==================== design 1
[src/rtl/stopwatch_pkg.sv]
// Shared definitions for the stopwatch front-panel logic.
//   btn_state_t : per-channel button FSM encoding (RELEASED / HELD / LONG)
//   BOARD_DIV   : filter-tick prescaler for the board clock
//   cnt_width   : width of a counter that must reach 'limit' without wrapping
package stopwatch_pkg;

    localparam int BOARD_DIV = 500_000;

    typedef enum logic [1:0] {
        RELEASED = 2'd0,
        HELD     = 2'd1,
        LONG     = 2'd2
    } btn_state_t;

    function automatic int cnt_width(input int limit);
        return (limit < 1) ? 1 : $clog2(limit + 1);
    endfunction

endpackage

[src/rtl/debounce_channel.sv]
// One button channel: 2-FF synchroniser, tick-based stability filter,
// press/release/long pulse generation and auto-repeat.
// Ports:
//   clk, reset : clock, asynchronous active-high reset
//   tick       : one-cycle filter tick from the shared prescaler
//   button     : raw asynchronous button input
//   level      : debounced level, 1 = pressed
//   press      : 1-cycle pulse on accepted press and on each auto-repeat
//   released   : 1-cycle pulse on accepted release ('release' is a reserved word)
//   long       : 1-cycle pulse when held LONG_TICKS ticks
module debounce_channel
    import stopwatch_pkg::*;
#(
    parameter int STABLE_TICKS = 3,
    parameter int LONG_TICKS   = 100,
    parameter int REPEAT_TICKS = 0,
    parameter int ACTIVE_LOW   = 0
) (
    input  logic clk,
    input  logic reset,
    input  logic tick,
    input  logic button,
    output logic level,
    output logic press,
    output logic released,
    output logic long
);

    localparam int SW = cnt_width(STABLE_TICKS);
    localparam int HW = cnt_width((LONG_TICKS > REPEAT_TICKS) ? LONG_TICKS : REPEAT_TICKS);
    localparam logic INVERT = (ACTIVE_LOW != 0);
    localparam logic [SW-1:0] STABLE_LAST = SW'(STABLE_TICKS - 1);
    localparam logic [HW-1:0] LONG_LAST   = HW'(LONG_TICKS - 1);
    localparam logic [HW-1:0] REPEAT_LAST = HW'((REPEAT_TICKS > 0) ? REPEAT_TICKS - 1 : 0);

    logic             sync0_reg, sync1_reg;
    logic             level_reg, level_next;
    logic [SW-1:0]    stab_reg, stab_next;
    logic             accept;
    logic             accept_press, accept_release;
    btn_state_t       state_reg, state_next;
    logic [HW-1:0]    hold_reg, hold_next;
    logic             press_reg, press_next;
    logic             release_reg, release_next;
    logic             long_reg, long_next;

    // Synchroniser; polarity is normalised before the first flop.
    always_ff @(posedge clk or posedge reset) begin
        if (reset) begin
            sync0_reg <= 1'b0;
            sync1_reg <= 1'b0;
        end else begin
            sync0_reg <= button ^ INVERT;
            sync1_reg <= sync0_reg;
        end
    end

    // Stability filter: any cycle agreeing with the current level restarts
    // qualification, so only an uninterrupted run of STABLE_TICKS ticks flips it.
    always_comb begin
        stab_next  = stab_reg;
        level_next = level_reg;
        accept     = 1'b0;
        if (sync1_reg == level_reg) begin
            stab_next = '0;
        end else if (tick) begin
            if (stab_reg == STABLE_LAST) begin
                accept     = 1'b1;
                level_next = ~level_reg;
                stab_next  = '0;
            end else begin
                stab_next = stab_reg + SW'(1);
            end
        end
    end

    assign accept_press   = accept & ~level_reg;
    assign accept_release = accept &  level_reg;

    // Hold/long/repeat FSM. Release is checked first in every held state so
    // that it cancels a long or repeat falling on the same tick.
    always_comb begin
        state_next   = state_reg;
        hold_next    = hold_reg;
        press_next   = 1'b0;
        release_next = 1'b0;
        long_next    = 1'b0;
        case (state_reg)
            RELEASED: begin
                if (accept_press) begin
                    state_next = HELD;
                    hold_next  = '0;
                    press_next = 1'b1;
                end
            end
            HELD: begin
                if (accept_release) begin
                    state_next   = RELEASED;
                    hold_next    = '0;
                    release_next = 1'b1;
                end else if (tick) begin
                    if (hold_reg == LONG_LAST) begin
                        state_next = LONG;
                        hold_next  = '0;
                        long_next  = 1'b1;
                    end else begin
                        hold_next = hold_reg + HW'(1);
                    end
                end
            end
            LONG: begin
                if (accept_release) begin
                    state_next   = RELEASED;
                    hold_next    = '0;
                    release_next = 1'b1;
                end else if (REPEAT_TICKS > 0 && tick) begin
                    if (hold_reg == REPEAT_LAST) begin
                        hold_next  = '0;
                        press_next = 1'b1;
                    end else begin
                        hold_next = hold_reg + HW'(1);
                    end
                end
            end
            default: begin
                state_next = RELEASED;
                hold_next  = '0;
            end
        endcase
    end

    always_ff @(posedge clk or posedge reset) begin
        if (reset) begin
            level_reg   <= 1'b0;
            stab_reg    <= '0;
            state_reg   <= RELEASED;
            hold_reg    <= '0;
            press_reg   <= 1'b0;
            release_reg <= 1'b0;
            long_reg    <= 1'b0;
        end else begin
            level_reg   <= level_next;
            stab_reg    <= stab_next;
            state_reg   <= state_next;
            hold_reg    <= hold_next;
            press_reg   <= press_next;
            release_reg <= release_next;
            long_reg    <= long_next;
        end
    end

    assign level    = level_reg;
    assign press    = press_reg;
    assign released = release_reg;
    assign long     = long_reg;

endmodule

[src/rtl/debounce_bank.sv]
// N-channel button conditioner for the stopwatch front panel.
// A single prescaler produces the filter tick shared by all channels.
// Ports:
//   clk, reset : clock, asynchronous active-high reset
//   button[N]  : raw asynchronous button inputs
//   level[N]   : debounced levels, 1 = pressed
//   press[N]   : press / auto-repeat pulses
//   released[N]: release pulses ('release' is a reserved word)
//   long[N]    : long-press pulses
module debounce_bank
    import stopwatch_pkg::*;
#(
    parameter int N            = 4,
    parameter int DIV          = BOARD_DIV,
    parameter int STABLE_TICKS = 3,
    parameter int LONG_TICKS   = 100,
    parameter int REPEAT_TICKS = 0,
    parameter int ACTIVE_LOW   = 0
) (
    input  logic         clk,
    input  logic         reset,
    input  logic [N-1:0] button,
    output logic [N-1:0] level,
    output logic [N-1:0] press,
    output logic [N-1:0] released,
    output logic [N-1:0] long
);

    // DIV=1 keeps a 1-bit counter pinned at 0, which makes tick constant 1.
    localparam int PW = (DIV > 1) ? $clog2(DIV) : 1;
    localparam logic [PW-1:0] PRE_LAST = PW'(DIV - 1);

    logic [PW-1:0] pre_reg;
    logic          tick;

    assign tick = (pre_reg == PRE_LAST);

    always_ff @(posedge clk or posedge reset) begin
        if (reset) begin
            pre_reg <= '0;
        end else if (tick) begin
            pre_reg <= '0;
        end else begin
            pre_reg <= pre_reg + PW'(1);
        end
    end

    generate
        for (genvar gi = 0; gi < N; gi++) begin : g_ch
            debounce_channel #(
                .STABLE_TICKS(STABLE_TICKS),
                .LONG_TICKS  (LONG_TICKS),
                .REPEAT_TICKS(REPEAT_TICKS),
                .ACTIVE_LOW  (ACTIVE_LOW)
            ) u_ch (
                .clk     (clk),
                .reset   (reset),
                .tick    (tick),
                .button  (button[gi]),
                .level   (level[gi]),
                .press   (press[gi]),
                .released(released[gi]),
                .long    (long[gi])
            );
        end
    endgenerate

endmodule

[config.mk]
export PLATFORM = sky130hd
export DESIGN_NAME = debounce_bank
export DESIGN_NICKNAME = d
export VERILOG_FILES = /design/src/rtl/stopwatch_pkg.sv /design/src/rtl/debounce_channel.sv /design/src/rtl/debounce_bank.sv
export SDC_FILE = /design/constraint.sdc
export NUM_CORES = 1
export LEC_CHECK = 0
export ABC_AREA = 1
export CAP_MARGIN = 20
export CORE_AREA = 2 2 97 99
export CTS_CLUSTER_SIZE = 14
export DETAILED_ROUTE_END_ITERATION = 16
export DIE_AREA = 0 0 99 101
export GPL_TIMING_DRIVEN = 0
export PLACE_DENSITY = 0.75
export SLEW_MARGIN = 20
export SYNTH_ARGS = -nofsm -noshare
export SYNTH_HDL_FRONTEND = slang
export SYNTH_SLANG_ARGS = --single-unit
[constraint.sdc]
create_clock -name clk -period 2.5 [get_ports clk]
set_clock_uncertainty 0.05 [all_clocks]
set_input_delay 0.25 -clock clk [delete_from_list [all_inputs] [get_ports clk]]
set_output_delay 0.25 -clock clk [all_outputs]
set_load 0.1 [all_outputs]
==================== design 2
### src/rtl/forward_ctrl.sv
// forward_ctrl: execute-stage hazard and forwarding controller.
//
// Tracks the destination tags of the instructions ahead of the one in ID.
// For each ID operand it picks an ALU input source and registers it as a
// one-hot select when ID/EX loads. It also stalls a load-use pair for one
// cycle and inserts a bubble into ID/EX.
//
// Ports:
//   clock, reset             pipeline clock; synchronous active-high reset
//   pipe_hold                global freeze; no state or select changes
//   id_valid                 ID holds a real instruction
//   id_rd_top/bot            ID reads top/bot source operand
//   id_src_top/bot           ID source register addresses
//   id_wr_top/bot            ID writes top/bot result
//   id_dst_top/bot           ID destination register addresses
//   id_is_load               ID result only available at MEM/WB
//   alu_input_sel_top/bot    registered one-hot ALU mux selects
//                            00001 own, 00010 ex_mem_top, 00100 ex_mem_bot,
//                            01000 mem_wb_top, 10000 mem_wb_bot
//   stall                    combinational load-use stall request
//   bubble                   stall & ~pipe_hold; ID/EX loads a NOP
//   stall_count              bubbles inserted, saturating (optional)
//
// Build option: define FORWARD_CTRL_STALL_CNT_EN to add stall_count.
//
// The MEM/WB tag slot only matters to the instruction already in EX, whose
// select was fixed a cycle earlier, so it is never consulted and is not kept.
// Write enables and the load flag are stored already gated by valid, which
// makes a separate valid bit unnecessary.

module forward_ctrl #(
  parameter int REG_ADDR_W = 4
) (
  input  logic                  clock,
  input  logic                  reset,
  input  logic                  pipe_hold,
  input  logic                  id_valid,
  input  logic                  id_rd_top,
  input  logic                  id_rd_bot,
  input  logic [REG_ADDR_W-1:0] id_src_top,
  input  logic [REG_ADDR_W-1:0] id_src_bot,
  input  logic                  id_wr_top,
  input  logic                  id_wr_bot,
  input  logic [REG_ADDR_W-1:0] id_dst_top,
  input  logic [REG_ADDR_W-1:0] id_dst_bot,
  input  logic                  id_is_load,
  output logic [4:0]            alu_input_sel_top,
  output logic [4:0]            alu_input_sel_bot,
  output logic                  stall,
  output logic                  bubble
`ifdef FORWARD_CTRL_STALL_CNT_EN
  ,
  output logic [15:0]           stall_count
`endif
);

  localparam logic [4:0] SEL_OWN     = 5'b00001;
  localparam logic [4:0] SEL_EXM_TOP = 5'b00010;
  localparam logic [4:0] SEL_EXM_BOT = 5'b00100;
  localparam logic [4:0] SEL_MWB_TOP = 5'b01000;
  localparam logic [4:0] SEL_MWB_BOT = 5'b10000;

  logic                  idex_wr_top_q, idex_wr_top_d;
  logic                  idex_wr_bot_q, idex_wr_bot_d;
  logic [REG_ADDR_W-1:0] idex_dst_top_q, idex_dst_top_d;
  logic [REG_ADDR_W-1:0] idex_dst_bot_q, idex_dst_bot_d;
  logic                  idex_load_q, idex_load_d;
  logic                  exmem_wr_top_q, exmem_wr_bot_q;
  logic [REG_ADDR_W-1:0] exmem_dst_top_q, exmem_dst_bot_q;
  logic [4:0]            sel_top_q, sel_top_d;
  logic [4:0]            sel_bot_q, sel_bot_d;

  logic hit_top, hit_bot, take_id;

  // Any read source that an IDEX write would satisfy.
  assign hit_top = id_rd_top &
                   ((idex_wr_top_q & (idex_dst_top_q == id_src_top)) |
                    (idex_wr_bot_q & (idex_dst_bot_q == id_src_top)));
  assign hit_bot = id_rd_bot &
                   ((idex_wr_top_q & (idex_dst_top_q == id_src_bot)) |
                    (idex_wr_bot_q & (idex_dst_bot_q == id_src_bot)));

  assign stall   = idex_load_q & id_valid & (hit_top | hit_bot);
  assign bubble  = stall & ~pipe_hold;
  assign take_id = id_valid & ~stall;

  always_comb begin
    idex_wr_top_d  = take_id & id_wr_top;
    idex_wr_bot_d  = take_id & id_wr_bot;
    idex_dst_top_d = id_dst_top;
    idex_dst_bot_d = id_dst_bot;
    idex_load_d    = take_id & id_is_load;
  end

  // Newer stage first, top before bot within a stage.
  always_comb begin
    sel_top_d = SEL_OWN;
    if (take_id && id_rd_top) begin
      if (idex_wr_top_q && idex_dst_top_q == id_src_top)        sel_top_d = SEL_EXM_TOP;
      else if (idex_wr_bot_q && idex_dst_bot_q == id_src_top)   sel_top_d = SEL_EXM_BOT;
      else if (exmem_wr_top_q && exmem_dst_top_q == id_src_top) sel_top_d = SEL_MWB_TOP;
      else if (exmem_wr_bot_q && exmem_dst_bot_q == id_src_top) sel_top_d = SEL_MWB_BOT;
    end
  end

  always_comb begin
    sel_bot_d = SEL_OWN;
    if (take_id && id_rd_bot) begin
      if (idex_wr_top_q && idex_dst_top_q == id_src_bot)        sel_bot_d = SEL_EXM_TOP;
      else if (idex_wr_bot_q && idex_dst_bot_q == id_src_bot)   sel_bot_d = SEL_EXM_BOT;
      else if (exmem_wr_top_q && exmem_dst_top_q == id_src_bot) sel_bot_d = SEL_MWB_TOP;
      else if (exmem_wr_bot_q && exmem_dst_bot_q == id_src_bot) sel_bot_d = SEL_MWB_BOT;
    end
  end

  always_ff @(posedge clock) begin
    if (reset) begin
      idex_wr_top_q   <= 1'b0;
      idex_wr_bot_q   <= 1'b0;
      idex_dst_top_q  <= '0;
      idex_dst_bot_q  <= '0;
      idex_load_q     <= 1'b0;
      exmem_wr_top_q  <= 1'b0;
      exmem_wr_bot_q  <= 1'b0;
      exmem_dst_top_q <= '0;
      exmem_dst_bot_q <= '0;
      sel_top_q       <= SEL_OWN;
      sel_bot_q       <= SEL_OWN;
    end else if (!pipe_hold) begin
      exmem_wr_top_q  <= idex_wr_top_q;
      exmem_wr_bot_q  <= idex_wr_bot_q;
      exmem_dst_top_q <= idex_dst_top_q;
      exmem_dst_bot_q <= idex_dst_bot_q;
      idex_wr_top_q   <= idex_wr_top_d;
      idex_wr_bot_q   <= idex_wr_bot_d;
      idex_dst_top_q  <= idex_dst_top_d;
      idex_dst_bot_q  <= idex_dst_bot_d;
      idex_load_q     <= idex_load_d;
      sel_top_q       <= sel_top_d;
      sel_bot_q       <= sel_bot_d;
    end
  end

  assign alu_input_sel_top = sel_top_q;
  assign alu_input_sel_bot = sel_bot_q;

`ifdef FORWARD_CTRL_STALL_CNT_EN
  logic [15:0] stall_cnt_q;

  // bubble already excludes hold cycles, so a held stall is counted once.
  always_ff @(posedge clock) begin
    if (reset)
      stall_cnt_q <= '0;
    else if (bubble && stall_cnt_q != 16'hFFFF)
      stall_cnt_q <= stall_cnt_q + 16'd1;
  end

  assign stall_count = stall_cnt_q;
`endif

endmodule

### config.mk
export PLATFORM = sky130hd
export DESIGN_NAME = forward_ctrl
export DESIGN_NICKNAME = d
export VERILOG_FILES = /design/src/rtl/forward_ctrl.sv
export SDC_FILE = /design/constraint.sdc
export NUM_CORES = 1
export LEC_CHECK = 0
export CORE_UTILIZATION = 40
export CTS_CLUSTER_DIAMETER = 200
export DETAILED_ROUTE_END_ITERATION = 7
export PLACE_DENSITY = 0.66
export SYNTH_ARGS = -nofsm -noshare
export SYNTH_HDL_FRONTEND = slang
export SYNTH_SLANG_ARGS = --single-unit
### constraint.sdc
create_clock -name clock -period 3.3 [get_ports clock]
set_input_delay 0.495 -clock clock [delete_from_list [all_inputs] [get_ports clock]]
set_output_delay 0.495 -clock clock [all_outputs]
set_load 0.02 [all_outputs]
==================== design 3
**config.mk**
```make
export PLATFORM = sky130hd
export DESIGN_NAME = ac_motor_vector_capture_flat
export DESIGN_NICKNAME = d
export VERILOG_FILES = /design/src/rtl/ac_motor_vector_capture_pkg.sv /design/src/rtl/ac_motor_vector_capture_if.sv /design/src/rtl/ac_motor_vector_capture_counter.sv /design/src/rtl/ac_motor_vector_capture.sv /design/src/flat_wrapper.sv
export SDC_FILE = /design/constraint.sdc
export NUM_CORES = 1
export LEC_CHECK = 0
export CELL_PAD_IN_SITES_DETAIL_PLACEMENT = 0
export CELL_PAD_IN_SITES_GLOBAL_PLACEMENT = 1
export CORE_UTILIZATION = 38
export DETAILED_ROUTE_END_ITERATION = 12
export PLACE_DENSITY_LB_ADDON = 0.1
export SYNTH_ARGS = -nofsm -noshare
export SYNTH_HDL_FRONTEND = slang
export SYNTH_SLANG_ARGS = --single-unit
```
**constraint.sdc**
```tcl
create_clock -name CLK -period 2.25 [get_ports CLK]
set_input_delay 0.3375 -clock CLK [delete_from_list [all_inputs] [get_ports CLK]]
set_output_delay 0.3375 -clock CLK [all_outputs]
set_load 0.005 [all_outputs]
```
**src/rtl/ac_motor_vector_capture_pkg.sv**
```systemverilog
// Shared definitions for the vector-control PWM path: the period timing
// shared with the generator, the counter width, and the phase-code ranks.
package ac_motor_vector_pkg;

  // Clock and sampling frequency shared with the vector-control generator
  localparam int F_CLK       = 100_000_000;
  localparam int F_TAST      = 5_000;
  localparam int TAST_PERIOD = F_CLK / F_TAST;

  // Dwell counter and output width; holds PERIOD_LEN + LEN_TOL
  localparam int CNT_W = 15;

  // Ranks follow the order of the vectors inside one sampling period
  typedef enum logic [1:0] {
    RANK_LOW  = 2'd0,
    RANK_HIGH = 2'd1,
    RANK_ZERO = 2'd2
  } rank_e;

  // Phase lines packed as {u_0, u_high, u_low}; valid only when one-hot
  function automatic logic is_one_hot3(input logic [2:0] lines);
    logic result;
    case (lines)
      3'b001, 3'b010, 3'b100: result = 1'b1;
      default:                result = 1'b0;
    endcase
    return result;
  endfunction

  // Rank of a one-hot phase code; callers qualify with is_one_hot3
  function automatic rank_e rank_of(input logic [2:0] lines);
    rank_e result;
    case (lines)
      3'b001:  result = RANK_LOW;
      3'b010:  result = RANK_HIGH;
      3'b100:  result = RANK_ZERO;
      default: result = RANK_LOW;
    endcase
    return result;
  endfunction

endpackage

```
**src/rtl/ac_motor_vector_capture_if.sv**
```systemverilog
// Phase-line and dwell-report bundle between the PWM side and the capture.
interface ac_motor_vector_capture_if;
  import ac_motor_vector_pkg::*;

  // Phase-state lines from the vector-control generator
  logic             U_0;
  logic             U_LOW;
  logic             U_HIGH;

  // Dwell report of the last closed frame
  logic [CNT_W-1:0] T_LOW;
  logic [CNT_W-1:0] T_HIGH;
  logic [CNT_W-1:0] T_ZERO;
  logic             VALID;
  logic             ERR_LEN;
  logic             ERR_CODING;

  // Generator / telemetry side: drives phase lines, receives the report
  modport master (
    output U_0, U_LOW, U_HIGH,
    input  T_LOW, T_HIGH, T_ZERO, VALID, ERR_LEN, ERR_CODING
  );

  // Capture side: receives phase lines, drives the report
  modport slave (
    input  U_0, U_LOW, U_HIGH,
    output T_LOW, T_HIGH, T_ZERO, VALID, ERR_LEN, ERR_CODING
  );

endinterface

```
**src/rtl/ac_motor_vector_capture_counter.sv**
```systemverilog
// Saturating dwell counter: clear to 0, load 1 (frame start), increment, hold.
module vector_dwell_counter
  import ac_motor_vector_pkg::*;
#(
  parameter int W = CNT_W
) (
  input  logic         clk,
  input  logic         rst_n,
  input  logic         clr,
  input  logic         load1,
  input  logic         inc,
  output logic [W-1:0] count
);

  localparam logic [W-1:0] ONE_C = {{(W-1){1'b0}}, 1'b1};
  localparam logic [W-1:0] MAX_C = {W{1'b1}};

  logic [W-1:0] count_r;

  // Counter state: clear beats load, load beats increment, saturate at max
  always_ff @(posedge clk) begin
    if (!rst_n) begin
      count_r <= {W{1'b0}};
    end else if (clr) begin
      count_r <= {W{1'b0}};
    end else if (load1) begin
      count_r <= ONE_C;
    end else if (inc && (count_r != MAX_C)) begin
      count_r <= count_r + ONE_C;
    end else begin
      count_r <= count_r;
    end
  end

  assign count = count_r;

endmodule

```
**src/rtl/ac_motor_vector_capture.sv**
```systemverilog
// Readback monitor for the vector-control PWM: measures per-frame dwell
// times of the low, high and zero vectors from the one-hot phase lines.
// A frame closes on a rank regression (new period begins) or on timeout.
module ac_motor_vector_capture #(
  parameter int F_CLK       = ac_motor_vector_pkg::F_CLK,
  parameter int F_TAST      = ac_motor_vector_pkg::F_TAST,
  parameter int TAST_PERIOD = F_CLK / F_TAST,
  parameter int PERIOD_LEN  = TAST_PERIOD + 1,
  parameter int LEN_TOL     = 1
) (
  input  logic                      CLK,
  input  logic                      RESET_N,
  ac_motor_vector_capture_if.slave  bus
);
  import ac_motor_vector_pkg::*;

  localparam logic [0:0] ST_IDLE = 1'b0;
  localparam logic [0:0] ST_RUN  = 1'b1;

  // Frame length window; reaching FRAME_MAX closes the frame by timeout
  localparam logic [CNT_W-1:0] FRAME_MAX = CNT_W'(PERIOD_LEN + LEN_TOL);
  localparam logic [CNT_W-1:0] FRAME_MIN = CNT_W'(PERIOD_LEN - LEN_TOL);

  logic [0:0]       state_r;
  rank_e            rank_r;

  logic [2:0]       sample_s;
  logic             sample_valid_s;
  rank_e            sample_rank_s;
  logic             run_s;
  logic             timeout_s;
  logic             regress_s;
  logic             close_s;
  logic             start_s;
  logic             advance_s;
  logic             sel_low_s;
  logic             sel_high_s;
  logic             sel_zero_s;
  logic             err_len_s;

  logic [CNT_W-1:0] cnt_low_s;
  logic [CNT_W-1:0] cnt_high_s;
  logic [CNT_W-1:0] cnt_zero_s;
  logic [CNT_W-1:0] cnt_frame_s;

  logic [CNT_W-1:0] t_low_r;
  logic [CNT_W-1:0] t_high_r;
  logic [CNT_W-1:0] t_zero_r;
  logic             valid_r;
  logic             err_len_r;
  logic             err_coding_r;

  assign sample_s = {bus.U_0, bus.U_HIGH, bus.U_LOW};

  // Sample decode and frame control: when to close, start and advance
  always_comb begin
    sample_valid_s = is_one_hot3(sample_s);
    sample_rank_s  = rank_of(sample_s);
    run_s          = (state_r == ST_RUN);
    timeout_s      = (cnt_frame_s == FRAME_MAX);
    if (sample_valid_s) begin
      regress_s = (sample_rank_s < rank_r);
    end else begin
      regress_s = 1'b0;
    end
    close_s    = run_s && (timeout_s || regress_s);
    // A closing sample always opens the next frame, even when invalid
    start_s    = close_s || ((state_r == ST_IDLE) && sample_valid_s);
    advance_s  = run_s && !close_s;
    sel_low_s  = sample_valid_s && (sample_rank_s == RANK_LOW);
    sel_high_s = sample_valid_s && (sample_rank_s == RANK_HIGH);
    sel_zero_s = sample_valid_s && (sample_rank_s == RANK_ZERO);
    err_len_s  = (cnt_frame_s > FRAME_MAX) || (cnt_frame_s < FRAME_MIN);
  end

  vector_dwell_counter #(.W(CNT_W)) u_cnt_low (
    .clk   (CLK),
    .rst_n (RESET_N),
    .clr   (start_s && !sel_low_s),
    .load1 (start_s && sel_low_s),
    .inc   (advance_s && sel_low_s),
    .count (cnt_low_s)
  );

  vector_dwell_counter #(.W(CNT_W)) u_cnt_high (
    .clk   (CLK),
    .rst_n (RESET_N),
    .clr   (start_s && !sel_high_s),
    .load1 (start_s && sel_high_s),
    .inc   (advance_s && sel_high_s),
    .count (cnt_high_s)
  );

  vector_dwell_counter #(.W(CNT_W)) u_cnt_zero (
    .clk   (CLK),
    .rst_n (RESET_N),
    .clr   (start_s && !sel_zero_s),
    .load1 (start_s && sel_zero_s),
    .inc   (advance_s && sel_zero_s),
    .count (cnt_zero_s)
  );

  // Frame length counts every RUN cycle, including invalid samples
  vector_dwell_counter #(.W(CNT_W)) u_cnt_frame (
    .clk   (CLK),
    .rst_n (RESET_N),
    .clr   (1'b0),
    .load1 (start_s),
    .inc   (advance_s),
    .count (cnt_frame_s)
  );

  // FSM and current rank; invalid samples never change the rank
  always_ff @(posedge CLK) begin
    if (!RESET_N) begin
      state_r <= ST_IDLE;
      rank_r  <= RANK_LOW;
    end else begin
      if (start_s) begin
        state_r <= ST_RUN;
      end else begin
        state_r <= state_r;
      end
      if (sample_valid_s) begin
        rank_r <= sample_rank_s;
      end else begin
        rank_r <= rank_r;
      end
    end
  end

  // Registered report: latch the closed frame, pulse VALID / ERR_CODING
  always_ff @(posedge CLK) begin
    if (!RESET_N) begin
      t_low_r      <= {CNT_W{1'b0}};
      t_high_r     <= {CNT_W{1'b0}};
      t_zero_r     <= {CNT_W{1'b0}};
      valid_r      <= 1'b0;
      err_len_r    <= 1'b0;
      err_coding_r <= 1'b0;
    end else begin
      valid_r      <= close_s;
      err_coding_r <= run_s && !sample_valid_s;
      if (close_s) begin
        t_low_r   <= cnt_low_s;
        t_high_r  <= cnt_high_s;
        t_zero_r  <= cnt_zero_s;
        err_len_r <= err_len_s;
      end else begin
        t_low_r   <= t_low_r;
        t_high_r  <= t_high_r;
        t_zero_r  <= t_zero_r;
        err_len_r <= err_len_r;
      end
    end
  end

  assign bus.T_LOW      = t_low_r;
  assign bus.T_HIGH     = t_high_r;
  assign bus.T_ZERO     = t_zero_r;
  assign bus.VALID      = valid_r;
  assign bus.ERR_LEN    = err_len_r;
  assign bus.ERR_CODING = err_coding_r;

endmodule
```
**src/flat_wrapper.sv**
```systemverilog
// flat-port wrapper written by rule: the top's interface ports become plain ports
module ac_motor_vector_capture_flat import ac_motor_vector_pkg::*;
#(
  parameter int F_CLK       = ac_motor_vector_pkg::F_CLK,
  parameter int F_TAST      = ac_motor_vector_pkg::F_TAST,
  parameter int TAST_PERIOD = F_CLK / F_TAST,
  parameter int PERIOD_LEN  = TAST_PERIOD + 1,
  parameter int LEN_TOL     = 1
)
  (CLK, RESET_N, bus_U_0, bus_U_LOW, bus_U_HIGH, bus_T_LOW, bus_T_HIGH, bus_T_ZERO, bus_VALID, bus_ERR_LEN, bus_ERR_CODING);
  ac_motor_vector_capture_if bus_i ();
  input  logic CLK;
  input  logic RESET_N;
  input wire logic [$bits(bus_i.U_0)-1:0] bus_U_0;
  input wire logic [$bits(bus_i.U_LOW)-1:0] bus_U_LOW;
  input wire logic [$bits(bus_i.U_HIGH)-1:0] bus_U_HIGH;
  output wire logic [$bits(bus_i.T_LOW)-1:0] bus_T_LOW;
  output wire logic [$bits(bus_i.T_HIGH)-1:0] bus_T_HIGH;
  output wire logic [$bits(bus_i.T_ZERO)-1:0] bus_T_ZERO;
  output wire logic [$bits(bus_i.VALID)-1:0] bus_VALID;
  output wire logic [$bits(bus_i.ERR_LEN)-1:0] bus_ERR_LEN;
  output wire logic [$bits(bus_i.ERR_CODING)-1:0] bus_ERR_CODING;
  assign bus_i.U_0 = bus_U_0;
  assign bus_i.U_LOW = bus_U_LOW;
  assign bus_i.U_HIGH = bus_U_HIGH;
  assign bus_T_LOW = bus_i.T_LOW;
  assign bus_T_HIGH = bus_i.T_HIGH;
  assign bus_T_ZERO = bus_i.T_ZERO;
  assign bus_VALID = bus_i.VALID;
  assign bus_ERR_LEN = bus_i.ERR_LEN;
  assign bus_ERR_CODING = bus_i.ERR_CODING;
  ac_motor_vector_capture #(.F_CLK(F_CLK), .F_TAST(F_TAST), .TAST_PERIOD(TAST_PERIOD), .PERIOD_LEN(PERIOD_LEN), .LEN_TOL(LEN_TOL)) u_core (.CLK(CLK), .RESET_N(RESET_N), .bus(bus_i));
endmodule
```

==> layout pictures side by side <==
Cells coloured by class.
(a)
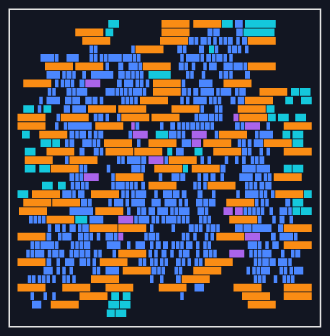
(b)
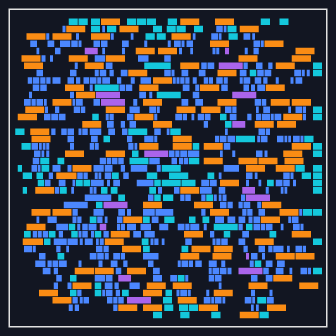
(c)
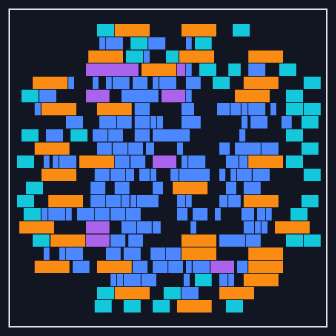
(c) -> design 2
(a) -> design 1
(b) -> design 3
Of these, most sequential cells: (b)
Of these, fewest sequential cells: (c)

design_2/route_heat.png
13 x 13 tiles, from dark blue (low) to red (high), scaled to the fullest tile. Values are wire area over tile area, all layers added.
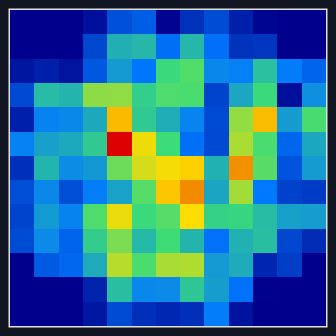
- nearly empty tiles: 15%
- tiles over half the peak: 20%
- fullest tile: 0.43
- mean over tiles: 0.13

==> impl_metrics.ini, design 2 <==
; synthesis and place-and-route metrics
[outcome]
outcome = finished clean

[setup_path]
startpoint = id_src_top[1]
cp-start-kind = input pin
path_buffers = 2
cp.arrival_ns = 2.62
rr_worst_depth = 5
endpoint = stall
path_delay_family = buffers and inverters

[placed_design]
dp.cells = 247
dp_hpwl_um = 2810
post-place-ws_ns = 0.177
gp_congestion = 0.843
io_buffers = 36

[drt]
drt_wl_total_um = 3520
drt_iter0_markers = 57
m1WireLength_um = 1570
firstDrtPassIters = 4

[cts]
cts.repair_timing.setup_buffer_count = 0
numCtsBuffers = 5
cts_resized = 0

[sta]
fin_worst_skew_ns = 0.00802
fin_crit_ns = 3.11
fmax_mhz = 321
setup_ws_ns = 0.186
finalCritPeriodShare_pct = 94.4
tightest_slew_ns = 0.589
fin_setup_tns_ns = 0
hold_viol = 0

[global_routing]
grt_pass1_vias = 1295
grtUsageTotal_pct = 18.7
grt_start_max_net_pins = 26

[final_layout]
layout-drive-gt1-share_pct = 8.70
n_fill_cell = 331
fin_area_um2 = 2130
largestClassByArea = logic gates
final_cell_mix = 36 x clkdlybuf4s50_1, 31 x dfxtp_1, 28 x nor2_1
comb-cell-share_pct = 45.0
regArea_um2 = 621
fin_util_pct = 56.6
final-nonclk-buf-share_pct = 17.6
comb_cells = 130

[logic_synthesis]
yosys_warnings = 0
yosys-stat-cells = 168
synthFlopType = dfxtp_1
most_common_cell = dfxtp_1
yosys.area.top_type = dfxtp_1
ys_chip_area_um2 = 1610
ys_ff = 31
synth.net_count = 193
synth_cell_types = 32
netlist.area_leader.share_pct = 38.6

[die]
pin_count = 37
n_tap_cell = 48
row_count = 22
die_w_um = 65.4
core-area_um2 = 3770
floorplan.core_util_pct = 42.6
die_h_um = 65.4

[power]
p_leak_nw = 0.862
comb_power_mw = 0.118
p_total_mw = 0.905
power_frac_clock_pct = 42.8
pwr-share-comb_pct = 13.0
pwr.group.sequential_mw = 0.400
p_sw_share_pct = 23.7
intPower_mw = 0.691

[hold_path]
hold_start = alu_input_sel_top[4]$_SDFFE_PP0N_
hold_class = reg -> reg
hold_depth = 1
[design 2: routing by layer]
layer  GRT usage, %  vias up
met1           21.9      571
met5              0        -
met2           32.2       30
met3           5.21        5
met4           6.52        0
li1               -      656
[design 2: cells by family (layout without fill, tap and decap cells)]
group	count (synthesis)	count (layout)	share of synthesized area (%)
simple gates	60	60	19.5
xor+xnor	32	32	17.4
flops	31	31	38.6
mux	20	20	12.8
compound gates	18	18	10.0
buf+inv	7	46	1.71
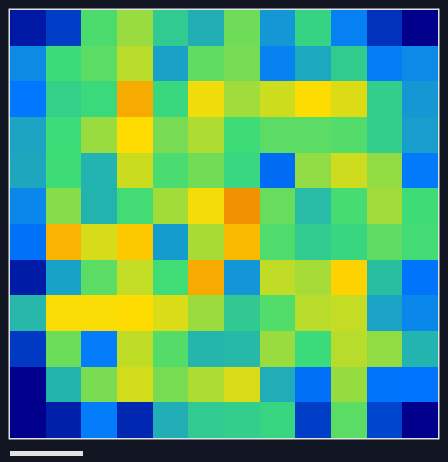
design_3/util_map.png
Scale bar: 20 um. 12 x 12 tiles, from dark blue (low) to red (high), 0 to 100% covered.
- fullest tile: 83%
- nearly empty tiles: 2.8%
- tiles over 75% full: 4.9%
- densest ninth of the die: middle
- mean over tiles: 48%
Starting Density: 39.5%
Core Area: 12800 um^2
post-layout util: 52.9%

==> impl_metrics.ini, design 3 <==
; synthesis and place-and-route metrics
[placed_design]
post-place-ws_ns = -0.705

[sta]
fmax_mhz = 451
tightest_slew_ns = 0.467
rsz0062_at_grt = yes

[logic_synthesis]
yosys_warnings = 0
yosys-stat-cells = 597
syn_area_um2 = 5050
async_flop_share_pct = 0
ys_chip_area_um2 = 5050
synthTopCellsByCount = 111 x dfxtp_1, 109 x nand2_1, 51 x a21oi_1

[die]
die_h_um = 117

[hold_path]
hold_depth = 4

[final_layout]
final_cell_mix = 109 x dfxtp_1, 103 x nand2_1, 49 x a21oi_1, 49 x clkdlybuf4s50_1, 49 x buf_4
seq-cell-share_pct = 32.9
layout-drive-gt1-share_pct = 17.4
regArea_um2 = 2220
combGateArea_um2 = 2820
seq_cells = 111
nonClockInverterCount = 7

[setup_path]
r2r_slack_ns = 0.03
cp-start-kind = flip-flop
cp-end-kind = flip-flop
startpoint = u_core.u_cnt_frame.count[2]$_SDFFE_PP0P_
r2r-start = u_core.u_cnt_frame.count[2]$_SDFFE_PP0P_
r2r-end = u_core.bus.T_HIGH[7]$_SDFFE_PN0P_
crit_fanout = 5
rr_worst_depth = 8

[outcome]
outcome = finished clean

[power]
seq_power_share_pct = 51.3
switchingPower_mw = 0.898
intPower_mw = 2.99

[global_routing]
grt_pass1_wl_um = 20600
antenna_found_initial = 0
grt_use_met2_pct = 31.6

[cts]
clock_latency_ns = 0.35
cts.repair_timing.setup_buffer_count = 2
cts_tree = yes
==> design 3: kinds of logic after synthesis <==
family          share of synthesized area, %
compound gates                          22.8
fa+ha+maj                               1.24
simple gates                            27.5
flops                                   44.0
xor+xnor                               0.347
buf+inv                                 3.74
mux                                    0.397
==> design 3: per-layer routing <==
layer  wire, um  vias to the layer above
met1       6190                     2273
li1           -                     2409
met5          0                        -
met2       6100                       74
met3        359                       11
met4        146                        0
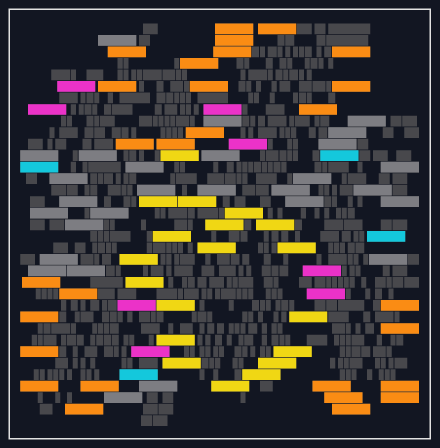
design_1/ff_map.png
Other sequential cells in the stronger grey, the rest of the logic in the fainter grey.
- orange: g_ch.u_ch.hold_reg (sequential cells 28; where spread over the die)
- magenta: g_ch.u_ch.state_reg (sequential cells 8)
- yellow: pre_reg (sequential cells 19)
- cyan: g_ch.u_ch.press (sequential cells 4)
- not coloured: 28

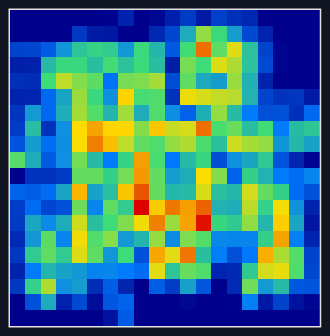
design_1/route_heat.png
20 x 20 tiles, from dark blue (low) to red (high), scaled to the fullest tile. Values are wire area over tile area, all layers added.
- emptiest ninth of the die: top right
- fullest tile: 0.40
- tiles over half the peak: 30%

==> impl_metrics.ini, design 1 <==
; synthesis and place-and-route metrics
[outcome]
outcome = finished clean

[setup_path]
cp-end-kind = primary output
critical_path_class = reg -> out
r2r-end = g_ch[3].u_ch.state_reg[1]$_DFFE_PP0P_
crit_fanout = 6

[cts]
numCtsBuffers = 9
cts_hold_buf = 0
clock_latency_ns = 0.36
clock-sinks = 87

[logic_synthesis]
synth.net_count = 613
netlist.area_leader.share_pct = 45.3
synth_cell_types = 37
edf_count = 0
yosys.area.top_type = dfrtp_1
synthTopCellsByArea = dfrtp_1 45%, nand2_1 12%, inv_1 5.9%
yosys-stat-cells = 590
ys_ff = 87

[final_layout]
largestClassByArea = registers
fin_area_um2 = 5390
area_growth_pct = 12.3
final-nonclk-buf-share_pct = 8.35
fin_util_pct = 60.1
largest_reg_flops = 28
n_fill_cell = 798

[sta]
fmax_mhz = 414
hold_viol = 0
slew_violations = 0
fin_crit_ns = 2.42

[die]
pin_count = 22
core-area_um2 = 8980

[drt]
drt_wl_total_um = 8770
wl_met2_um = 4400
firstDrtPassIters = 5

[global_routing]
grt_pass1_wl_um = 15600

[placed_design]
placedInstanceArea_um2 = 5230
dp.cells = 725
post-place-ws_ns = 0.309
dp_hpwl_um = 6550

[power]
seq_power_share_pct = 60.6

[hold_path]
hold_class = in -> async
==> design 1: critical path: cells and delay by family, from the launching register on <==
kind	cells	cell delay [ns]
flops	1	0.48
buf+inv	2	1.27
==> design 1: kinds of logic after synthesis <==
group                    Yosys count  share of synthesized area [%]
XOR/XNOR                          29                           5.29
adder cells (fa/ha/maj)           17                           4.43
flip-flops                        87                           45.3
buffers and inverters            111                           10.4
AND-OR/OR-AND                     37                           4.22
AND/OR/NAND/NOR                  309                           30.3

==================== design 4
design_4/clock_nets.png
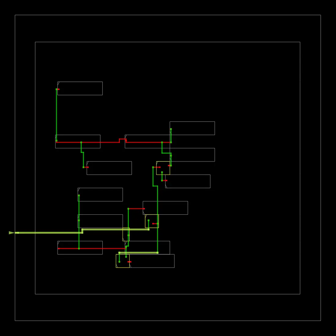

[src/rtl/mux_arb_rr_if.sv]
// mux_arb_rr_if: stream bundle between N producers, the arbitrated mux and one sink.
interface mux_arb_rr_if #(
  parameter int N = 4,
  parameter int W = 8
);
  logic [N*W-1:0]         in_data;
  logic [N-1:0]           in_valid;
  logic [N-1:0]           in_ready;
  logic [W-1:0]           out_data;
  logic                   out_valid;
  logic                   out_ready;
  logic [$clog2(N)-1:0]   out_sel;
  modport master (
    output in_data, in_valid, out_ready,
    input  in_ready, out_data, out_valid, out_sel
  );
  modport slave (
    input  in_data, in_valid, out_ready,
    output in_ready, out_data, out_valid, out_sel
  );
endinterface

[src/rtl/mux_arb_rr.sv]
// mux_arb_rr: N-input arbitrated mux (round-robin or fixed priority) with a registered valid/ready output.
module mux_arb_rr #(
  parameter int N = 4,
  parameter int W = 8,
  localparam int SELW = $clog2(N)
) (
  input  logic         clk,
  input  logic         rst_n,
  input  logic         mode,
  mux_arb_rr_if.slave  bus
);
  logic [SELW-1:0] ptr, g;
  logic            found, load;
  int              j;
  // Search starts at ptr (round-robin) or 0 (fixed priority); first valid wins.
  always_comb begin
    found = 1'b0;
    g = '0;
    j = 0;
    for (int k = 0; k < N; k++) begin
      j = (mode ? 0 : int'(ptr)) + k;
      j = (j >= N) ? j - N : j;
      if (!found && bus.in_valid[j]) begin
        found = 1'b1;
        g = SELW'(j);
      end
    end
    load = found && rst_n && (!bus.out_valid || bus.out_ready);
    bus.in_ready = load ? N'(1) << g : '0;
  end
  always_ff @(posedge clk or negedge rst_n)
    if (!rst_n) begin
      ptr <= '0;
      bus.out_data <= '0;
      bus.out_sel <= '0;
      bus.out_valid <= 1'b0;
    end else if (load) begin
      bus.out_data <= bus.in_data[g*W +: W];
      bus.out_sel <= g;
      bus.out_valid <= 1'b1;
      ptr <= (g == SELW'(N-1)) ? '0 : g + SELW'(1);
    end else if (bus.out_ready)
      bus.out_valid <= 1'b0;
endmodule

[src/flat_wrapper.sv]
// flat-port wrapper written by rule: the top's interface ports become plain ports
module mux_arb_rr_flat 
#(
  parameter int N = 4,
  parameter int W = 8,
  localparam int SELW = $clog2(N)
)
  (clk, rst_n, mode, bus_in_data, bus_in_valid, bus_out_ready, bus_in_ready, bus_out_data, bus_out_valid, bus_out_sel);
  mux_arb_rr_if #(.N(N), .W(W)) bus_i ();
  input  logic clk;
  input  logic rst_n;
  input  logic mode;
  input wire logic [$bits(bus_i.in_data)-1:0] bus_in_data;
  input wire logic [$bits(bus_i.in_valid)-1:0] bus_in_valid;
  input wire logic [$bits(bus_i.out_ready)-1:0] bus_out_ready;
  output wire logic [$bits(bus_i.in_ready)-1:0] bus_in_ready;
  output wire logic [$bits(bus_i.out_data)-1:0] bus_out_data;
  output wire logic [$bits(bus_i.out_valid)-1:0] bus_out_valid;
  output wire logic [$bits(bus_i.out_sel)-1:0] bus_out_sel;
  assign bus_i.in_data = bus_in_data;
  assign bus_i.in_valid = bus_in_valid;
  assign bus_i.out_ready = bus_out_ready;
  assign bus_in_ready = bus_i.in_ready;
  assign bus_out_data = bus_i.out_data;
  assign bus_out_valid = bus_i.out_valid;
  assign bus_out_sel = bus_i.out_sel;
  mux_arb_rr #(.N(N), .W(W)) u_core (.clk(clk), .rst_n(rst_n), .mode(mode), .bus(bus_i));
endmodule
[config.mk]
export PLATFORM = sky130hd
export DESIGN_NAME = mux_arb_rr_flat
export DESIGN_NICKNAME = d
export VERILOG_FILES = /design/src/rtl/mux_arb_rr_if.sv /design/src/rtl/mux_arb_rr.sv /design/src/flat_wrapper.sv
export SDC_FILE = /design/constraint.sdc
export NUM_CORES = 1
export LEC_CHECK = 0
export CORE_MARGIN = 4
export CORE_UTILIZATION = 47
export CTS_CLUSTER_DIAMETER = 150
export DETAILED_ROUTE_END_ITERATION = 16
export GPL_ROUTABILITY_DRIVEN = 0
export PLACE_DENSITY = 0.91
export SLEW_MARGIN = 20
export SYNTH_ARGS = -nofsm -noshare
export SYNTH_HDL_FRONTEND = slang
export SYNTH_SLANG_ARGS = --single-unit
[constraint.sdc]
create_clock -name clk -period 7.2 [get_ports clk]
set_input_delay 1.8 -clock clk [delete_from_list [all_inputs] [get_ports clk]]
set_output_delay 1.8 -clock clk [all_outputs]
set_load 0.01 [all_outputs]
==================== design 5
<file path="config.mk">
export PLATFORM = sky130hd
export DESIGN_NAME = mdu_issue_ctrl
export DESIGN_NICKNAME = d
export VERILOG_FILES = /design/src/rtl/mdu_issue_ctrl.sv
export SDC_FILE = /design/constraint.sdc
export NUM_CORES = 1
export LEC_CHECK = 0
export CAP_MARGIN = 30
export CORE_UTILIZATION = 35
export CTS_BUF_LIST = sky130_fd_sc_hd__clkbuf_8
export DETAILED_ROUTE_END_ITERATION = 12
export GPL_ROUTABILITY_DRIVEN = 1
export PLACE_DENSITY = 0.64
export SYNTH_ARGS = -nofsm -noshare
export SYNTH_HDL_FRONTEND = slang
export SYNTH_SLANG_ARGS = --single-unit
</file>
<file path="constraint.sdc">
create_clock -name clk -period 4.8 [get_ports clk]
set_input_delay 0.96 -clock clk [delete_from_list [all_inputs] [get_ports clk]]
set_output_delay 0.96 -clock clk [all_outputs]
set_load 0.02 [all_outputs]
</file>
<file path="src/rtl/mdu_issue_ctrl.sv">
// Issue sequencer for the shared multi-cycle multiply/divide unit and the HI/LO pair.
// Starts the MDU, counts its latency, strobes HI/LO write-back and requests ID stalls.
module mdu_issue_ctrl #(
  parameter int unsigned MUL_LAT = 4,
  parameter int unsigned DIV_LAT = 32,
  parameter int unsigned CNT_W   = 6
) (
  input  logic       clk,
  input  logic       rst,
  input  logic       id_mdu_req,
  input  logic [1:0] id_mdu_op,
  input  logic       id_div_zero,
  input  logic       id_hilo_use,
  input  logic       flush,
  output logic       mdu_start,
  output logic [1:0] mdu_op,
  output logic       mdu_sel_div,
  output logic       hilo_we,
  output logic       busy,
  output logic       stall_req
);

  typedef enum logic [1:0] {StIdle, StBusy, StDone} state_e;

  // Counter is loaded with LAT-1 so BUSY spans exactly LAT cycles.
  localparam logic [CNT_W-1:0] MulCnt = CNT_W'(MUL_LAT - 1);
  localparam logic [CNT_W-1:0] DivCnt = CNT_W'(DIV_LAT - 1);

  state_e           state_q, state_d;
  logic [CNT_W-1:0] cnt_q, cnt_d;
  logic [1:0]       op_q, op_d;
  logic             start_q, start_d;
  logic             issue;

  assign issue = (state_q == StIdle) && id_mdu_req && !flush;

  always_comb begin
    state_d = state_q;
    cnt_d   = cnt_q;
    op_d    = op_q;
    start_d = 1'b0;
    unique case (state_q)
      StIdle: begin
        if (issue) begin
          start_d = 1'b1;
          op_d    = id_mdu_op;
          if (id_mdu_op[1] && id_div_zero) begin
            state_d = StDone;
          end else begin
            state_d = StBusy;
            cnt_d   = id_mdu_op[1] ? DivCnt : MulCnt;
          end
        end
      end
      StBusy: begin
        if (cnt_q == '0) begin
          state_d = StDone;
        end else begin
          cnt_d = cnt_q - CNT_W'(1);
        end
      end
      StDone: begin
        state_d = StIdle;
      end
      default: begin
        state_d = StIdle;
      end
    endcase
  end

  always_ff @(posedge clk) begin
    if (rst) begin
      state_q <= StIdle;
      cnt_q   <= '0;
      op_q    <= 2'b00;
      start_q <= 1'b0;
    end else begin
      state_q <= state_d;
      cnt_q   <= cnt_d;
      op_q    <= op_d;
      start_q <= start_d;
    end
  end

  assign mdu_start   = start_q;
  assign mdu_op      = op_q;
  assign mdu_sel_div = op_q[1];
  assign busy        = (state_q != StIdle);
  assign hilo_we     = (state_q == StDone);
  // No HI/LO forwarding, so the DONE cycle must stall dependents as well.
  assign stall_req   = busy && (id_mdu_req || id_hilo_use);

endmodule

</file>
==================== design 6
==> config.mk <==
export PLATFORM = sky130hd
export DESIGN_NAME = minaret_mem_arb
export DESIGN_NICKNAME = d
export VERILOG_FILES = /design/src/rtl/minaret_mem_arb.sv
export SDC_FILE = /design/constraint.sdc
export NUM_CORES = 1
export LEC_CHECK = 0
export ABC_AREA = 1
export CAP_MARGIN = 20
export CORE_ASPECT_RATIO = 1.1
export CORE_MARGIN = 8
export CORE_UTILIZATION = 30
export CTS_CLUSTER_DIAMETER = 40
export CTS_CLUSTER_SIZE = 14
export DETAILED_ROUTE_END_ITERATION = 10
export PLACE_DENSITY = 0.58
export SYNTH_ARGS = -nofsm -noshare
export SYNTH_HDL_FRONTEND = slang
export SYNTH_SLANG_ARGS = --single-unit
==> constraint.sdc <==
create_clock -name clk_i -period 2.3 [get_ports clk_i]
set_input_delay 0.345 -clock clk_i [delete_from_list [all_inputs] [get_ports clk_i]]
set_output_delay 0.345 -clock clk_i [all_outputs]
set_load 0.005 [all_outputs]
==> src/rtl/minaret_mem_arb.sv <==
// minaret_mem_arb: serialises the core's fetch and data ports onto one valid/ready memory bus
// Round-robin on conflict, one outstanding transaction, watchdog-terminated bus accesses.
// Ports:
//   clk_i, reset_i                  clock, synchronous active-high reset
//   imem_valid_i/addr_i             fetch request (held until imem_ready_o)
//   imem_ready_o/rdata_o/err_o      one-cycle fetch response
//   dmem_valid_i/addr_i/wdata_i     data request (held until dmem_ready_o)
//   dmem_rmask_i/wmask_i            byte masks; nonzero wmask means store
//   dmem_ready_o/rdata_o/err_o      one-cycle data response
//   mem_valid_o/instr_o/addr_o      shared bus request
//   mem_wdata_o/wstrb_o             bus store data and strobes (0 = read)
//   mem_ready_i/rdata_i             bus completion and read data
module minaret_mem_arb #(
    parameter int TIMEOUT = 256,
    parameter int CNT_W   = 9
) (
    input  logic        clk_i,
    input  logic        reset_i,
    input  logic        imem_valid_i,
    input  logic [31:0] imem_addr_i,
    output logic        imem_ready_o,
    output logic [31:0] imem_rdata_o,
    output logic        imem_err_o,
    input  logic        dmem_valid_i,
    input  logic [31:0] dmem_addr_i,
    input  logic [31:0] dmem_wdata_i,
    input  logic [3:0]  dmem_rmask_i,
    input  logic [3:0]  dmem_wmask_i,
    output logic        dmem_ready_o,
    output logic [31:0] dmem_rdata_o,
    output logic        dmem_err_o,
    output logic        mem_valid_o,
    output logic        mem_instr_o,
    output logic [31:0] mem_addr_o,
    output logic [31:0] mem_wdata_o,
    output logic [3:0]  mem_wstrb_o,
    input  logic        mem_ready_i,
    input  logic [31:0] mem_rdata_i
);
    typedef enum logic [1:0] {IDLE, BUS, RESP} state_t;
    state_t           state_q;
    logic             last_d_q;
    logic [CNT_W-1:0] cnt_q;
    logic             imem_ready_q, imem_err_q, dmem_ready_q, dmem_err_q;
    logic [31:0]      imem_rdata_q, dmem_rdata_q;
    logic             mem_valid_q, mem_instr_q;
    logic [31:0]      mem_addr_q, mem_wdata_q;
    logic [3:0]       mem_wstrb_q;
    logic             grant_instr, timed_out;
    // reads are always full-word, so the read mask has no effect on the bus
    logic             unused_rmask;
    assign unused_rmask = ^dmem_rmask_i;
    // fetch wins when it is the only requester, or on conflict when data was granted last
    assign grant_instr = imem_valid_i & (~dmem_valid_i | last_d_q);
    assign timed_out   = (TIMEOUT != 0) && (cnt_q == CNT_W'(TIMEOUT - 1));
    always_ff @(posedge clk_i) begin
        if (reset_i) begin
            state_q      <= IDLE;
            last_d_q     <= 1'b1;
            cnt_q        <= '0;
            imem_ready_q <= 1'b0;
            imem_err_q   <= 1'b0;
            imem_rdata_q <= '0;
            dmem_ready_q <= 1'b0;
            dmem_err_q   <= 1'b0;
            dmem_rdata_q <= '0;
            mem_valid_q  <= 1'b0;
            mem_instr_q  <= 1'b0;
            mem_addr_q   <= '0;
            mem_wdata_q  <= '0;
            mem_wstrb_q  <= '0;
        end else begin
            case (state_q)
                IDLE: begin
                    if (imem_valid_i | dmem_valid_i) begin
                        mem_valid_q <= 1'b1;
                        mem_instr_q <= grant_instr;
                        mem_addr_q  <= grant_instr ? imem_addr_i : dmem_addr_i;
                        mem_wdata_q <= grant_instr ? '0 : dmem_wdata_i;
                        mem_wstrb_q <= grant_instr ? 4'h0 : dmem_wmask_i;
                        last_d_q    <= ~grant_instr;
                        cnt_q       <= '0;
                        state_q     <= BUS;
                    end
                end
                BUS: begin
                    if (mem_ready_i) begin
                        if (mem_instr_q) begin
                            imem_ready_q <= 1'b1;
                            imem_err_q   <= 1'b0;
                            imem_rdata_q <= mem_rdata_i;
                        end else begin
                            dmem_ready_q <= 1'b1;
                            dmem_err_q   <= 1'b0;
                            dmem_rdata_q <= mem_rdata_i;
                        end
                        mem_valid_q <= 1'b0;
                        mem_wstrb_q <= '0;
                        state_q     <= RESP;
                    end else if (timed_out) begin
                        if (mem_instr_q) begin
                            imem_ready_q <= 1'b1;
                            imem_err_q   <= 1'b1;
                            imem_rdata_q <= '0;
                        end else begin
                            dmem_ready_q <= 1'b1;
                            dmem_err_q   <= 1'b1;
                            dmem_rdata_q <= '0;
                        end
                        mem_valid_q <= 1'b0;
                        mem_wstrb_q <= '0;
                        state_q     <= RESP;
                    end else begin
                        cnt_q <= cnt_q + 1'b1;
                    end
                end
                // one dead cycle lets the core drop the valid it still holds for the finished request
                default: begin
                    imem_ready_q <= 1'b0;
                    imem_err_q   <= 1'b0;
                    dmem_ready_q <= 1'b0;
                    dmem_err_q   <= 1'b0;
                    cnt_q        <= '0;
                    state_q      <= IDLE;
                end
            endcase
        end
    end
    assign imem_ready_o = imem_ready_q;
    assign imem_rdata_o = imem_rdata_q;
    assign imem_err_o   = imem_err_q;
    assign dmem_ready_o = dmem_ready_q;
    assign dmem_rdata_o = dmem_rdata_q;
    assign dmem_err_o   = dmem_err_q;
    assign mem_valid_o  = mem_valid_q;
    assign mem_instr_o  = mem_instr_q;
    assign mem_addr_o   = mem_addr_q;
    assign mem_wdata_o  = mem_wdata_q;
    assign mem_wstrb_o  = mem_wstrb_q;
endmodule

==================== design 7
## config.mk

```make
export PLATFORM = sky130hd
export DESIGN_NAME = step_sequencer_ctrl_flat
export DESIGN_NICKNAME = d
export VERILOG_FILES = /design/src/rtl/step_sequencer_ctrl_pkg.sv /design/src/rtl/step_sequencer_ctrl_if.sv /design/src/rtl/step_sequencer_ctrl_tick_prescaler.sv /design/src/rtl/step_sequencer_ctrl.sv /design/src/flat_wrapper.sv
export SDC_FILE = /design/constraint.sdc
export NUM_CORES = 1
export LEC_CHECK = 0
export ABC_AREA = 0
export CORE_ASPECT_RATIO = 1.75
export CORE_MARGIN = 4
export CORE_UTILIZATION = 58
export DETAILED_ROUTE_END_ITERATION = 16
export GPL_ROUTABILITY_DRIVEN = 0
export HOLD_SLACK_MARGIN = 0.12
export PLACE_DENSITY = 0.77
export REMOVE_ABC_BUFFERS = 1
export SLEW_MARGIN = 15
export SYNTH_ARGS = -nofsm -noshare
export SYNTH_HDL_FRONTEND = slang
export SYNTH_SLANG_ARGS = --single-unit
export TNS_END_PERCENT = 10
```

## constraint.sdc

```tcl
create_clock -name clk -period 4.3 [get_ports clk]
set_input_delay 0.645 -clock clk [delete_from_list [all_inputs] [get_ports clk]]
set_output_delay 0.645 -clock clk [all_outputs]
set_load 0.02 [all_outputs]
```

## src/rtl/step_sequencer_ctrl_pkg.sv

```systemverilog
// Shared widths, reset defaults, state encoding and config payload for the
// step sequencer controller.
package step_sequencer_ctrl_pkg;

  localparam int unsigned STEP_W = 4;
  localparam int unsigned DIV_W  = 27;

  // Power-on configuration: 8 steps, 0.5 s per tick at 100 MHz.
  localparam logic [STEP_W-1:0] DEFAULT_STEPS = 4'd8;
  localparam logic [DIV_W-1:0]  DEFAULT_DIV   = 27'd50000000;

  typedef enum logic [1:0] {
    ST_IDLE  = 2'd0,
    ST_RUN   = 2'd1,
    ST_PAUSE = 2'd2
  } state_t;

  // One step/rate request as held in the pending slot.
  typedef struct packed {
    logic [STEP_W-1:0] steps;
    logic [DIV_W-1:0]  div;
  } cfg_t;

  // Prescaler reload value: div cycles per tick, with div==0 behaving as 1.
  function automatic logic [DIV_W-1:0] reload_val(input logic [DIV_W-1:0] div);
    return (div == '0) ? '0 : div - DIV_W'(1);
  endfunction

endpackage

```

## src/rtl/step_sequencer_ctrl_if.sv

```systemverilog
// Config handshake between the config source (master) and the controller (slave).
interface step_sequencer_ctrl_if;
  import step_sequencer_ctrl_pkg::*;

  logic              cfg_valid;
  logic              cfg_ready;
  logic [STEP_W-1:0] cfg_steps;
  logic [DIV_W-1:0]  cfg_div;

  modport master (
    output cfg_valid,
    output cfg_steps,
    output cfg_div,
    input  cfg_ready
  );

  modport slave (
    input  cfg_valid,
    input  cfg_steps,
    input  cfg_div,
    output cfg_ready
  );

endinterface

```

## src/rtl/step_sequencer_ctrl_tick_prescaler.sv

```systemverilog
// Down-counting tick prescaler. expire_c flags the enabled cycle on which the
// count sits at zero; the owner registers it into the tick output.
module step_sequencer_ctrl_tick_prescaler
  import step_sequencer_ctrl_pkg::*;
#(
  parameter logic [DIV_W-1:0] DEF_DIV = DEFAULT_DIV
) (
  input  logic             clk,
  input  logic             rst,
  input  logic             load,
  input  logic             en,
  input  logic [DIV_W-1:0] div,
  output logic             expire_c
);

  logic [DIV_W-1:0] cnt;

  assign expire_c = en & (cnt == '0);

  // Reload on request or on expiry; otherwise count down while enabled, hold when not.
  always_ff @(posedge clk or posedge rst) begin
    if (rst) begin
      cnt <= reload_val(DEF_DIV);
    end else if (load || expire_c) begin
      cnt <= reload_val(div);
    end else if (en) begin
      cnt <= cnt - DIV_W'(1);
    end
  end

endmodule

```

## src/rtl/step_sequencer_ctrl.sv

```systemverilog
// Run/pause/single-step controller for the 4-bit step counter. Generates the
// counter tick from a programmable prescaler, owns the active step limit and
// takes new step/rate settings over a valid/ready slot. While running, a new
// step limit waits for a wrap so a sequence is never cut short.
module step_sequencer_ctrl
  import step_sequencer_ctrl_pkg::*;
#(
  parameter logic [STEP_W-1:0] DEF_STEPS = DEFAULT_STEPS,
  parameter logic [DIV_W-1:0]  DEF_DIV   = DEFAULT_DIV
) (
  input  logic                clk,
  input  logic                rst,
  input  logic                btn_run,
  input  logic                btn_step,
  input  logic                btn_clear,
  step_sequencer_ctrl_if.slave cfg,
  input  logic [STEP_W-1:0]   count_i,
  output logic                tick,
  output logic [STEP_W-1:0]   steps,
  output logic                ctr_clr,
  output logic                running,
  output logic                wrap
);

  state_t           state;
  logic [DIV_W-1:0] div;
  cfg_t             pend;
  logic             pend_valid;
  logic             cfg_ready_q;

  logic             wrap_c;
  logic             accept_c;
  logic             apply_c;
  logic [DIV_W-1:0] eff_div_c;
  logic             load_c;
  logic             en_c;
  logic             step_c;
  logic             expire_c;

  assign cfg.cfg_ready = cfg_ready_q;

  // Per-cycle decisions; btn_clear outranks btn_run, which outranks btn_step.
  always_comb begin
    wrap_c    = tick & (count_i >= steps) & (steps != '0);
    accept_c  = cfg.cfg_valid & cfg_ready_q;
    // In RUN a pending config lands only on the tick that wraps the counter
    // (or any tick when the limit is 0); elsewhere it lands immediately.
    apply_c   = pend_valid &
                (btn_clear | (state != ST_RUN) | (tick & (wrap_c | (steps == '0))));
    eff_div_c = apply_c ? pend.div : div;
    load_c    = btn_clear | (btn_run & (state == ST_IDLE));
    en_c      = (state == ST_RUN) & ~btn_clear & ~btn_run;
    step_c    = btn_step & ~btn_clear & ~btn_run & (state != ST_RUN);
  end

  step_sequencer_ctrl_tick_prescaler #(
    .DEF_DIV (DEF_DIV)
  ) u_prescaler (
    .clk      (clk),
    .rst      (rst),
    .load     (load_c),
    .en       (en_c),
    .div      (eff_div_c),
    .expire_c (expire_c)
  );

  // Run/pause/idle state machine with registered running flag.
  always_ff @(posedge clk or posedge rst) begin
    if (rst) begin
      state   <= ST_IDLE;
      running <= 1'b0;
    end else if (btn_clear) begin
      state   <= ST_IDLE;
      running <= 1'b0;
    end else if (btn_run) begin
      case (state)
        ST_IDLE, ST_PAUSE: begin
          state   <= ST_RUN;
          running <= 1'b1;
        end
        ST_RUN: begin
          state   <= ST_PAUSE;
          running <= 1'b0;
        end
        default: begin
          state   <= ST_IDLE;
          running <= 1'b0;
        end
      endcase
    end
  end

  // One-cycle pulses to the step counter.
  always_ff @(posedge clk or posedge rst) begin
    if (rst) begin
      tick    <= 1'b0;
      wrap    <= 1'b0;
      ctr_clr <= 1'b0;
    end else begin
      tick    <= expire_c | step_c;
      wrap    <= wrap_c;
      ctr_clr <= btn_clear;
    end
  end

  // Active configuration and the single-entry pending slot.
  always_ff @(posedge clk or posedge rst) begin
    if (rst) begin
      steps       <= DEF_STEPS;
      div         <= DEF_DIV;
      pend        <= '0;
      pend_valid  <= 1'b0;
      cfg_ready_q <= 1'b1;
    end else begin
      if (apply_c) begin
        steps <= pend.steps;
        div   <= pend.div;
      end
      if (accept_c) begin
        pend <= {cfg.cfg_steps, cfg.cfg_div};
      end
      pend_valid  <= accept_c | (pend_valid & ~apply_c);
      cfg_ready_q <= ~(accept_c | (pend_valid & ~apply_c));
    end
  end

endmodule

```

## src/flat_wrapper.sv

```systemverilog
// flat-port wrapper written by rule: the top's interface ports become plain ports
module step_sequencer_ctrl_flat import step_sequencer_ctrl_pkg::*;
#(
  parameter logic [STEP_W-1:0] DEF_STEPS = DEFAULT_STEPS,
  parameter logic [DIV_W-1:0]  DEF_DIV   = DEFAULT_DIV
)
  (clk, rst, btn_run, btn_step, btn_clear, count_i, tick, steps, ctr_clr, running, wrap, cfg_cfg_valid, cfg_cfg_steps, cfg_cfg_div, cfg_cfg_ready);
  step_sequencer_ctrl_if cfg_i ();
  input  logic clk;
  input  logic rst;
  input  logic btn_run;
  input  logic btn_step;
  input  logic btn_clear;
  input  logic [STEP_W-1:0] count_i;
  output logic tick;
  output logic [STEP_W-1:0] steps;
  output logic ctr_clr;
  output logic running;
  output logic wrap;
  input wire logic [$bits(cfg_i.cfg_valid)-1:0] cfg_cfg_valid;
  input wire logic [$bits(cfg_i.cfg_steps)-1:0] cfg_cfg_steps;
  input wire logic [$bits(cfg_i.cfg_div)-1:0] cfg_cfg_div;
  output wire logic [$bits(cfg_i.cfg_ready)-1:0] cfg_cfg_ready;
  assign cfg_i.cfg_valid = cfg_cfg_valid;
  assign cfg_i.cfg_steps = cfg_cfg_steps;
  assign cfg_i.cfg_div = cfg_cfg_div;
  assign cfg_cfg_ready = cfg_i.cfg_ready;
  step_sequencer_ctrl #(.DEF_STEPS(DEF_STEPS), .DEF_DIV(DEF_DIV)) u_core (.clk(clk), .rst(rst), .btn_run(btn_run), .btn_step(btn_step), .btn_clear(btn_clear), .cfg(cfg_i), .count_i(count_i), .tick(tick), .steps(steps), .ctr_clr(ctr_clr), .running(running), .wrap(wrap));
endmodule
```


==> notes/layouts.md <==
Pictures saved along the way, in no particular order.

Signal metal coverage by tile.
panel A
30 x 33 tiles, from dark blue (low) to red (high), scaled to the fullest tile. Values are wire area over tile area, all layers added.
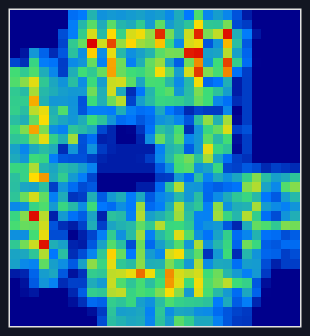
panel B
16 x 27 tiles, from dark blue (low) to red (high), scaled to the fullest tile. Values are wire area over tile area, all layers added.
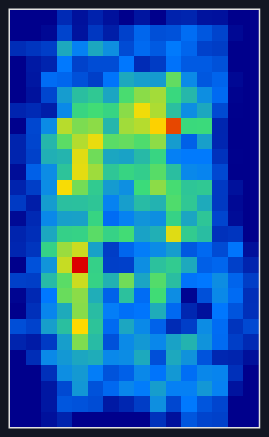
panel C
13 x 13 tiles, from dark blue (low) to red (high), scaled to the fullest tile. Values are wire area over tile area, all layers added.
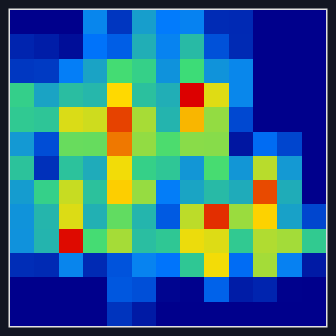
panel D
9 x 9 tiles, from dark blue (low) to red (high), scaled to the fullest tile. Values are wire area over tile area, all layers added.
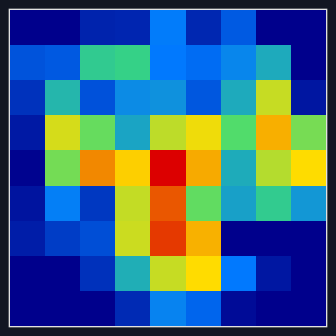
design 4 -> panel C
design 6 -> panel A
design 5 -> panel D
design 7 -> panel B

design_4/clock_wires.png
Scale bar: 20 um.
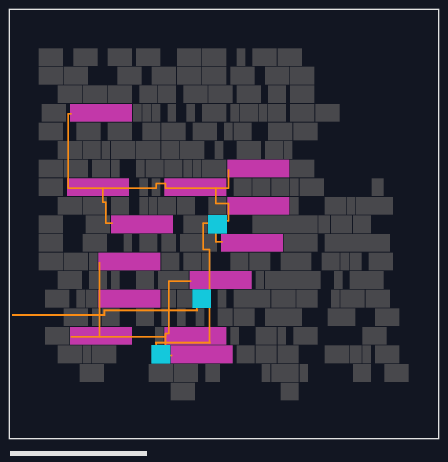
- magenta: flip-flops (count 13)
- orange: clock wires (length 154 um)
- cyan: clock-net drivers (count 3)
- routed clock nets: 4
clk_skew: 0.00384 ns
clock share of power: 8.1%
Clk. pwr: 0.0435 mW

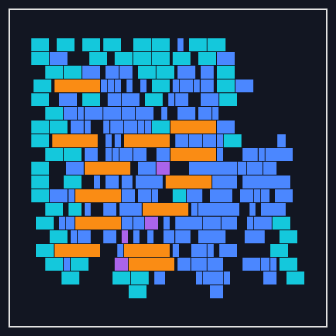
design_4/class_map.png
- orange: registers (cells 13; share of their area 18%)
- purple: clock drivers and dummy loads (cells 4; share of their area 1.4%)
- blue: remaining logic cells (cells 126; share of their area 51%)
- cyan: remaining buffers and delay cells (cells 56; share of their area 30%)

About design_4/clock_nets.png:
cts bufs inserted: 3
CLK BUF: 4
flop count: 13
Num Clock Sinks: 13
later-pin clock latency in the skew report: 0.27 ns

==> impl_metrics.ini, design 4 <==
; synthesis and place-and-route metrics
[outcome]
outcome = finished clean

[setup_path]
cp-end-kind = primary output
critPathMaxStageDelay_ns = 0.59
required_ns = 5.40
cp_cell_sequence = clkdlybuf4s50_1 > nand2b_4 > o32a_4 > a221oi_4 > a21o_4 > nand2_2 > nor2_1 > clkdlybuf4s50_1
cp_slowest_cell = a221oi_4
startpoint = mode
r2r-end = u_core.bus.out_data[3]$_DFFE_PN0P_
crit_fanout = 17
rr_worst_depth = 6

[sta]
fin_crit_ns = 6.48
hold_viol = 0
fmax_mhz = 154
tightest_slew_ns = 0.735
slew_violations = 0
rsz0062_at_grt = no
finalCritPeriodShare_pct = 89.9
slew_headroom_pct = 50.7

[die]
row_count = 19
core-area_um2 = 2810
n_tap_cell = 31
die_h_um = 62.7

[drt]
vias_per_cell = 5.98

[power]
power_density_nw_per_um2 = 285
pwr.group.sequential_mw = 0.144
p_leak_nw = 0.767
switchingPower_mw = 0.236

[logic_synthesis]
synth_area_per_cell_um2 = 9.06
yosys.area.top_type = dfrtp_1
most_common_cell = nand2_1
yosys_warnings = 0
synth_cell_types = 49
ys_top_logic_family = AND-OR/OR-AND gates
aoi_share_pct = 32.8
synthTopCellsByCount = 34 x nand2_1, 17 x mux2i_1, 16 x a211oi_1
synthTopCellsByArea = dfrtp_1 23%, mux2i_1 12%, nand2_1 9.1%
mux_area_share_pct = 12.1
yosys.area_share.simple_pct = 18.6

[flow_run]
max_cap_violations = 0
tool_warnings = 26

[final_layout]
largest_reg_flops = 8
antennaDiodeCount = 0
fin_area_um2 = 1890
final-nonclk-buf-share_pct = 29.4
layout.nets = 241
lay_top_count = clkdlybuf4s50_1
nonClockInverterCount = 5
clock_area_share_pct = 1.39
combGateArea_um2 = 922
largestClassByArea = logic gates
area_growth_pct = 34.4
regArea_um2 = 325
fin_cells = 230

[global_routing]
antenna_found_initial = 0
grt-ovfl-total = 0

[hold_path]
hold_start = u_core.bus.out_data[7]$_DFFE_PN0P_
hold_depth = 2

[placed_design]
dp_hpwl_um = 3000
dp.cells = 226
placedInstanceArea_um2 = 1860
io_buffers = 54

[cts]
cts_resized = 0
cts_tree = yes
cts.htree.levels = 1
clock-root-buffer = clkbuf_4
-- design 4: cells by family (layout without fill, tap and decap cells) --
kind of cell,Yosys count,count (layout)
xor gates and xnor gates,1,1
adders and majority gates,1,1
DFF,13,13
and+or+nand+nor,52,52
buffers and inverters,21,65
muxes,17,17
AOI/OAI and AO/OA,50,50
-- design 4: per-layer routing --
layer  track usage, %  up-vias  routed length, um
li1                 -      661                  -
met1             23.9      660               1570
met2             36.6       50               2060
met3             5.04        4                223
met4             4.13        0                 23
met5                0        -                  0
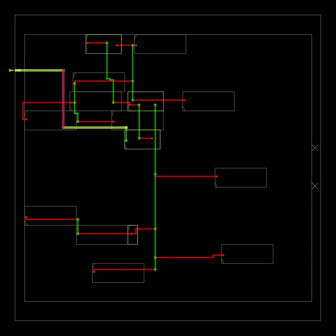
design_5/clock_nets.png
Clk. pwr: 0.0907 mW
cts bufs inserted: 3
clk_skew: 0.00880 ns
Num Clock Sinks: 11

==> impl_metrics.ini, design 5 <==
; synthesis and place-and-route metrics
[power]
intPower_mw = 0.186
ir_worst_vdd_v = 0.000182
power-top-group = registers
power_density_nw_per_um2 = 328
p_total_mw = 0.260
p_sw_share_pct = 28.6
switchingPower_mw = 0.0745
seq_power_share_pct = 40.1

[final_layout]
largestClassByArea = logic gates
clkbuf_count = 3
nNonClkBuffers = 14
lay_top_count = clkdlybuf4s50_1
seq_cells = 11
fin_util_pct = 51.0
final_cell_mix = 14 x clkdlybuf4s50_1, 12 x nor2_1, 11 x dfxtp_1
area_growth_pct = 31.2
comb-cell-share_pct = 45.5

[sta]
rsz0062_at_grt = no
tightest_slew_ns = 0.541
fin_crit_ns = 3.15
finalCritPeriodShare_pct = 65.6
slew_violations = 0
setup_viol = 0

[logic_synthesis]
async_flop_share_pct = 0
postSynthSeqShare_pct = 36.4
yosys_warnings = 0
xor_share_pct = 1.45
synthTopCellsByArea = dfxtp_1 36%, nor2_1 7.4%, ha_1 4.1%
mux_area_share_pct = 3.31
synthTopCellsByCount = 12 x nor2_1, 11 x dfxtp_1, 4 x nand2_1
ys_top_logic_family = simple AND/OR/NAND/NOR gates
yosys.area.top_type = dfxtp_1
netlist.area_leader.share_pct = 36.4
synth.net_count = 80
ys_chip_area_um2 = 606
most_common_cell = nor2_1

[setup_path]
required_ns = 3.84
startpoint = id_mdu_req
r2r-start = cnt_q[0]$_SDFFE_PP0P_
endpoint = stall_req
rr_worst_depth = 6
r2r-end = cnt_q[5]$_SDFFE_PP0P_
cp-end-kind = primary output

[die]
pin_count = 15
n_tap_cell = 16
floorplan.core_util_pct = 38.8
core-area_um2 = 1560
die_h_um = 43.6

[cts]
clock_latency_ns = 0.24
cts_max_path_buffers = 2
cts.htree.levels = 1

[global_routing]
grt-ovfl-total = 0
grt_start_max_net_pins = 17
grtUsageTotal_pct = 16.7

[flow_run]
max_cap_violations = 0

[drt]
ant_nets = 0
post_drt_wl_per_cell_um = 12.8
drt_iter0_markers = 8
drc = 2

[hold_path]
hold_depth = 2

[placed_design]
io_buffers = 14
placedInstanceArea_um2 = 749
dp_hpwl_um = 966

[outcome]
violations = DRC
outcome = complete, but fails checks
-- design 5: registers in the layout (all words and copies together) (netlist names) --
| register | cells |
|---|---|
| state_q | 2 |
| cnt_q | 6 |
| mdu_start | 1 |
| mdu_op | 2 |
-- design 5: worst max-delay path, stage by stage --
cell and delay [ns]:
clkdlybuf4s50_1 0.50, o21a_1 0.13, clkdlybuf4s50_1 0.59
-- design 5: layer usage --
layer / wire, um / up-vias / global-route usage, %
met5: 0 / - / 0
met4: 8 / 0 / 7.50
met3: 60 / 2 / 4.17
met2: 602 / 9 / 27.2
met1: 622 / 250 / 20.8
li1: - / 284 / -
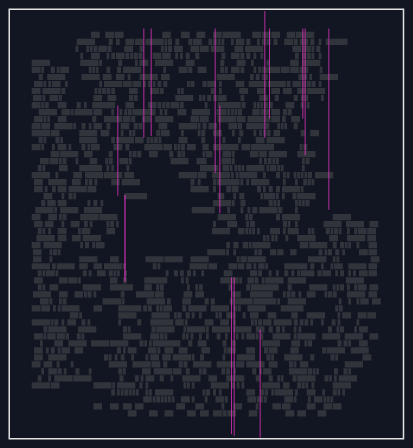
design_6/m4.png
Cells faint in the background.
- nets with wire on the layer: 12
- wire length on this layer: 649 um
via count: 6364
Routed WL: 22600 um

==> impl_metrics.ini, design 6 <==
; synthesis and place-and-route metrics
[cts]
cts_max_path_buffers = 2
clk_pin_slew_worst_paths_ns = 0.07
clock-sinks = 150
clock_latency_ns = 0.42
numCtsBuffers = 17
cts_resized = 0

[drt]
ant_nets = 0
m1WireLength_um = 8950
highest_layer = met4
firstDrtPassIters = 6
wl_met2_um = 11200

[logic_synthesis]
async_flop_share_pct = 0
synth.net_count = 1018
postSynthSeqShare_pct = 48.9
yosys-stat-cells = 875
aoi_share_pct = 9.86
synthFlopType = dfxtp_1
yosys.area.top_type = dfxtp_1
most_common_cell = nand2_1
syn_area_um2 = 6140
ys_top_logic_family = simple AND/OR/NAND/NOR gates
adder_share_pct = 0.407
edf_count = 0
mux_area_share_pct = 0

[global_routing]
grtUsageTotal_pct = 17.5
grt_pass1_vias = 6126
grt-ovfl-total = 0
top_usage_layer = met2
grt_pass1_wl_um = 35300
antenna_found_initial = 1

[die]
core-area_um2 = 20300
n_tap_cell = 256
die-area_um2 = 25300

[sta]
tightest_slew_ns = 0.470
hold_viol = 0
slew_violations = 0
slew_headroom_pct = 68.6
fin_crit_ns = 2.08
finalCritPeriodShare_pct = 90.2
fin_setup_tns_ns = 0
setup_viol = 0

[setup_path]
crit_fanout = 9
critical_path_class = reg -> reg
cp-end-kind = flip-flop
cp-start-kind = flip-flop
r2r-start = cnt_q[0]$_SDFFE_PP0P_
cp.depth = 13
r2r_slack_ns = 0.22
critPathMaxStageDelay_ns = 0.33

[final_layout]
seq-cell-share_pct = 30.7
comb_cells = 585
comb-cell-share_pct = 26.3
final-nonclk-buf-share_pct = 30.4
area_growth_pct = 59.3
final_cell_mix = 273 x clkdlybuf4s50_1, 249 x nand2_1, 150 x dfxtp_1
layout.nets = 1277
regArea_um2 = 3000
lay_top_count = clkdlybuf4s50_1
clock_area_share_pct = 6.07
clkbuf_count = 18

[placed_design]
io_buffers = 274

[power]
power_frac_clock_pct = 41.3
intPower_mw = 5.00
pwr.group.sequential_mw = 2.81
comb_power_mw = 1.21
ir_worst_vdd_v = 0.000488

[hold_path]
hold_depth = 4
hold_start = reset_i

[flow_run]
max_cap_violations = 0

[outcome]
outcome = finished clean
-- design 6: through the flow --
| stage | power (mW) | hold slack, ns | area [um^2] | std cells | setup slack (ns) |
|---|---|---|---|---|---|
| detailed placement | 4.09 | 0.448 | 9180 | 1371 | 0.172 |
| floorplan | 3.38 | 0.426 | 6140 | 875 | 0.514 |
| finish | 6.86 | 0.348 | 9790 | 1404 | 0.224 |
| global route | 7.20 | 0.362 | 9790 | 1404 | 0.00647 |
| CTS | 6.96 | 0.341 | 9770 | 1403 | 0.166 |
| global placement | 4.09 | 0.443 | 9180 | 1371 | 0.210 |
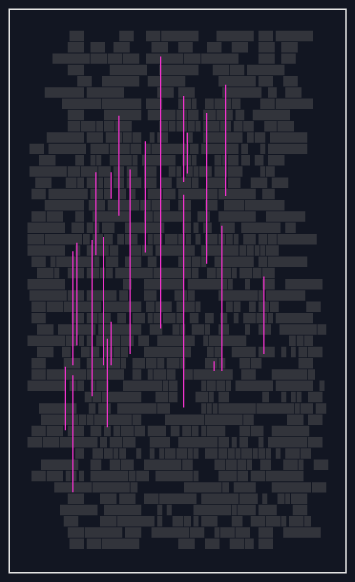
design_7/m4.png
Cells faint in the background.
- nets with wire on the layer: 18
- main direction: vertical
- share of all routed wire: 4.5%
- wire length on this layer: 578 um
- longest straight run: 65.3 um
Routed WL: 12800 um
via count: 4298

==> impl_metrics.ini, design 7 <==
; synthesis and place-and-route metrics
[outcome]
outcome = finished clean

[placed_design]
placedInstanceArea_um2 = 6060
io_buffers = 49
dp_hpwl_um = 9150

[logic_synthesis]
edf_count = 0
yosys-stat-cells = 510
netlist.area_leader.share_pct = 30.2
yosys_warnings = 0
synth_cell_types = 61
async_flop_share_pct = 100
xor_share_pct = 8.13
yosys.area.top_type = dfrtp_1
synthTopCellsByCount = 65 x dfrtp_1, 53 x mux2_2, 42 x nand2_1
aoi_share_pct = 11.3
syn_inst = 510
syn_area_um2 = 5390
postSynthSeqShare_pct = 45.8

[final_layout]
nonClockInverterCount = 11
clkbuf_count = 14
largest-register = u_core.pend
largest_reg_flops = 31
fin_util_pct = 69.9
area_growth_pct = 18.0
seq-cell-share_pct = 38.8
antennaDiodeCount = 0
regArea_um2 = 2470
comb-cell-share_pct = 43.7
nNonClkBuffers = 69
largestClassByArea = logic gates

[cts]
cts_hold_buf = 0
cts_tree = yes
clock-sinks = 97
cts.htree.levels = 3
clock_latency_ns = 0.35

[setup_path]
startpoint = count_i[0]
r2r-start = u_core.steps[0]$_DFFE_PP0N_
cp.depth = 17
cpMostUsedCell = ha_1
critical_path_class = in -> reg
endpoint = u_core.u_prescaler.cnt[9]$_DFFE_PP0P_
path_delay_family = simple AND/OR/NAND/NOR gates
cp.arrival_ns = 4.27
path_buffers = 3

[power]
intPower_mw = 2.12
p_leak_nw = 2.43
power-top-group = registers
p_total_mw = 3.16
power_clock_mw = 0.756
comb_power_mw = 0.896
power_density_nw_per_um2 = 498

[global_routing]
grtUsageTotal_pct = 24.6
grt_start_max_net_pins = 41
grt_pass1_vias = 4285

[sta]
slew_headroom_pct = 59.6
holdWs_ns = 0.462
rsz0062_at_grt = no
fmax_mhz = 247
setup_viol = 0
slew_violations = 0

[die]
die-area_um2 = 11000
n_tap_cell = 120
row_count = 46

[drt]
firstDrtPassIters = 5
post_drt_wl_per_cell_um = 18.4

[flow_run]
tool_warnings = 25
max_cap_violations = 0

[hold_path]
hold_depth = 2
hold_start = u_core.pend[27]$_DFFE_PP0P_
hold_class = reg -> reg
-- design 7: kinds of logic (layout without fill, tap and decap cells) --
group           Yosys count  in the layout
mux                      58             58
xor+xnor                 50             50
fa+ha+maj                 6              6
flops                    97             97
compound gates           89             89
simple gates            178            178
buf+inv                  32             96
-- design 7: layer usage --
layer / global-route usage, % / vias to the layer above / share of wire, %
li1: - / 1978 / -
met1: 30.6 / 2119 / 40
met2: 40.1 / 153 / 51
met3: 3.20 / 48 / 4.0
met4: 14.7 / 0 / 4.5
met5: 0 / - / 0

==================== design 8
$ cat config.mk
export PLATFORM = sky130hd
export DESIGN_NAME = shift_mix_addkey_flat
export DESIGN_NICKNAME = d
export VERILOG_FILES = /design/src/rtl/shift_mix_addkey_if.sv /design/src/rtl/shift_mix_addkey.sv /design/src/flat_wrapper.sv
export SDC_FILE = /design/constraint.sdc
export NUM_CORES = 1
export LEC_CHECK = 0
export ABC_CLOCK_PERIOD_IN_PS = 4250
export CORE_MARGIN = 5
export CORE_UTILIZATION = 52
export DETAILED_ROUTE_END_ITERATION = 16
export MAX_ROUTING_LAYER = met4
export PLACE_DENSITY = 0.79
export SYNTH_ARGS = -nofsm -noshare
export SYNTH_HDL_FRONTEND = slang
export SYNTH_SLANG_ARGS = --single-unit
$ cat constraint.sdc
create_clock -name clk -period 4.25 [get_ports clk]
set_input_delay 0.85 -clock clk [delete_from_list [all_inputs] [get_ports clk]]
set_output_delay 0.85 -clock clk [all_outputs]
set_load 0.01 [all_outputs]
$ cat src/rtl/shift_mix_addkey_if.sv
// ============================================================================
//  Module      : shift_mix_addkey_if
//  Description : Input/output handshake bundle of the ShiftRows/MixColumns/
//                AddRoundKey round stage.
//                Upstream side : in_valid/in_ready, in_state, in_key, final_rnd
//                Downstream    : out_valid/out_ready, out_state
//                master modport = the environment (SubBytes feed + round
//                controller); slave modport = the round stage itself.
//  Revision    : 1.0 - initial release
// ============================================================================
`default_nettype none

interface shift_mix_addkey_if;
  logic         in_valid;
  logic         in_ready;
  logic [127:0] in_state;
  logic [127:0] in_key;
  logic         final_rnd;
  logic         out_valid;
  logic         out_ready;
  logic [127:0] out_state;

  modport master (
    output in_valid, in_state, in_key, final_rnd, out_ready,
    input  in_ready, out_valid, out_state
  );

  modport slave (
    input  in_valid, in_state, in_key, final_rnd, out_ready,
    output in_ready, out_valid, out_state
  );
endinterface

`default_nettype wire

$ cat src/rtl/shift_mix_addkey.sv
// ============================================================================
//  Module      : shift_mix_addkey
//  Description : AES round stage following byte-serial SubBytes. Applies
//                ShiftRows on capture, then MixColumns (bypassed on the final
//                round) and AddRoundKey column-serially, MIX_COLS_PER_CYCLE
//                columns per clock, and presents the result on a valid/ready
//                handshake.
//  Ports       : clk  - clock, rising edge
//                rst  - synchronous reset, active low
//                bus  - handshake bundle (slave side): in_valid/in_ready,
//                       in_state, in_key, final_rnd, out_valid/out_ready,
//                       out_state. Byte 0 of every 128-bit word is at [127:120],
//                       column-major.
//                busy - high whenever the stage is not idle
//  Revision    : 1.0 - initial release
// ============================================================================
`default_nettype none

module shift_mix_addkey #(
  parameter int MIX_COLS_PER_CYCLE = 1
) (
  input  logic               clk,
  input  logic               rst,
  shift_mix_addkey_if.slave  bus,
  output logic               busy
);

  generate
    if (!(MIX_COLS_PER_CYCLE == 1 || MIX_COLS_PER_CYCLE == 2 ||
          MIX_COLS_PER_CYCLE == 4)) begin : g_bad_cols_per_cycle
      $error("shift_mix_addkey: MIX_COLS_PER_CYCLE must be 1, 2 or 4");
    end
  endgenerate

  // Column index of the last group; the edge that processes it ends MIX.
  localparam logic [1:0] c_LAST_COL = 2'(4 - MIX_COLS_PER_CYCLE);
  localparam logic [1:0] c_COL_STEP = 2'(MIX_COLS_PER_CYCLE);

  typedef enum logic [1:0] {
    ST_IDLE = 2'd0,
    ST_MIX  = 2'd1,
    ST_OUT  = 2'd2
  } state_t;

  // --------------------------------------------------------------------------
  // GF(2^8) helpers
  // --------------------------------------------------------------------------
  function automatic logic [7:0] xtime(input logic [7:0] b);
    return {b[6:0], 1'b0} ^ (b[7] ? 8'h1b : 8'h00);
  endfunction

  function automatic logic [31:0] mix_col(input logic [31:0] col);
    logic [7:0] a0, a1, a2, a3;
    logic [7:0] r0, r1, r2, r3;
    a0 = col[31:24];
    a1 = col[23:16];
    a2 = col[15:8];
    a3 = col[7:0];
    // 3*x is expressed as xtime(x) ^ x
    r0 = xtime(a0) ^ xtime(a1) ^ a1 ^ a2 ^ a3;
    r1 = a0 ^ xtime(a1) ^ xtime(a2) ^ a2 ^ a3;
    r2 = a0 ^ a1 ^ xtime(a2) ^ xtime(a3) ^ a3;
    r3 = xtime(a0) ^ a0 ^ a1 ^ a2 ^ xtime(a3);
    return {r0, r1, r2, r3};
  endfunction

  // Row r rotated left by r bytes: s'[r,c] = s[r,(c+r) mod 4].
  // Byte s[r,c] lives at [127 - 8*(4c + r) -: 8].
  function automatic logic [127:0] shift_rows(input logic [127:0] s);
    logic [127:0] o;
    o = '0;
    for (int c = 0; c < 4; c++) begin
      for (int r = 0; r < 4; r++) begin
        o[127 - 8*(4*c + r) -: 8] = s[127 - 8*(4*((c + r) % 4) + r) -: 8];
      end
    end
    return o;
  endfunction

  // --------------------------------------------------------------------------
  // State
  // --------------------------------------------------------------------------
  state_t       state_q;
  logic [127:0] work_q;      // shifted state, columns overwritten as they finish
  logic [127:0] work_d;
  logic [127:0] key_q;
  logic         final_q;
  logic [1:0]   col_q;       // first column of the group processed this cycle
  logic [127:0] out_q;

  logic [31:0]  w_col;
  logic [31:0]  w_res;
  int           w_idx;

  // Replace the current column group with its mixed-and-keyed result.
  always_comb begin
    work_d = work_q;
    w_col  = '0;
    w_res  = '0;
    w_idx  = 0;
    for (int g = 0; g < MIX_COLS_PER_CYCLE; g++) begin
      w_idx = int'(col_q) + g;
      w_col = work_q[127 - 32*w_idx -: 32];
      w_res = (final_q ? w_col : mix_col(w_col)) ^ key_q[127 - 32*w_idx -: 32];
      work_d[127 - 32*w_idx -: 32] = w_res;
    end
  end

  always_ff @(posedge clk) begin
    if (!rst) begin
      state_q <= ST_IDLE;
      work_q  <= '0;
      key_q   <= '0;
      final_q <= 1'b0;
      col_q   <= '0;
      out_q   <= '0;
    end else begin
      case (state_q)
        ST_IDLE: begin
          if (bus.in_valid) begin
            work_q  <= shift_rows(bus.in_state);
            key_q   <= bus.in_key;
            final_q <= bus.final_rnd;
            col_q   <= '0;
            state_q <= ST_MIX;
          end
        end
        ST_MIX: begin
          work_q <= work_d;
          col_q  <= col_q + c_COL_STEP;
          if (col_q == c_LAST_COL) begin
            // work_d already holds every finished column at this point
            out_q   <= work_d;
            state_q <= ST_OUT;
          end
        end
        ST_OUT: begin
          if (bus.out_ready) begin
            state_q <= ST_IDLE;
          end
        end
        default: state_q <= ST_IDLE;
      endcase
    end
  end

  // Status outputs are pure decodes of the state register, so they carry no
  // combinational path from in_valid or out_ready.
  assign bus.in_ready  = (state_q == ST_IDLE);
  assign bus.out_valid = (state_q == ST_OUT);
  assign bus.out_state = out_q;
  assign busy          = (state_q != ST_IDLE);

endmodule

`default_nettype wire

$ cat src/flat_wrapper.sv
// flat-port wrapper written by rule: the top's interface ports become plain ports
module shift_mix_addkey_flat 
#(
  parameter int MIX_COLS_PER_CYCLE = 1
)
  (clk, rst, busy, bus_in_valid, bus_in_state, bus_in_key, bus_final_rnd, bus_out_ready, bus_in_ready, bus_out_valid, bus_out_state);
  shift_mix_addkey_if bus_i ();
  input  logic clk;
  input  logic rst;
  output logic busy;
  input wire logic [$bits(bus_i.in_valid)-1:0] bus_in_valid;
  input wire logic [$bits(bus_i.in_state)-1:0] bus_in_state;
  input wire logic [$bits(bus_i.in_key)-1:0] bus_in_key;
  input wire logic [$bits(bus_i.final_rnd)-1:0] bus_final_rnd;
  input wire logic [$bits(bus_i.out_ready)-1:0] bus_out_ready;
  output wire logic [$bits(bus_i.in_ready)-1:0] bus_in_ready;
  output wire logic [$bits(bus_i.out_valid)-1:0] bus_out_valid;
  output wire logic [$bits(bus_i.out_state)-1:0] bus_out_state;
  assign bus_i.in_valid = bus_in_valid;
  assign bus_i.in_state = bus_in_state;
  assign bus_i.in_key = bus_in_key;
  assign bus_i.final_rnd = bus_final_rnd;
  assign bus_i.out_ready = bus_out_ready;
  assign bus_in_ready = bus_i.in_ready;
  assign bus_out_valid = bus_i.out_valid;
  assign bus_out_state = bus_i.out_state;
  shift_mix_addkey #(.MIX_COLS_PER_CYCLE(MIX_COLS_PER_CYCLE)) u_core (.clk(clk), .rst(rst), .bus(bus_i), .busy(busy));
endmodule
==================== design 9
`src/rtl/operand_collector.sv`:
```
// rtl/operand_collector.sv - operand-fetch front end: issues masked register reads and assembles operand bundles
module operand_collector #(
    parameter int NUM_OPS    = 3,
    parameter int ADDR_W     = 32,
    parameter int DATA_W     = 32,
    parameter int CODE_W     = 8,
    parameter int META_DEPTH = 4
) (
    input  logic                      clk_i,
    input  logic                      arst_ni,
    input  logic [CODE_W-1:0]         uinstr_code_i,
    input  logic [NUM_OPS-1:0]        uinstr_mask_i,
    input  logic [NUM_OPS*ADDR_W-1:0] uinstr_addr_i,
    input  logic                      uinstr_valid_i,
    output logic                      uinstr_ready_o,
    output logic [ADDR_W-1:0]         rd_addr_o,
    output logic                      rd_addr_valid_o,
    input  logic                      rd_addr_ready_i,
    input  logic [DATA_W-1:0]         rd_data_i,
    input  logic                      rd_data_valid_i,
    output logic                      rd_data_ready_o,
    output logic [NUM_OPS*DATA_W-1:0] operands_o,
    output logic [NUM_OPS-1:0]        operand_mask_o,
    output logic [CODE_W-1:0]         operation_code_o,
    output logic                      operation_valid_o,
    input  logic                      operation_ready_i
);

    localparam int PTR_W = $clog2(META_DEPTH);
    localparam int IDX_W = (NUM_OPS > 1) ? $clog2(NUM_OPS) : 1;
    localparam logic [PTR_W:0] PTR_ONE = 1;

    typedef enum logic {S_IDLE, S_ISSUE} state_t;

    state_t              r_state;
    state_t              w_state_nxt;
    logic                r_run;
    logic [CODE_W-1:0]   r_meta_code [META_DEPTH];
    logic [NUM_OPS-1:0]  r_meta_mask [META_DEPTH];
    logic [PTR_W:0]      r_wr_ptr;
    logic [PTR_W:0]      r_rd_ptr;
    logic [ADDR_W-1:0]   r_addr [NUM_OPS];
    logic [NUM_OPS-1:0]  r_rem;
    logic [NUM_OPS-1:0]  r_rcv;
    logic [DATA_W-1:0]   r_opnd [NUM_OPS];

    logic                w_full;
    logic                w_head_valid;
    logic [NUM_OPS-1:0]  w_head_mask;
    logic [NUM_OPS-1:0]  w_pending;
    logic [NUM_OPS-1:0]  w_rem_low;
    logic [IDX_W-1:0]    w_issue_idx;
    logic [IDX_W-1:0]    w_data_idx;
    logic                w_in_ready;
    logic                w_accept;
    logic                w_addr_hs;
    logic                w_data_hs;
    logic                w_pop;

    // Index of the lowest set bit; 0 when the mask is empty.
    function automatic logic [IDX_W-1:0] lowest_idx(input logic [NUM_OPS-1:0] m);
        lowest_idx = '0;
        for (int k = NUM_OPS - 1; k >= 0; k--) begin
            if (m[k]) lowest_idx = IDX_W'(k);
        end
    endfunction

    assign w_full       = (r_wr_ptr[PTR_W] != r_rd_ptr[PTR_W]) &&
                          (r_wr_ptr[PTR_W-1:0] == r_rd_ptr[PTR_W-1:0]);
    assign w_head_valid = (r_wr_ptr != r_rd_ptr);
    assign w_head_mask  = w_head_valid ? r_meta_mask[r_rd_ptr[PTR_W-1:0]] : '0;
    assign w_pending    = w_head_mask & ~r_rcv;
    assign w_rem_low    = r_rem & (-r_rem);
    assign w_issue_idx  = lowest_idx(r_rem);
    assign w_data_idx   = lowest_idx(w_pending);

    assign w_in_ready   = r_run && !w_full && (r_state == S_IDLE);
    assign w_accept     = uinstr_valid_i && w_in_ready;
    assign w_addr_hs    = rd_addr_valid_o && rd_addr_ready_i;
    assign w_data_hs    = rd_data_valid_i && rd_data_ready_o;
    assign w_pop        = operation_valid_o && operation_ready_i;

    assign uinstr_ready_o    = w_in_ready;
    assign rd_addr_o         = rd_addr_valid_o ? r_addr[w_issue_idx] : '0;
    assign rd_data_ready_o   = w_head_valid && (w_pending != '0);
    assign operation_valid_o = w_head_valid && (w_pending == '0);
    assign operand_mask_o    = w_head_mask;
    assign operation_code_o  = w_head_valid ? r_meta_code[r_rd_ptr[PTR_W-1:0]] : '0;

    // Out-of-reset flag holds off instruction acceptance until the first edge after release.
    always_ff @(posedge clk_i or negedge arst_ni) begin
        if (!arst_ni) r_run <= 1'b0;
        else          r_run <= 1'b1;
    end

    // Issue FSM state register.
    always_ff @(posedge clk_i or negedge arst_ni) begin
        if (!arst_ni) r_state <= S_IDLE;
        else          r_state <= w_state_nxt;
    end

    // Issue FSM next state and read-request valid.
    always_comb begin
        w_state_nxt     = r_state;
        rd_addr_valid_o = 1'b0;
        case (r_state)
            S_IDLE: begin
                if (w_accept && (uinstr_mask_i != '0)) w_state_nxt = S_ISSUE;
            end
            S_ISSUE: begin
                rd_addr_valid_o = 1'b1;
                if (rd_addr_ready_i && ((r_rem & ~w_rem_low) == '0)) w_state_nxt = S_IDLE;
            end
            default: w_state_nxt = S_IDLE;
        endcase
    end

    // Latch slot addresses on accept and retire one remaining-mask bit per address handshake.
    always_ff @(posedge clk_i or negedge arst_ni) begin
        if (!arst_ni) begin
            r_rem <= '0;
            for (int k = 0; k < NUM_OPS; k++) r_addr[k] <= '0;
        end else if (w_accept) begin
            r_rem <= uinstr_mask_i;
            for (int k = 0; k < NUM_OPS; k++) r_addr[k] <= uinstr_addr_i[k*ADDR_W +: ADDR_W];
        end else if (w_addr_hs) begin
            r_rem <= r_rem & ~w_rem_low;
        end
    end

    // Metadata FIFO pointers: push on accept, pop on bundle handshake.
    always_ff @(posedge clk_i or negedge arst_ni) begin
        if (!arst_ni) begin
            r_wr_ptr <= '0;
            r_rd_ptr <= '0;
        end else begin
            if (w_accept) r_wr_ptr <= r_wr_ptr + PTR_ONE;
            if (w_pop)    r_rd_ptr <= r_rd_ptr + PTR_ONE;
        end
    end

    // Metadata FIFO storage; contents are only observed through a valid head.
    always_ff @(posedge clk_i) begin
        if (w_accept) begin
            r_meta_code[r_wr_ptr[PTR_W-1:0]] <= uinstr_code_i;
            r_meta_mask[r_wr_ptr[PTR_W-1:0]] <= uinstr_mask_i;
        end
    end

    // Collect in-order read data into the lowest pending slot; clear everything on retire.
    always_ff @(posedge clk_i or negedge arst_ni) begin
        if (!arst_ni) begin
            r_rcv <= '0;
            for (int k = 0; k < NUM_OPS; k++) r_opnd[k] <= '0;
        end else if (w_pop) begin
            r_rcv <= '0;
            for (int k = 0; k < NUM_OPS; k++) r_opnd[k] <= '0;
        end else if (w_data_hs) begin
            r_rcv[w_data_idx]  <= 1'b1;
            r_opnd[w_data_idx] <= rd_data_i;
        end
    end

    // Pack operand registers onto the bundle bus.
    always_comb begin
        operands_o = '0;
        for (int k = 0; k < NUM_OPS; k++) operands_o[k*DATA_W +: DATA_W] = r_opnd[k];
    end

endmodule
```
`config.mk`:
```
export PLATFORM = sky130hd
export DESIGN_NAME = operand_collector
export DESIGN_NICKNAME = d
export VERILOG_FILES = /design/src/rtl/operand_collector.sv
export SDC_FILE = /design/constraint.sdc
export NUM_CORES = 1
export LEC_CHECK = 0
export ABC_CLOCK_PERIOD_IN_PS = 2900
export CAP_MARGIN = 25
export CORE_ASPECT_RATIO = 0.6
export CORE_MARGIN = 2
export CORE_UTILIZATION = 45
export DETAILED_ROUTE_END_ITERATION = 8
export PLACE_DENSITY = 0.72
export SLEW_MARGIN = 20
export SYNTH_ARGS = -nofsm -noshare
export SYNTH_HDL_FRONTEND = slang
export SYNTH_SLANG_ARGS = --single-unit
```
`constraint.sdc`:
```
create_clock -name clk_i -period 2.9 [get_ports clk_i]
set_clock_uncertainty 0.2 [all_clocks]
set_input_delay 0.58 -clock clk_i [delete_from_list [all_inputs] [get_ports clk_i]]
set_output_delay 0.58 -clock clk_i [all_outputs]
set_load 0.05 [all_outputs]
```
==================== design 10
### src/rtl/commit_unit_pkg.sv
// Shared types for the commit stage: ROB head entry layout, itype codes and FSM states.
package commit_unit_pkg;

  localparam int unsigned CU_XLEN = 32;

  localparam logic [1:0] ITYPE_BRANCH = 2'b00;
  localparam logic [1:0] ITYPE_STORE  = 2'b01;
  localparam logic [1:0] ITYPE_ALU    = 2'b10;
  localparam logic [1:0] ITYPE_LOAD   = 2'b11;

  typedef struct packed {
    logic               ready;
    logic [1:0]         itype;
    logic [3:0]         ROB_number;
    logic [4:0]         dest_reg;
    logic [CU_XLEN-1:0] value;
    logic [CU_XLEN-1:0] store_addr;
    logic [CU_XLEN-1:0] pc;
    logic [CU_XLEN-1:0] branch_target;
    logic               branch_result;
    logic               pred_taken;
  } ROB_entry_t;

  typedef enum logic [1:0] {
    S_COMMIT  = 2'd0,
    S_ST_WAIT = 2'd1,
    S_FLUSH   = 2'd2
  } commit_state_t;

endpackage

### src/rtl/commit_branch_resolve.sv
// Combinational branch resolution: mispredict detect and corrected fetch PC.
module commit_branch_resolve #(
  parameter int unsigned XLEN = 32
) (
  input  logic [XLEN-1:0] i_pc,
  input  logic [XLEN-1:0] i_target,
  input  logic            i_branch_result,
  input  logic            i_pred_taken,
  output logic            o_mispredict,
  output logic [XLEN-1:0] o_redirect_pc
);

  assign o_mispredict  = (i_branch_result != i_pred_taken);
  // Fall-through PC wraps naturally at the top of the address space.
  assign o_redirect_pc = i_branch_result ? i_target : (i_pc + XLEN'(4));

endmodule

### src/rtl/commit_unit.sv
// In-order retirement stage: register writeback, store handshake, mispredict flush/redirect.
// Optional performance counters are enabled with `define COMMIT_PERF_CNT_EN.
module commit_unit
  import commit_unit_pkg::*;
#(
  parameter int unsigned XLEN         = CU_XLEN,
  parameter int unsigned FLUSH_CYCLES = 2
) (
  input  logic             clk,
  input  logic             reset,
  input  ROB_entry_t       head,
  input  logic             head_ready,
  input  logic             rob_empty,
  input  logic             rob_head_store,
  output logic             rd_en,
  output logic             rf_we,
  output logic [4:0]       rf_waddr,
  output logic [XLEN-1:0]  rf_wdata,
  output logic [3:0]       rf_wrob,
  output logic             mem_req,
  output logic [XLEN-1:0]  mem_addr,
  output logic [XLEN-1:0]  mem_wdata,
  input  logic             mem_ack,
  output logic             flush,
  output logic             redirect_valid,
  output logic [XLEN-1:0]  redirect_pc
`ifdef COMMIT_PERF_CNT_EN
  ,
  output logic [31:0]      retired_cnt,
  output logic [31:0]      mispredict_cnt
`endif
);

  localparam int unsigned CNT_W = (FLUSH_CYCLES < 1) ? 1 : $clog2(FLUSH_CYCLES + 1);

  commit_state_t    r_state, w_state_nxt;
  logic [CNT_W-1:0] r_cnt, w_cnt_nxt;
  logic             w_eligible;
  logic             w_mispredict;
  logic [XLEN-1:0]  w_redirect_pc;
  logic             w_unused_ready;

  // The ROB's own ready bit is mirrored on head_ready, which is the one we act on.
  assign w_unused_ready = head.ready;

  commit_branch_resolve #(.XLEN(XLEN)) u_branch_resolve (
    .i_pc            (XLEN'(head.pc)),
    .i_target        (XLEN'(head.branch_target)),
    .i_branch_result (head.branch_result),
    .i_pred_taken    (head.pred_taken),
    .o_mispredict    (w_mispredict),
    .o_redirect_pc   (w_redirect_pc)
  );

  assign w_eligible = (r_state == S_COMMIT) && !rob_empty && head_ready &&
                      (head.ROB_number != 4'd0);

  always_ff @(posedge clk) begin
    if (reset) begin
      r_state <= S_COMMIT;
      r_cnt   <= '0;
    end else begin
      r_state <= w_state_nxt;
      r_cnt   <= w_cnt_nxt;
    end
  end

  // Mealy outputs and next state; everything is forced low while reset is asserted.
  always_comb begin
    w_state_nxt    = r_state;
    w_cnt_nxt      = r_cnt;
    rd_en          = 1'b0;
    rf_we          = 1'b0;
    rf_waddr       = '0;
    rf_wdata       = '0;
    rf_wrob        = '0;
    mem_req        = 1'b0;
    mem_addr       = '0;
    mem_wdata      = '0;
    flush          = 1'b0;
    redirect_valid = 1'b0;
    redirect_pc    = '0;
    if (!reset) begin
      case (r_state)
        S_COMMIT: begin
          if (w_eligible) begin
            if (rob_head_store) begin
              mem_req     = 1'b1;
              mem_addr    = XLEN'(head.store_addr);
              mem_wdata   = XLEN'(head.value);
              w_state_nxt = S_ST_WAIT;
            end else if (head.itype == ITYPE_BRANCH) begin
              rd_en = 1'b1;
              if (w_mispredict) begin
                redirect_valid = 1'b1;
                redirect_pc    = w_redirect_pc;
                w_cnt_nxt      = CNT_W'(FLUSH_CYCLES);
                w_state_nxt    = S_FLUSH;
              end
            end else begin
              rd_en    = 1'b1;
              rf_we    = (head.dest_reg != 5'd0);
              rf_waddr = head.dest_reg;
              rf_wdata = XLEN'(head.value);
              rf_wrob  = head.ROB_number;
            end
          end
        end
        S_ST_WAIT: begin
          // Head is held by the ROB until we pop, so address/data stay stable.
          mem_req   = 1'b1;
          mem_addr  = XLEN'(head.store_addr);
          mem_wdata = XLEN'(head.value);
          if (mem_ack) begin
            rd_en       = !rob_empty;
            w_state_nxt = S_COMMIT;
          end
        end
        S_FLUSH: begin
          flush = 1'b1;
          if (r_cnt <= CNT_W'(1)) begin
            w_cnt_nxt   = '0;
            w_state_nxt = S_COMMIT;
          end else begin
            w_cnt_nxt = r_cnt - CNT_W'(1);
          end
        end
        default: begin
          w_state_nxt = S_COMMIT;
          w_cnt_nxt   = '0;
        end
      endcase
    end
  end

`ifdef COMMIT_PERF_CNT_EN
  always_ff @(posedge clk) begin
    if (reset) begin
      retired_cnt    <= '0;
      mispredict_cnt <= '0;
    end else begin
      if (rd_en)          retired_cnt    <= retired_cnt + 32'd1;
      if (redirect_valid) mispredict_cnt <= mispredict_cnt + 32'd1;
    end
  end
`endif

endmodule

### config.mk
export PLATFORM = sky130hd
export DESIGN_NAME = commit_unit
export DESIGN_NICKNAME = d
export VERILOG_FILES = /design/src/rtl/commit_unit_pkg.sv /design/src/rtl/commit_branch_resolve.sv /design/src/rtl/commit_unit.sv
export SDC_FILE = /design/constraint.sdc
export NUM_CORES = 1
export LEC_CHECK = 0
export ABC_AREA = 1
export CORE_AREA = 3 3 112 114
export CTS_CLUSTER_SIZE = 12
export DETAILED_ROUTE_END_ITERATION = 7
export DIE_AREA = 0 0 115 117
export GPL_ROUTABILITY_DRIVEN = 0
export PLACE_DENSITY = 0.68
export SKIP_LAST_GASP = 1
export SLEW_MARGIN = 20
export SYNTH_ARGS = -nofsm -noshare
export SYNTH_HDL_FRONTEND = slang
export SYNTH_SLANG_ARGS = --single-unit
### constraint.sdc
create_clock -name clk -period 1.8 [get_ports clk]
set_input_delay 0.36 -clock clk [delete_from_list [all_inputs] [get_ports clk]]
set_output_delay 0.36 -clock clk [all_outputs]
set_load 0.03 [all_outputs]
==================== design 11
## src/rtl/key_debounce_pkg.sv

```systemverilog
// rtl/key_debounce_pkg.sv - shared timing constants for the key and LED blocks
package key_debounce_pkg;

  localparam int CLK_FREQ_HZ = 50_000_000;
  localparam int DEBOUNCE_MS = 20;
  localparam int LONG_MS     = 1000;

  localparam int DEBOUNCE_CNT_DEF = (CLK_FREQ_HZ / 1000) * DEBOUNCE_MS;
  localparam int LONG_CNT_DEF     = (CLK_FREQ_HZ / 1000) * LONG_MS;

  // Counter width able to hold 0..n-1, never narrower than one bit.
  function automatic int cnt_width(input int n);
    return (n > 1) ? $clog2(n) : 1;
  endfunction

endpackage

```

## src/rtl/key_debounce_filter.sv

```systemverilog
// rtl/key_debounce_filter.sv - one key: synchronizer, debounce, hold counter, event pulses
module key_filter
  import key_debounce_pkg::*;
#(
  parameter int DEBOUNCE_CNT   = 10,
  parameter int LONG_CNT       = 50,
  parameter bit KEY_ACTIVE_LOW = 1'b1
) (
  input  logic sys_clk,
  input  logic sys_rst_n,
  input  logic key_in,
  output logic key_state,
  output logic key_press,
  output logic key_release,
  output logic key_long
);

  localparam int DW = cnt_width(DEBOUNCE_CNT);
  localparam int LW = cnt_width(LONG_CNT);
  localparam logic [DW-1:0] DB_LAST   = DW'(DEBOUNCE_CNT - 1);
  localparam logic [LW-1:0] HOLD_LAST = LW'(LONG_CNT - 1);
  localparam logic [LW-1:0] HOLD_PRE  = LW'(LONG_CNT - 2);

  logic [1:0]    sync_q;
  logic          level;
  logic          accept;
  logic [DW-1:0] db_cnt;
  logic [LW-1:0] hold_cnt;

  assign level  = sync_q[1] ^ KEY_ACTIVE_LOW;
  assign accept = (level != key_state) && (db_cnt == DB_LAST);

  // Synchronizer resets to the released level so reset never looks like a press.
  always_ff @(posedge sys_clk or negedge sys_rst_n) begin
    if (!sys_rst_n) begin
      sync_q      <= {2{KEY_ACTIVE_LOW}};
      db_cnt      <= '0;
      key_state   <= 1'b0;
      key_press   <= 1'b0;
      key_release <= 1'b0;
    end else begin
      sync_q      <= {sync_q[0], key_in};
      key_press   <= accept && level;
      key_release <= accept && !level;
      if ((level == key_state) || accept)
        db_cnt <= '0;
      else
        db_cnt <= db_cnt + DW'(1);
      if (accept)
        key_state <= level;
    end
  end

  // Saturating hold counter; the pulse is suppressed on the releasing cycle.
  always_ff @(posedge sys_clk or negedge sys_rst_n) begin
    if (!sys_rst_n) begin
      hold_cnt <= '0;
      key_long <= 1'b0;
    end else begin
      if (!key_state || accept)
        hold_cnt <= '0;
      else if (hold_cnt != HOLD_LAST)
        hold_cnt <= hold_cnt + LW'(1);
      key_long <= key_state && !accept && (hold_cnt == HOLD_PRE);
    end
  end

endmodule

```

## src/rtl/key_debounce.sv

```systemverilog
// rtl/key_debounce.sv - debounced level and press/release/long-press pulses for NUM_KEYS keys
module key_debounce
  import key_debounce_pkg::*;
#(
  parameter int NUM_KEYS       = 4,
  parameter int DEBOUNCE_CNT   = DEBOUNCE_CNT_DEF,
  parameter int LONG_CNT       = LONG_CNT_DEF,
  parameter bit KEY_ACTIVE_LOW = 1'b1
) (
  input  logic                sys_clk,
  input  logic                sys_rst_n,
  input  logic [NUM_KEYS-1:0] key_in,
  output logic [NUM_KEYS-1:0] key_state,
  output logic [NUM_KEYS-1:0] key_press,
  output logic [NUM_KEYS-1:0] key_release,
  output logic [NUM_KEYS-1:0] key_long
);

  generate
    if (DEBOUNCE_CNT < 2 || LONG_CNT < 2) begin : g_param_check
      $error("key_debounce: DEBOUNCE_CNT and LONG_CNT must both be >= 2");
    end
  endgenerate

  for (genvar i = 0; i < NUM_KEYS; i++) begin : g_key
    key_filter #(
      .DEBOUNCE_CNT  (DEBOUNCE_CNT),
      .LONG_CNT      (LONG_CNT),
      .KEY_ACTIVE_LOW(KEY_ACTIVE_LOW)
    ) u_filter (
      .sys_clk    (sys_clk),
      .sys_rst_n  (sys_rst_n),
      .key_in     (key_in[i]),
      .key_state  (key_state[i]),
      .key_press  (key_press[i]),
      .key_release(key_release[i]),
      .key_long   (key_long[i])
    );
  end

endmodule

```

## config.mk

```make
export PLATFORM = sky130hd
export DESIGN_NAME = key_debounce
export DESIGN_NICKNAME = d
export VERILOG_FILES = /design/src/rtl/key_debounce_pkg.sv /design/src/rtl/key_debounce_filter.sv /design/src/rtl/key_debounce.sv
export SDC_FILE = /design/constraint.sdc
export NUM_CORES = 1
export LEC_CHECK = 0
export ABC_CLOCK_PERIOD_IN_PS = 4080
export CORE_MARGIN = 2
export CORE_UTILIZATION = 65
export CTS_CLUSTER_DIAMETER = 120
export DETAILED_ROUTE_END_ITERATION = 6
export PLACE_DENSITY = 0.92
export SYNTH_ARGS = -nofsm -noshare
export SYNTH_HDL_FRONTEND = slang
export SYNTH_HIERARCHICAL = 1
export SYNTH_SLANG_ARGS = --single-unit
```

## constraint.sdc

```tcl
create_clock -name sys_clk -period 4.08 [get_ports sys_clk]
set_clock_uncertainty 0.2 [all_clocks]
set_input_delay 0.612 -clock sys_clk [delete_from_list [all_inputs] [get_ports sys_clk]]
set_output_delay 0.612 -clock sys_clk [all_outputs]
set_load 0.005 [all_outputs]
```

design_11/clock_nets.png
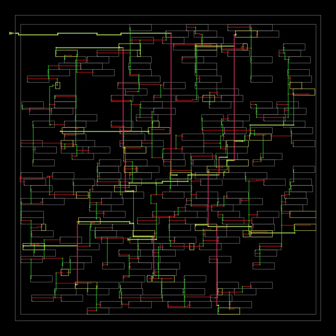
cts bufs inserted: 22
Num Clock Sinks: 208
later-pin clock latency in the skew report: 0.50 ns

==> impl_metrics.ini, design 11 <==
; synthesis and place-and-route metrics
[final_layout]
lay_top_count = dfrtp_1
layout.nets = 1051
final_cell_mix = 200 x dfrtp_1, 159 x nor2_1, 81 x xor2_1
fin_util_pct = 73.5

[logic_synthesis]
edf_count = 0
ys_ff = 208
yosys_warnings = 6
adder_share_pct = 1.48
ys_chip_area_um2 = 10100
synthTopCellsByCount = 200 x dfrtp_1, 159 x nor2_1, 81 x xor2_1
xor_share_pct = 11.8
yosys-stat-cells = 1009
netlist.area_leader.share_pct = 49.3
most_common_cell = dfrtp_1
ys_top_logic_family = simple AND/OR/NAND/NOR gates
synth_cell_types = 45
synthFlopType = dfrtp_1

[setup_path]
cp-end-kind = flip-flop
cp_slowest_cell = or4_1
r2r_slack_ns = 1.31
path_buffers = 0
endpoint = g_key[1].u_filter/key_long$_DFF_PN0_
path_delay_family = simple AND/OR/NAND/NOR gates
critPathMaxStageDelay_ns = 0.70
required_ns = 4.22
cp.depth = 5

[placed_design]
io_buffers = 21
post-place-ws_ns = 1.41
gp_congestion = 0.792
placedInstanceArea_um2 = 10500
dp_hpwl_um = 12700

[die]
die_h_um = 129
die-area_um2 = 16600
floorplan.core_util_pct = 66.5

[flow_run]
max_cap_violations = 0

[sta]
setup_ws_ns = 1.31
hold_viol = 6
holdWs_ns = -0.0433
slew_headroom_pct = 38.1
tightest_slew_ns = 0.929

[cts]
cts_hold_buf = 0
cts_resized = 0
cts_max_path_buffers = 3
clk_pin_slew_worst_paths_ns = 0.06

[drt]
drt_wl_total_um = 20300
num_vias = 7658
drc = 0

[outcome]
outcome = complete, but fails checks
violations = hold timing

[power]
pwr-share-comb_pct = 2.0
power-top-group = registers
switchingPower_mw = 0.874
p_sw_share_pct = 21.0
intPower_mw = 3.28
p_total_mw = 4.15

[global_routing]
grt-ovfl-total = 0
grt_pass1_wl_um = 35400
grtUsageTotal_pct = 25.6
top_usage_layer = met2
grt_pass1_vias = 7661
use_met3_pct = 3.58
==> design 11: metal layers <==
layer  part of all wire [%]  vias up
met3                    3.9       58
met5                      0        -
met4                    2.8        0
met2                     51      206
li1                       -     3625
met1                     43     3769
==> design 11: cell type report <==
| type | instances | area [um^2] |
|---|---|---|
| Clock buffer | 29 | 648 |
| Clock inverter | 10 | 83.8 |
| Fill cell | 989 | 4040 |
| Inverter | 21 | 78.8 |
| Multi-Input combinational cell | 757 | 4690 |
| Sequential cell | 208 | 5220 |
| Tap cell | 211 | 264 |
| Timing Repair Buffer | 23 | 241 |
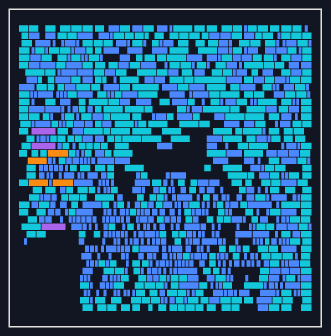
design_10/class_map.png
- cyan: remaining buffers and delay cells (cells 422; share of their area 53%)
- blue: remaining logic cells (cells 554; share of their area 45%)
- purple: clock-net drivers (cells 3; share of their area 0.88%)
- orange: registers (cells 4; share of their area 0.96%)
fin area: 8750 um^2
Core Area: 11500 um^2
row count: 39
post-layout util: 76.0%
flop share of the area: 0.944%

==> impl_metrics.ini, design 10 <==
; synthesis and place-and-route metrics
[sta]
setup_viol = 141
slew_violations = 0
setup_ws_ns = -0.397
fin_setup_tns_ns = -38.18

[drt]
post_drt_wl_per_cell_um = 17.2

[power]
switchingPower_mw = 0.850
p_total_mw = 1.97
pwr.group.sequential_mw = 0.0927
comb_power_mw = 1.52

[logic_synthesis]
ys_ff = 4
yosys.area_share.simple_pct = 64.1
synthTopCellsByArea = nor2_1 21%, nand2_1 18%, inv_1 16%
async_flop_share_pct = 0
synth_area_per_cell_um2 = 4.72

[die]
die_w_um = 115

[cts]
clock-sinks = 4
cts_resized = 313
clock_latency_ns = 0.23
clk_pin_slew_worst_paths_ns = 0.03
numCtsBuffers = 3

[global_routing]
grtUsageTotal_pct = 26.9
top_usage_layer = met2
grt-ovfl-total = 0

[outcome]
outcome = complete, but fails checks
violations = setup timing

[setup_path]
critical_path_class = reg -> out
cpMostUsedCell = nor2_4
required_ns = 1.44

[final_layout]
fin_cells = 1127
[design 10: area by class of cell]
type | instances | area (um^2) | share of cell area, %
Clock buffer | 3 | 75.1 | 0.858
Antenna cell | 1 | 2.50 | 0.0286
Multi-Input combinational cell | 432 | 3370 | 38.5
Tap cell | 143 | 179 | 2.04
Sequential cell | 4 | 82.6 | 0.944
Timing Repair Buffer | 422 | 4570 | 52.2
Inverter | 122 | 473 | 5.41
[design 10: state kept, by name, indices dropped and copies added (netlist names)]
signal   flops
r_state      2
r_cnt        2
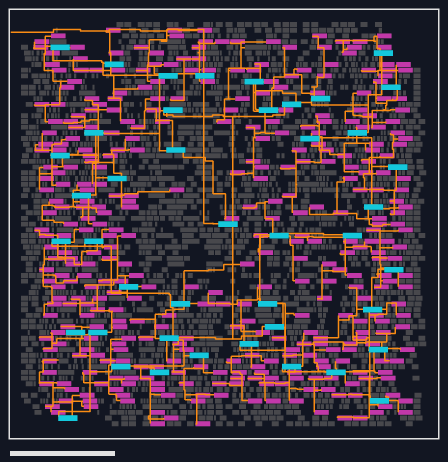
design_8/clock_wires.png
Scale bar: 50 um.
- orange: clock wires (length 4940 um)
- magenta: flip-flops (count 389)
- cyan: clock-net drivers (count 43)
- flops lie: spread over the die
- routed clock nets: 44
clock share of power: 32.1%
Clk. pwr: 4.13 mW
later-pin clock latency in the skew report: 0.56 ns
clk_skew: 0.0204 ns

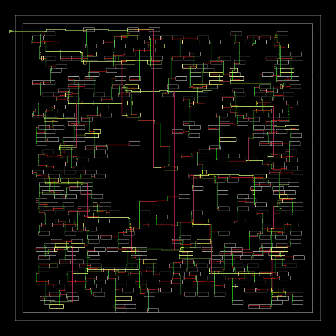
design_8/clock_nets.png
Num Clock Sinks: 389
flop count: 389

==> impl_metrics.ini, design 8 <==
; synthesis and place-and-route metrics
[outcome]
outcome = finished clean

[setup_path]
critical_path_class = reg -> reg
rr_worst_depth = 7
cp.arrival_ns = 3.94
cp-end-kind = flip-flop
cp.depth = 7
cp-start-kind = flip-flop

[hold_path]
hold_class = reg -> reg
worst_hold_path.endpoint = u_core.bus.out_state[13]$_SDFFE_PN0P_
hold_start = u_core.bus.out_state[13]$_SDFFE_PN0P_

[logic_synthesis]
synthTopCellsByCount = 438 x nand2_1, 389 x dfxtp_1, 364 x a21oi_1
xor_share_pct = 9.24
async_flop_share_pct = 0
yosys-stat-cells = 2244
netlist.area_leader.share_pct = 39.7
syn_inst = 2244
yosys.area.top_type = dfxtp_1
ys_ff = 389
yosys_warnings = 0
mux_area_share_pct = 8.70
synthFlopType = dfxtp_1
ys_top_logic_family = AND-OR/OR-AND gates
postSynthSeqShare_pct = 39.7
synth_area_per_cell_um2 = 8.73

[cts]
cts_hold_buf = 0
clk_pin_slew_worst_paths_ns = 0.06
cts_tree = yes
clock-root-buffer = clkbuf_16
cts_max_path_buffers = 3
cts.repair_timing.setup_buffer_count = 0
cts.htree.levels = 2
numCtsBuffers = 43

[drt]
route.met3.wl_um = 9840
highest_layer = met4
ant_nets = 0
drc = 0
wl_met2_um = 34500
drt_wl_total_um = 78700
num_vias = 19700

[global_routing]
use_met3_pct = 8.51
grtUsageTotal_pct = 37.2
grt_pass1_wl_um = 117000
grt-ovfl-total = 0
grt_use_met2_pct = 54.8
grt_start_max_net_pins = 131

[final_layout]
final_cell_mix = 436 x nand2_1, 390 x clkdlybuf4s50_1, 386 x dfxtp_1
n_fill_cell = 3013

[power]
ir_worst_vdd_v = 0.000310
p_leak_nw = 9.39
power_density_nw_per_um2 = 505
pwr-share-comb_pct = 36.2

[sta]
slew_headroom_pct = 14.1
hold_viol = 0
finalCritPeriodShare_pct = 82.0

[placed_design]
gp_congestion = 1.02

[die]
pin_count = 392

[flow_run]
max_cap_violations = 0
-- design 8: cell type report --
cell class                      instances  share of cell area (%)
Tap cell                              511                    2.51
Clock buffer                           62                    5.10
Timing Repair Buffer                  452                    17.5
Inverter                               38                   0.579
Sequential cell                       389                    30.6
Multi-Input combinational cell       1614                    42.6
Clock inverter                         16                    1.05
-- design 8: sequential cells by signal (all words and copies together), names as in the netlist --
register              cells
u_core.bus.out_state    128
u_core.key_q            128
u_core.work_q           128
u_core.col_q              2
u_core.state_q            2
u_core.final_q            1
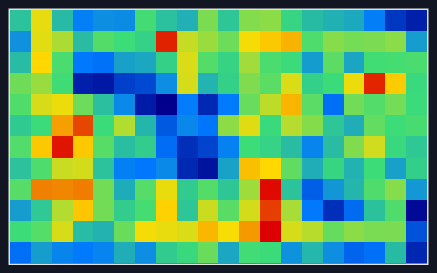
design_9/route_heat.png
20 x 12 tiles, from dark blue (low) to red (high), scaled to the fullest tile. Values are wire area over tile area, all layers added.
- nearly empty tiles: 0.40%
- densest ninth of the die: bottom middle
- tiles over half the peak: 49%
- mean over tiles: 0.19
- fullest tile: 0.39
via count: 8136
total track usage: 22.8%
wire per inst: 18.6 um

==> impl_metrics.ini, design 9 <==
; synthesis and place-and-route metrics
[outcome]
outcome = finished clean

[sta]
finalCritPeriodShare_pct = 99.0
rsz0062_at_grt = yes
fin_crit_ns = 2.87

[logic_synthesis]
adder_share_pct = 0.590
ys_top_logic_family = simple AND/OR/NAND/NOR gates
yosys-stat-cells = 960
yosys.area_share.simple_pct = 16.3
xor_share_pct = 0.731
postSynthSeqShare_pct = 61.1
synthFlopType = dfrtp_1

[die]
pin_count = 288
row_count = 43
floorplan.core_util_pct = 45.8
die-area_um2 = 24900

[power]
intPower_mw = 11.5
pwr.group.sequential_mw = 5.78
power-top-group = combinational logic
p_total_mw = 20.8

[setup_path]
path_delay_family = buffers and inverters
crit_fanout = 16
required_ns = 2.12
cp.depth = 6
startpoint = r_rem[1]$_DFFE_PN0P_
cp-end-kind = primary output

[global_routing]
top_usage_layer = met2
grt_pass1_wl_um = 44800
met1_usage_pct = 33.3
grt_use_met2_pct = 34.8
grt_start_max_net_pins = 68
grt_pass1_vias = 8171

[final_layout]
n_fill_cell = 1729
clkbuf_count = 35
seq-cell-share_pct = 41.4
nonClockInverterCount = 4

[drt]
m1WireLength_um = 13700
drt_iter0_markers = 458

[cts]
clock-sinks = 250
cts_tree = yes

[placed_design]
io_buffers = 287
## design 9: metrics by stage
step | cells | cell area, um^2 | hold WS, ns | setup WS (ns)
detailed placement | 1524 | 14300 | 0.261 | 0.301
CTS | 1575 | 15300 | 0.277 | -0.00976
global placement | 1524 | 14300 | 0.257 | 0.359
finish | 1586 | 15700 | 0.275 | 0.0287
floorplan | 960 | 10700 | 0.0844 | -0.188
global route | 1584 | 15600 | 0.292 | -0.0521
## design 9: cell families after synthesis
group,Yosys count
AOI/OAI and AO/OA,82
muxes,113
DFF,250
and+or+nand+nor,434
xor gates and xnor gates,8
buffers and inverters,67
adders and majority gates,5
other,1

==> notes/layouts.md <==
Pictures saved along the way, in no particular order.

The metal 4 layer.
Cells faint in the background.
shot_01.png
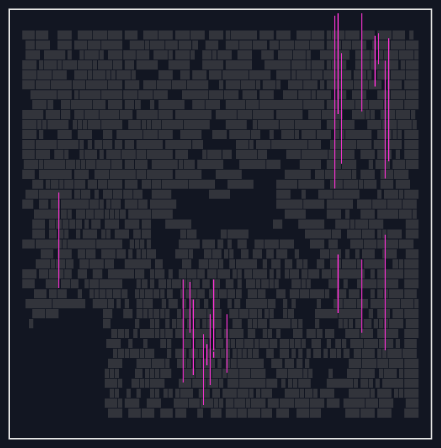
shot_02.png
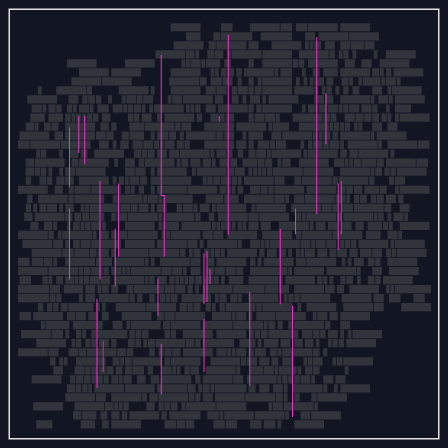
shot_03.png
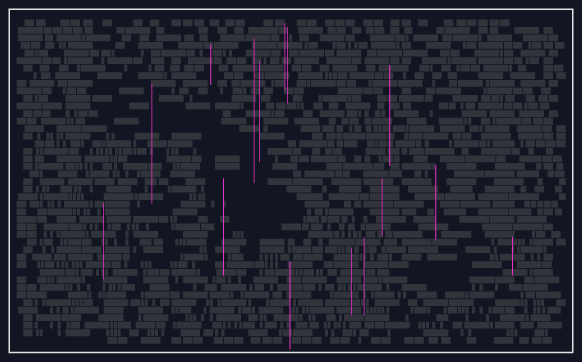
shot_04.png
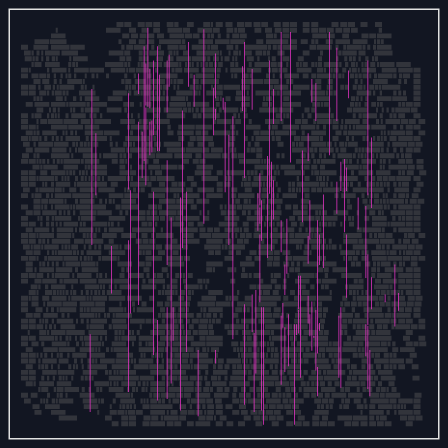
- design 11 = shot_02.png
- design 10 = shot_01.png
- design 8 = shot_04.png
- design 9 = shot_03.png

Key to shot_02.png:
- share of all routed wire: 2.8%
- longest straight run: 59.8 um
- nets with wire on the layer: 22
- wire length on this layer: 560 um
- main direction: vertical



==> layout pictures side by side <==
The clock network.
picture 1
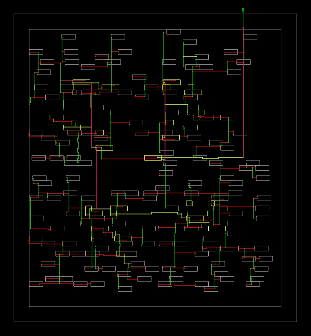
picture 2
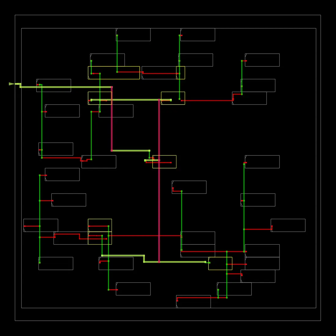
picture 3
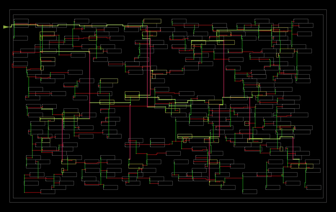
picture 4
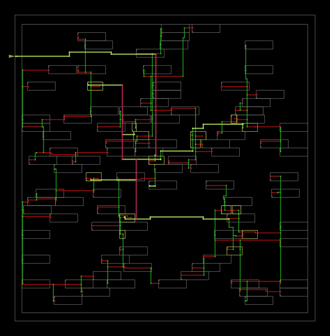
picture 5
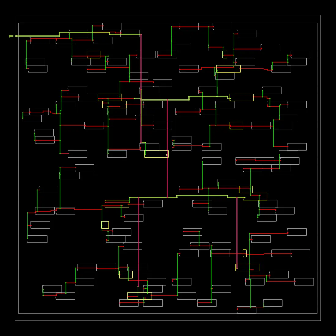
picture 6
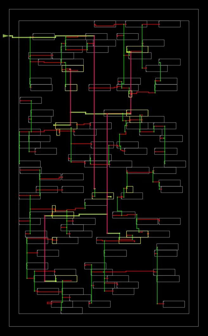
picture 5 -> design 3
picture 3 -> design 9
picture 2 -> design 2
picture 4 -> design 1
picture 1 -> design 6
picture 6 -> design 7
Of these, most sequential cells: picture 3
Of these, most clock buffers: picture 3


==> screenshots <==
Cells coloured by class.
Plate I
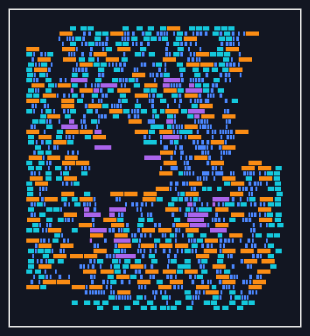
Plate II
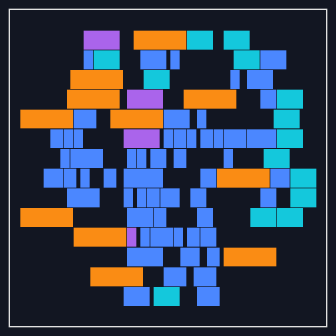
Plate III
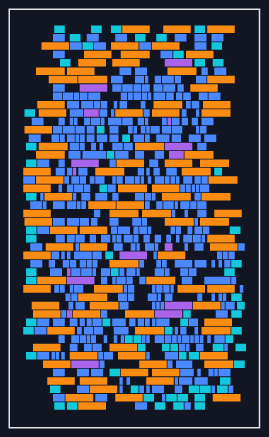
Plate IV
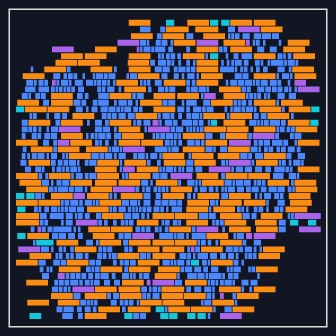
Plate V
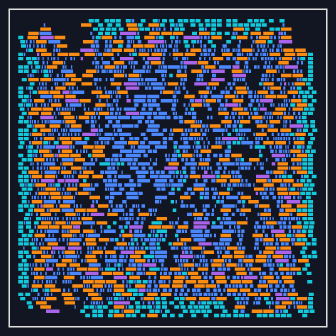
Plate VI
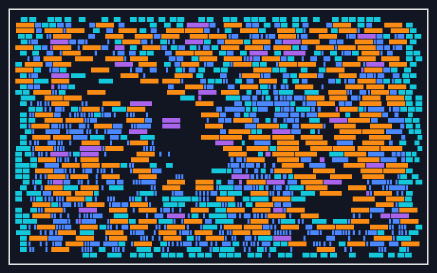
Plate II is design 5.
Plate IV is design 11.
Plate VI is design 9.
Plate V is design 8.
Plate III is design 7.
Plate I is design 6.

Power and IR drop assume default switching activity.
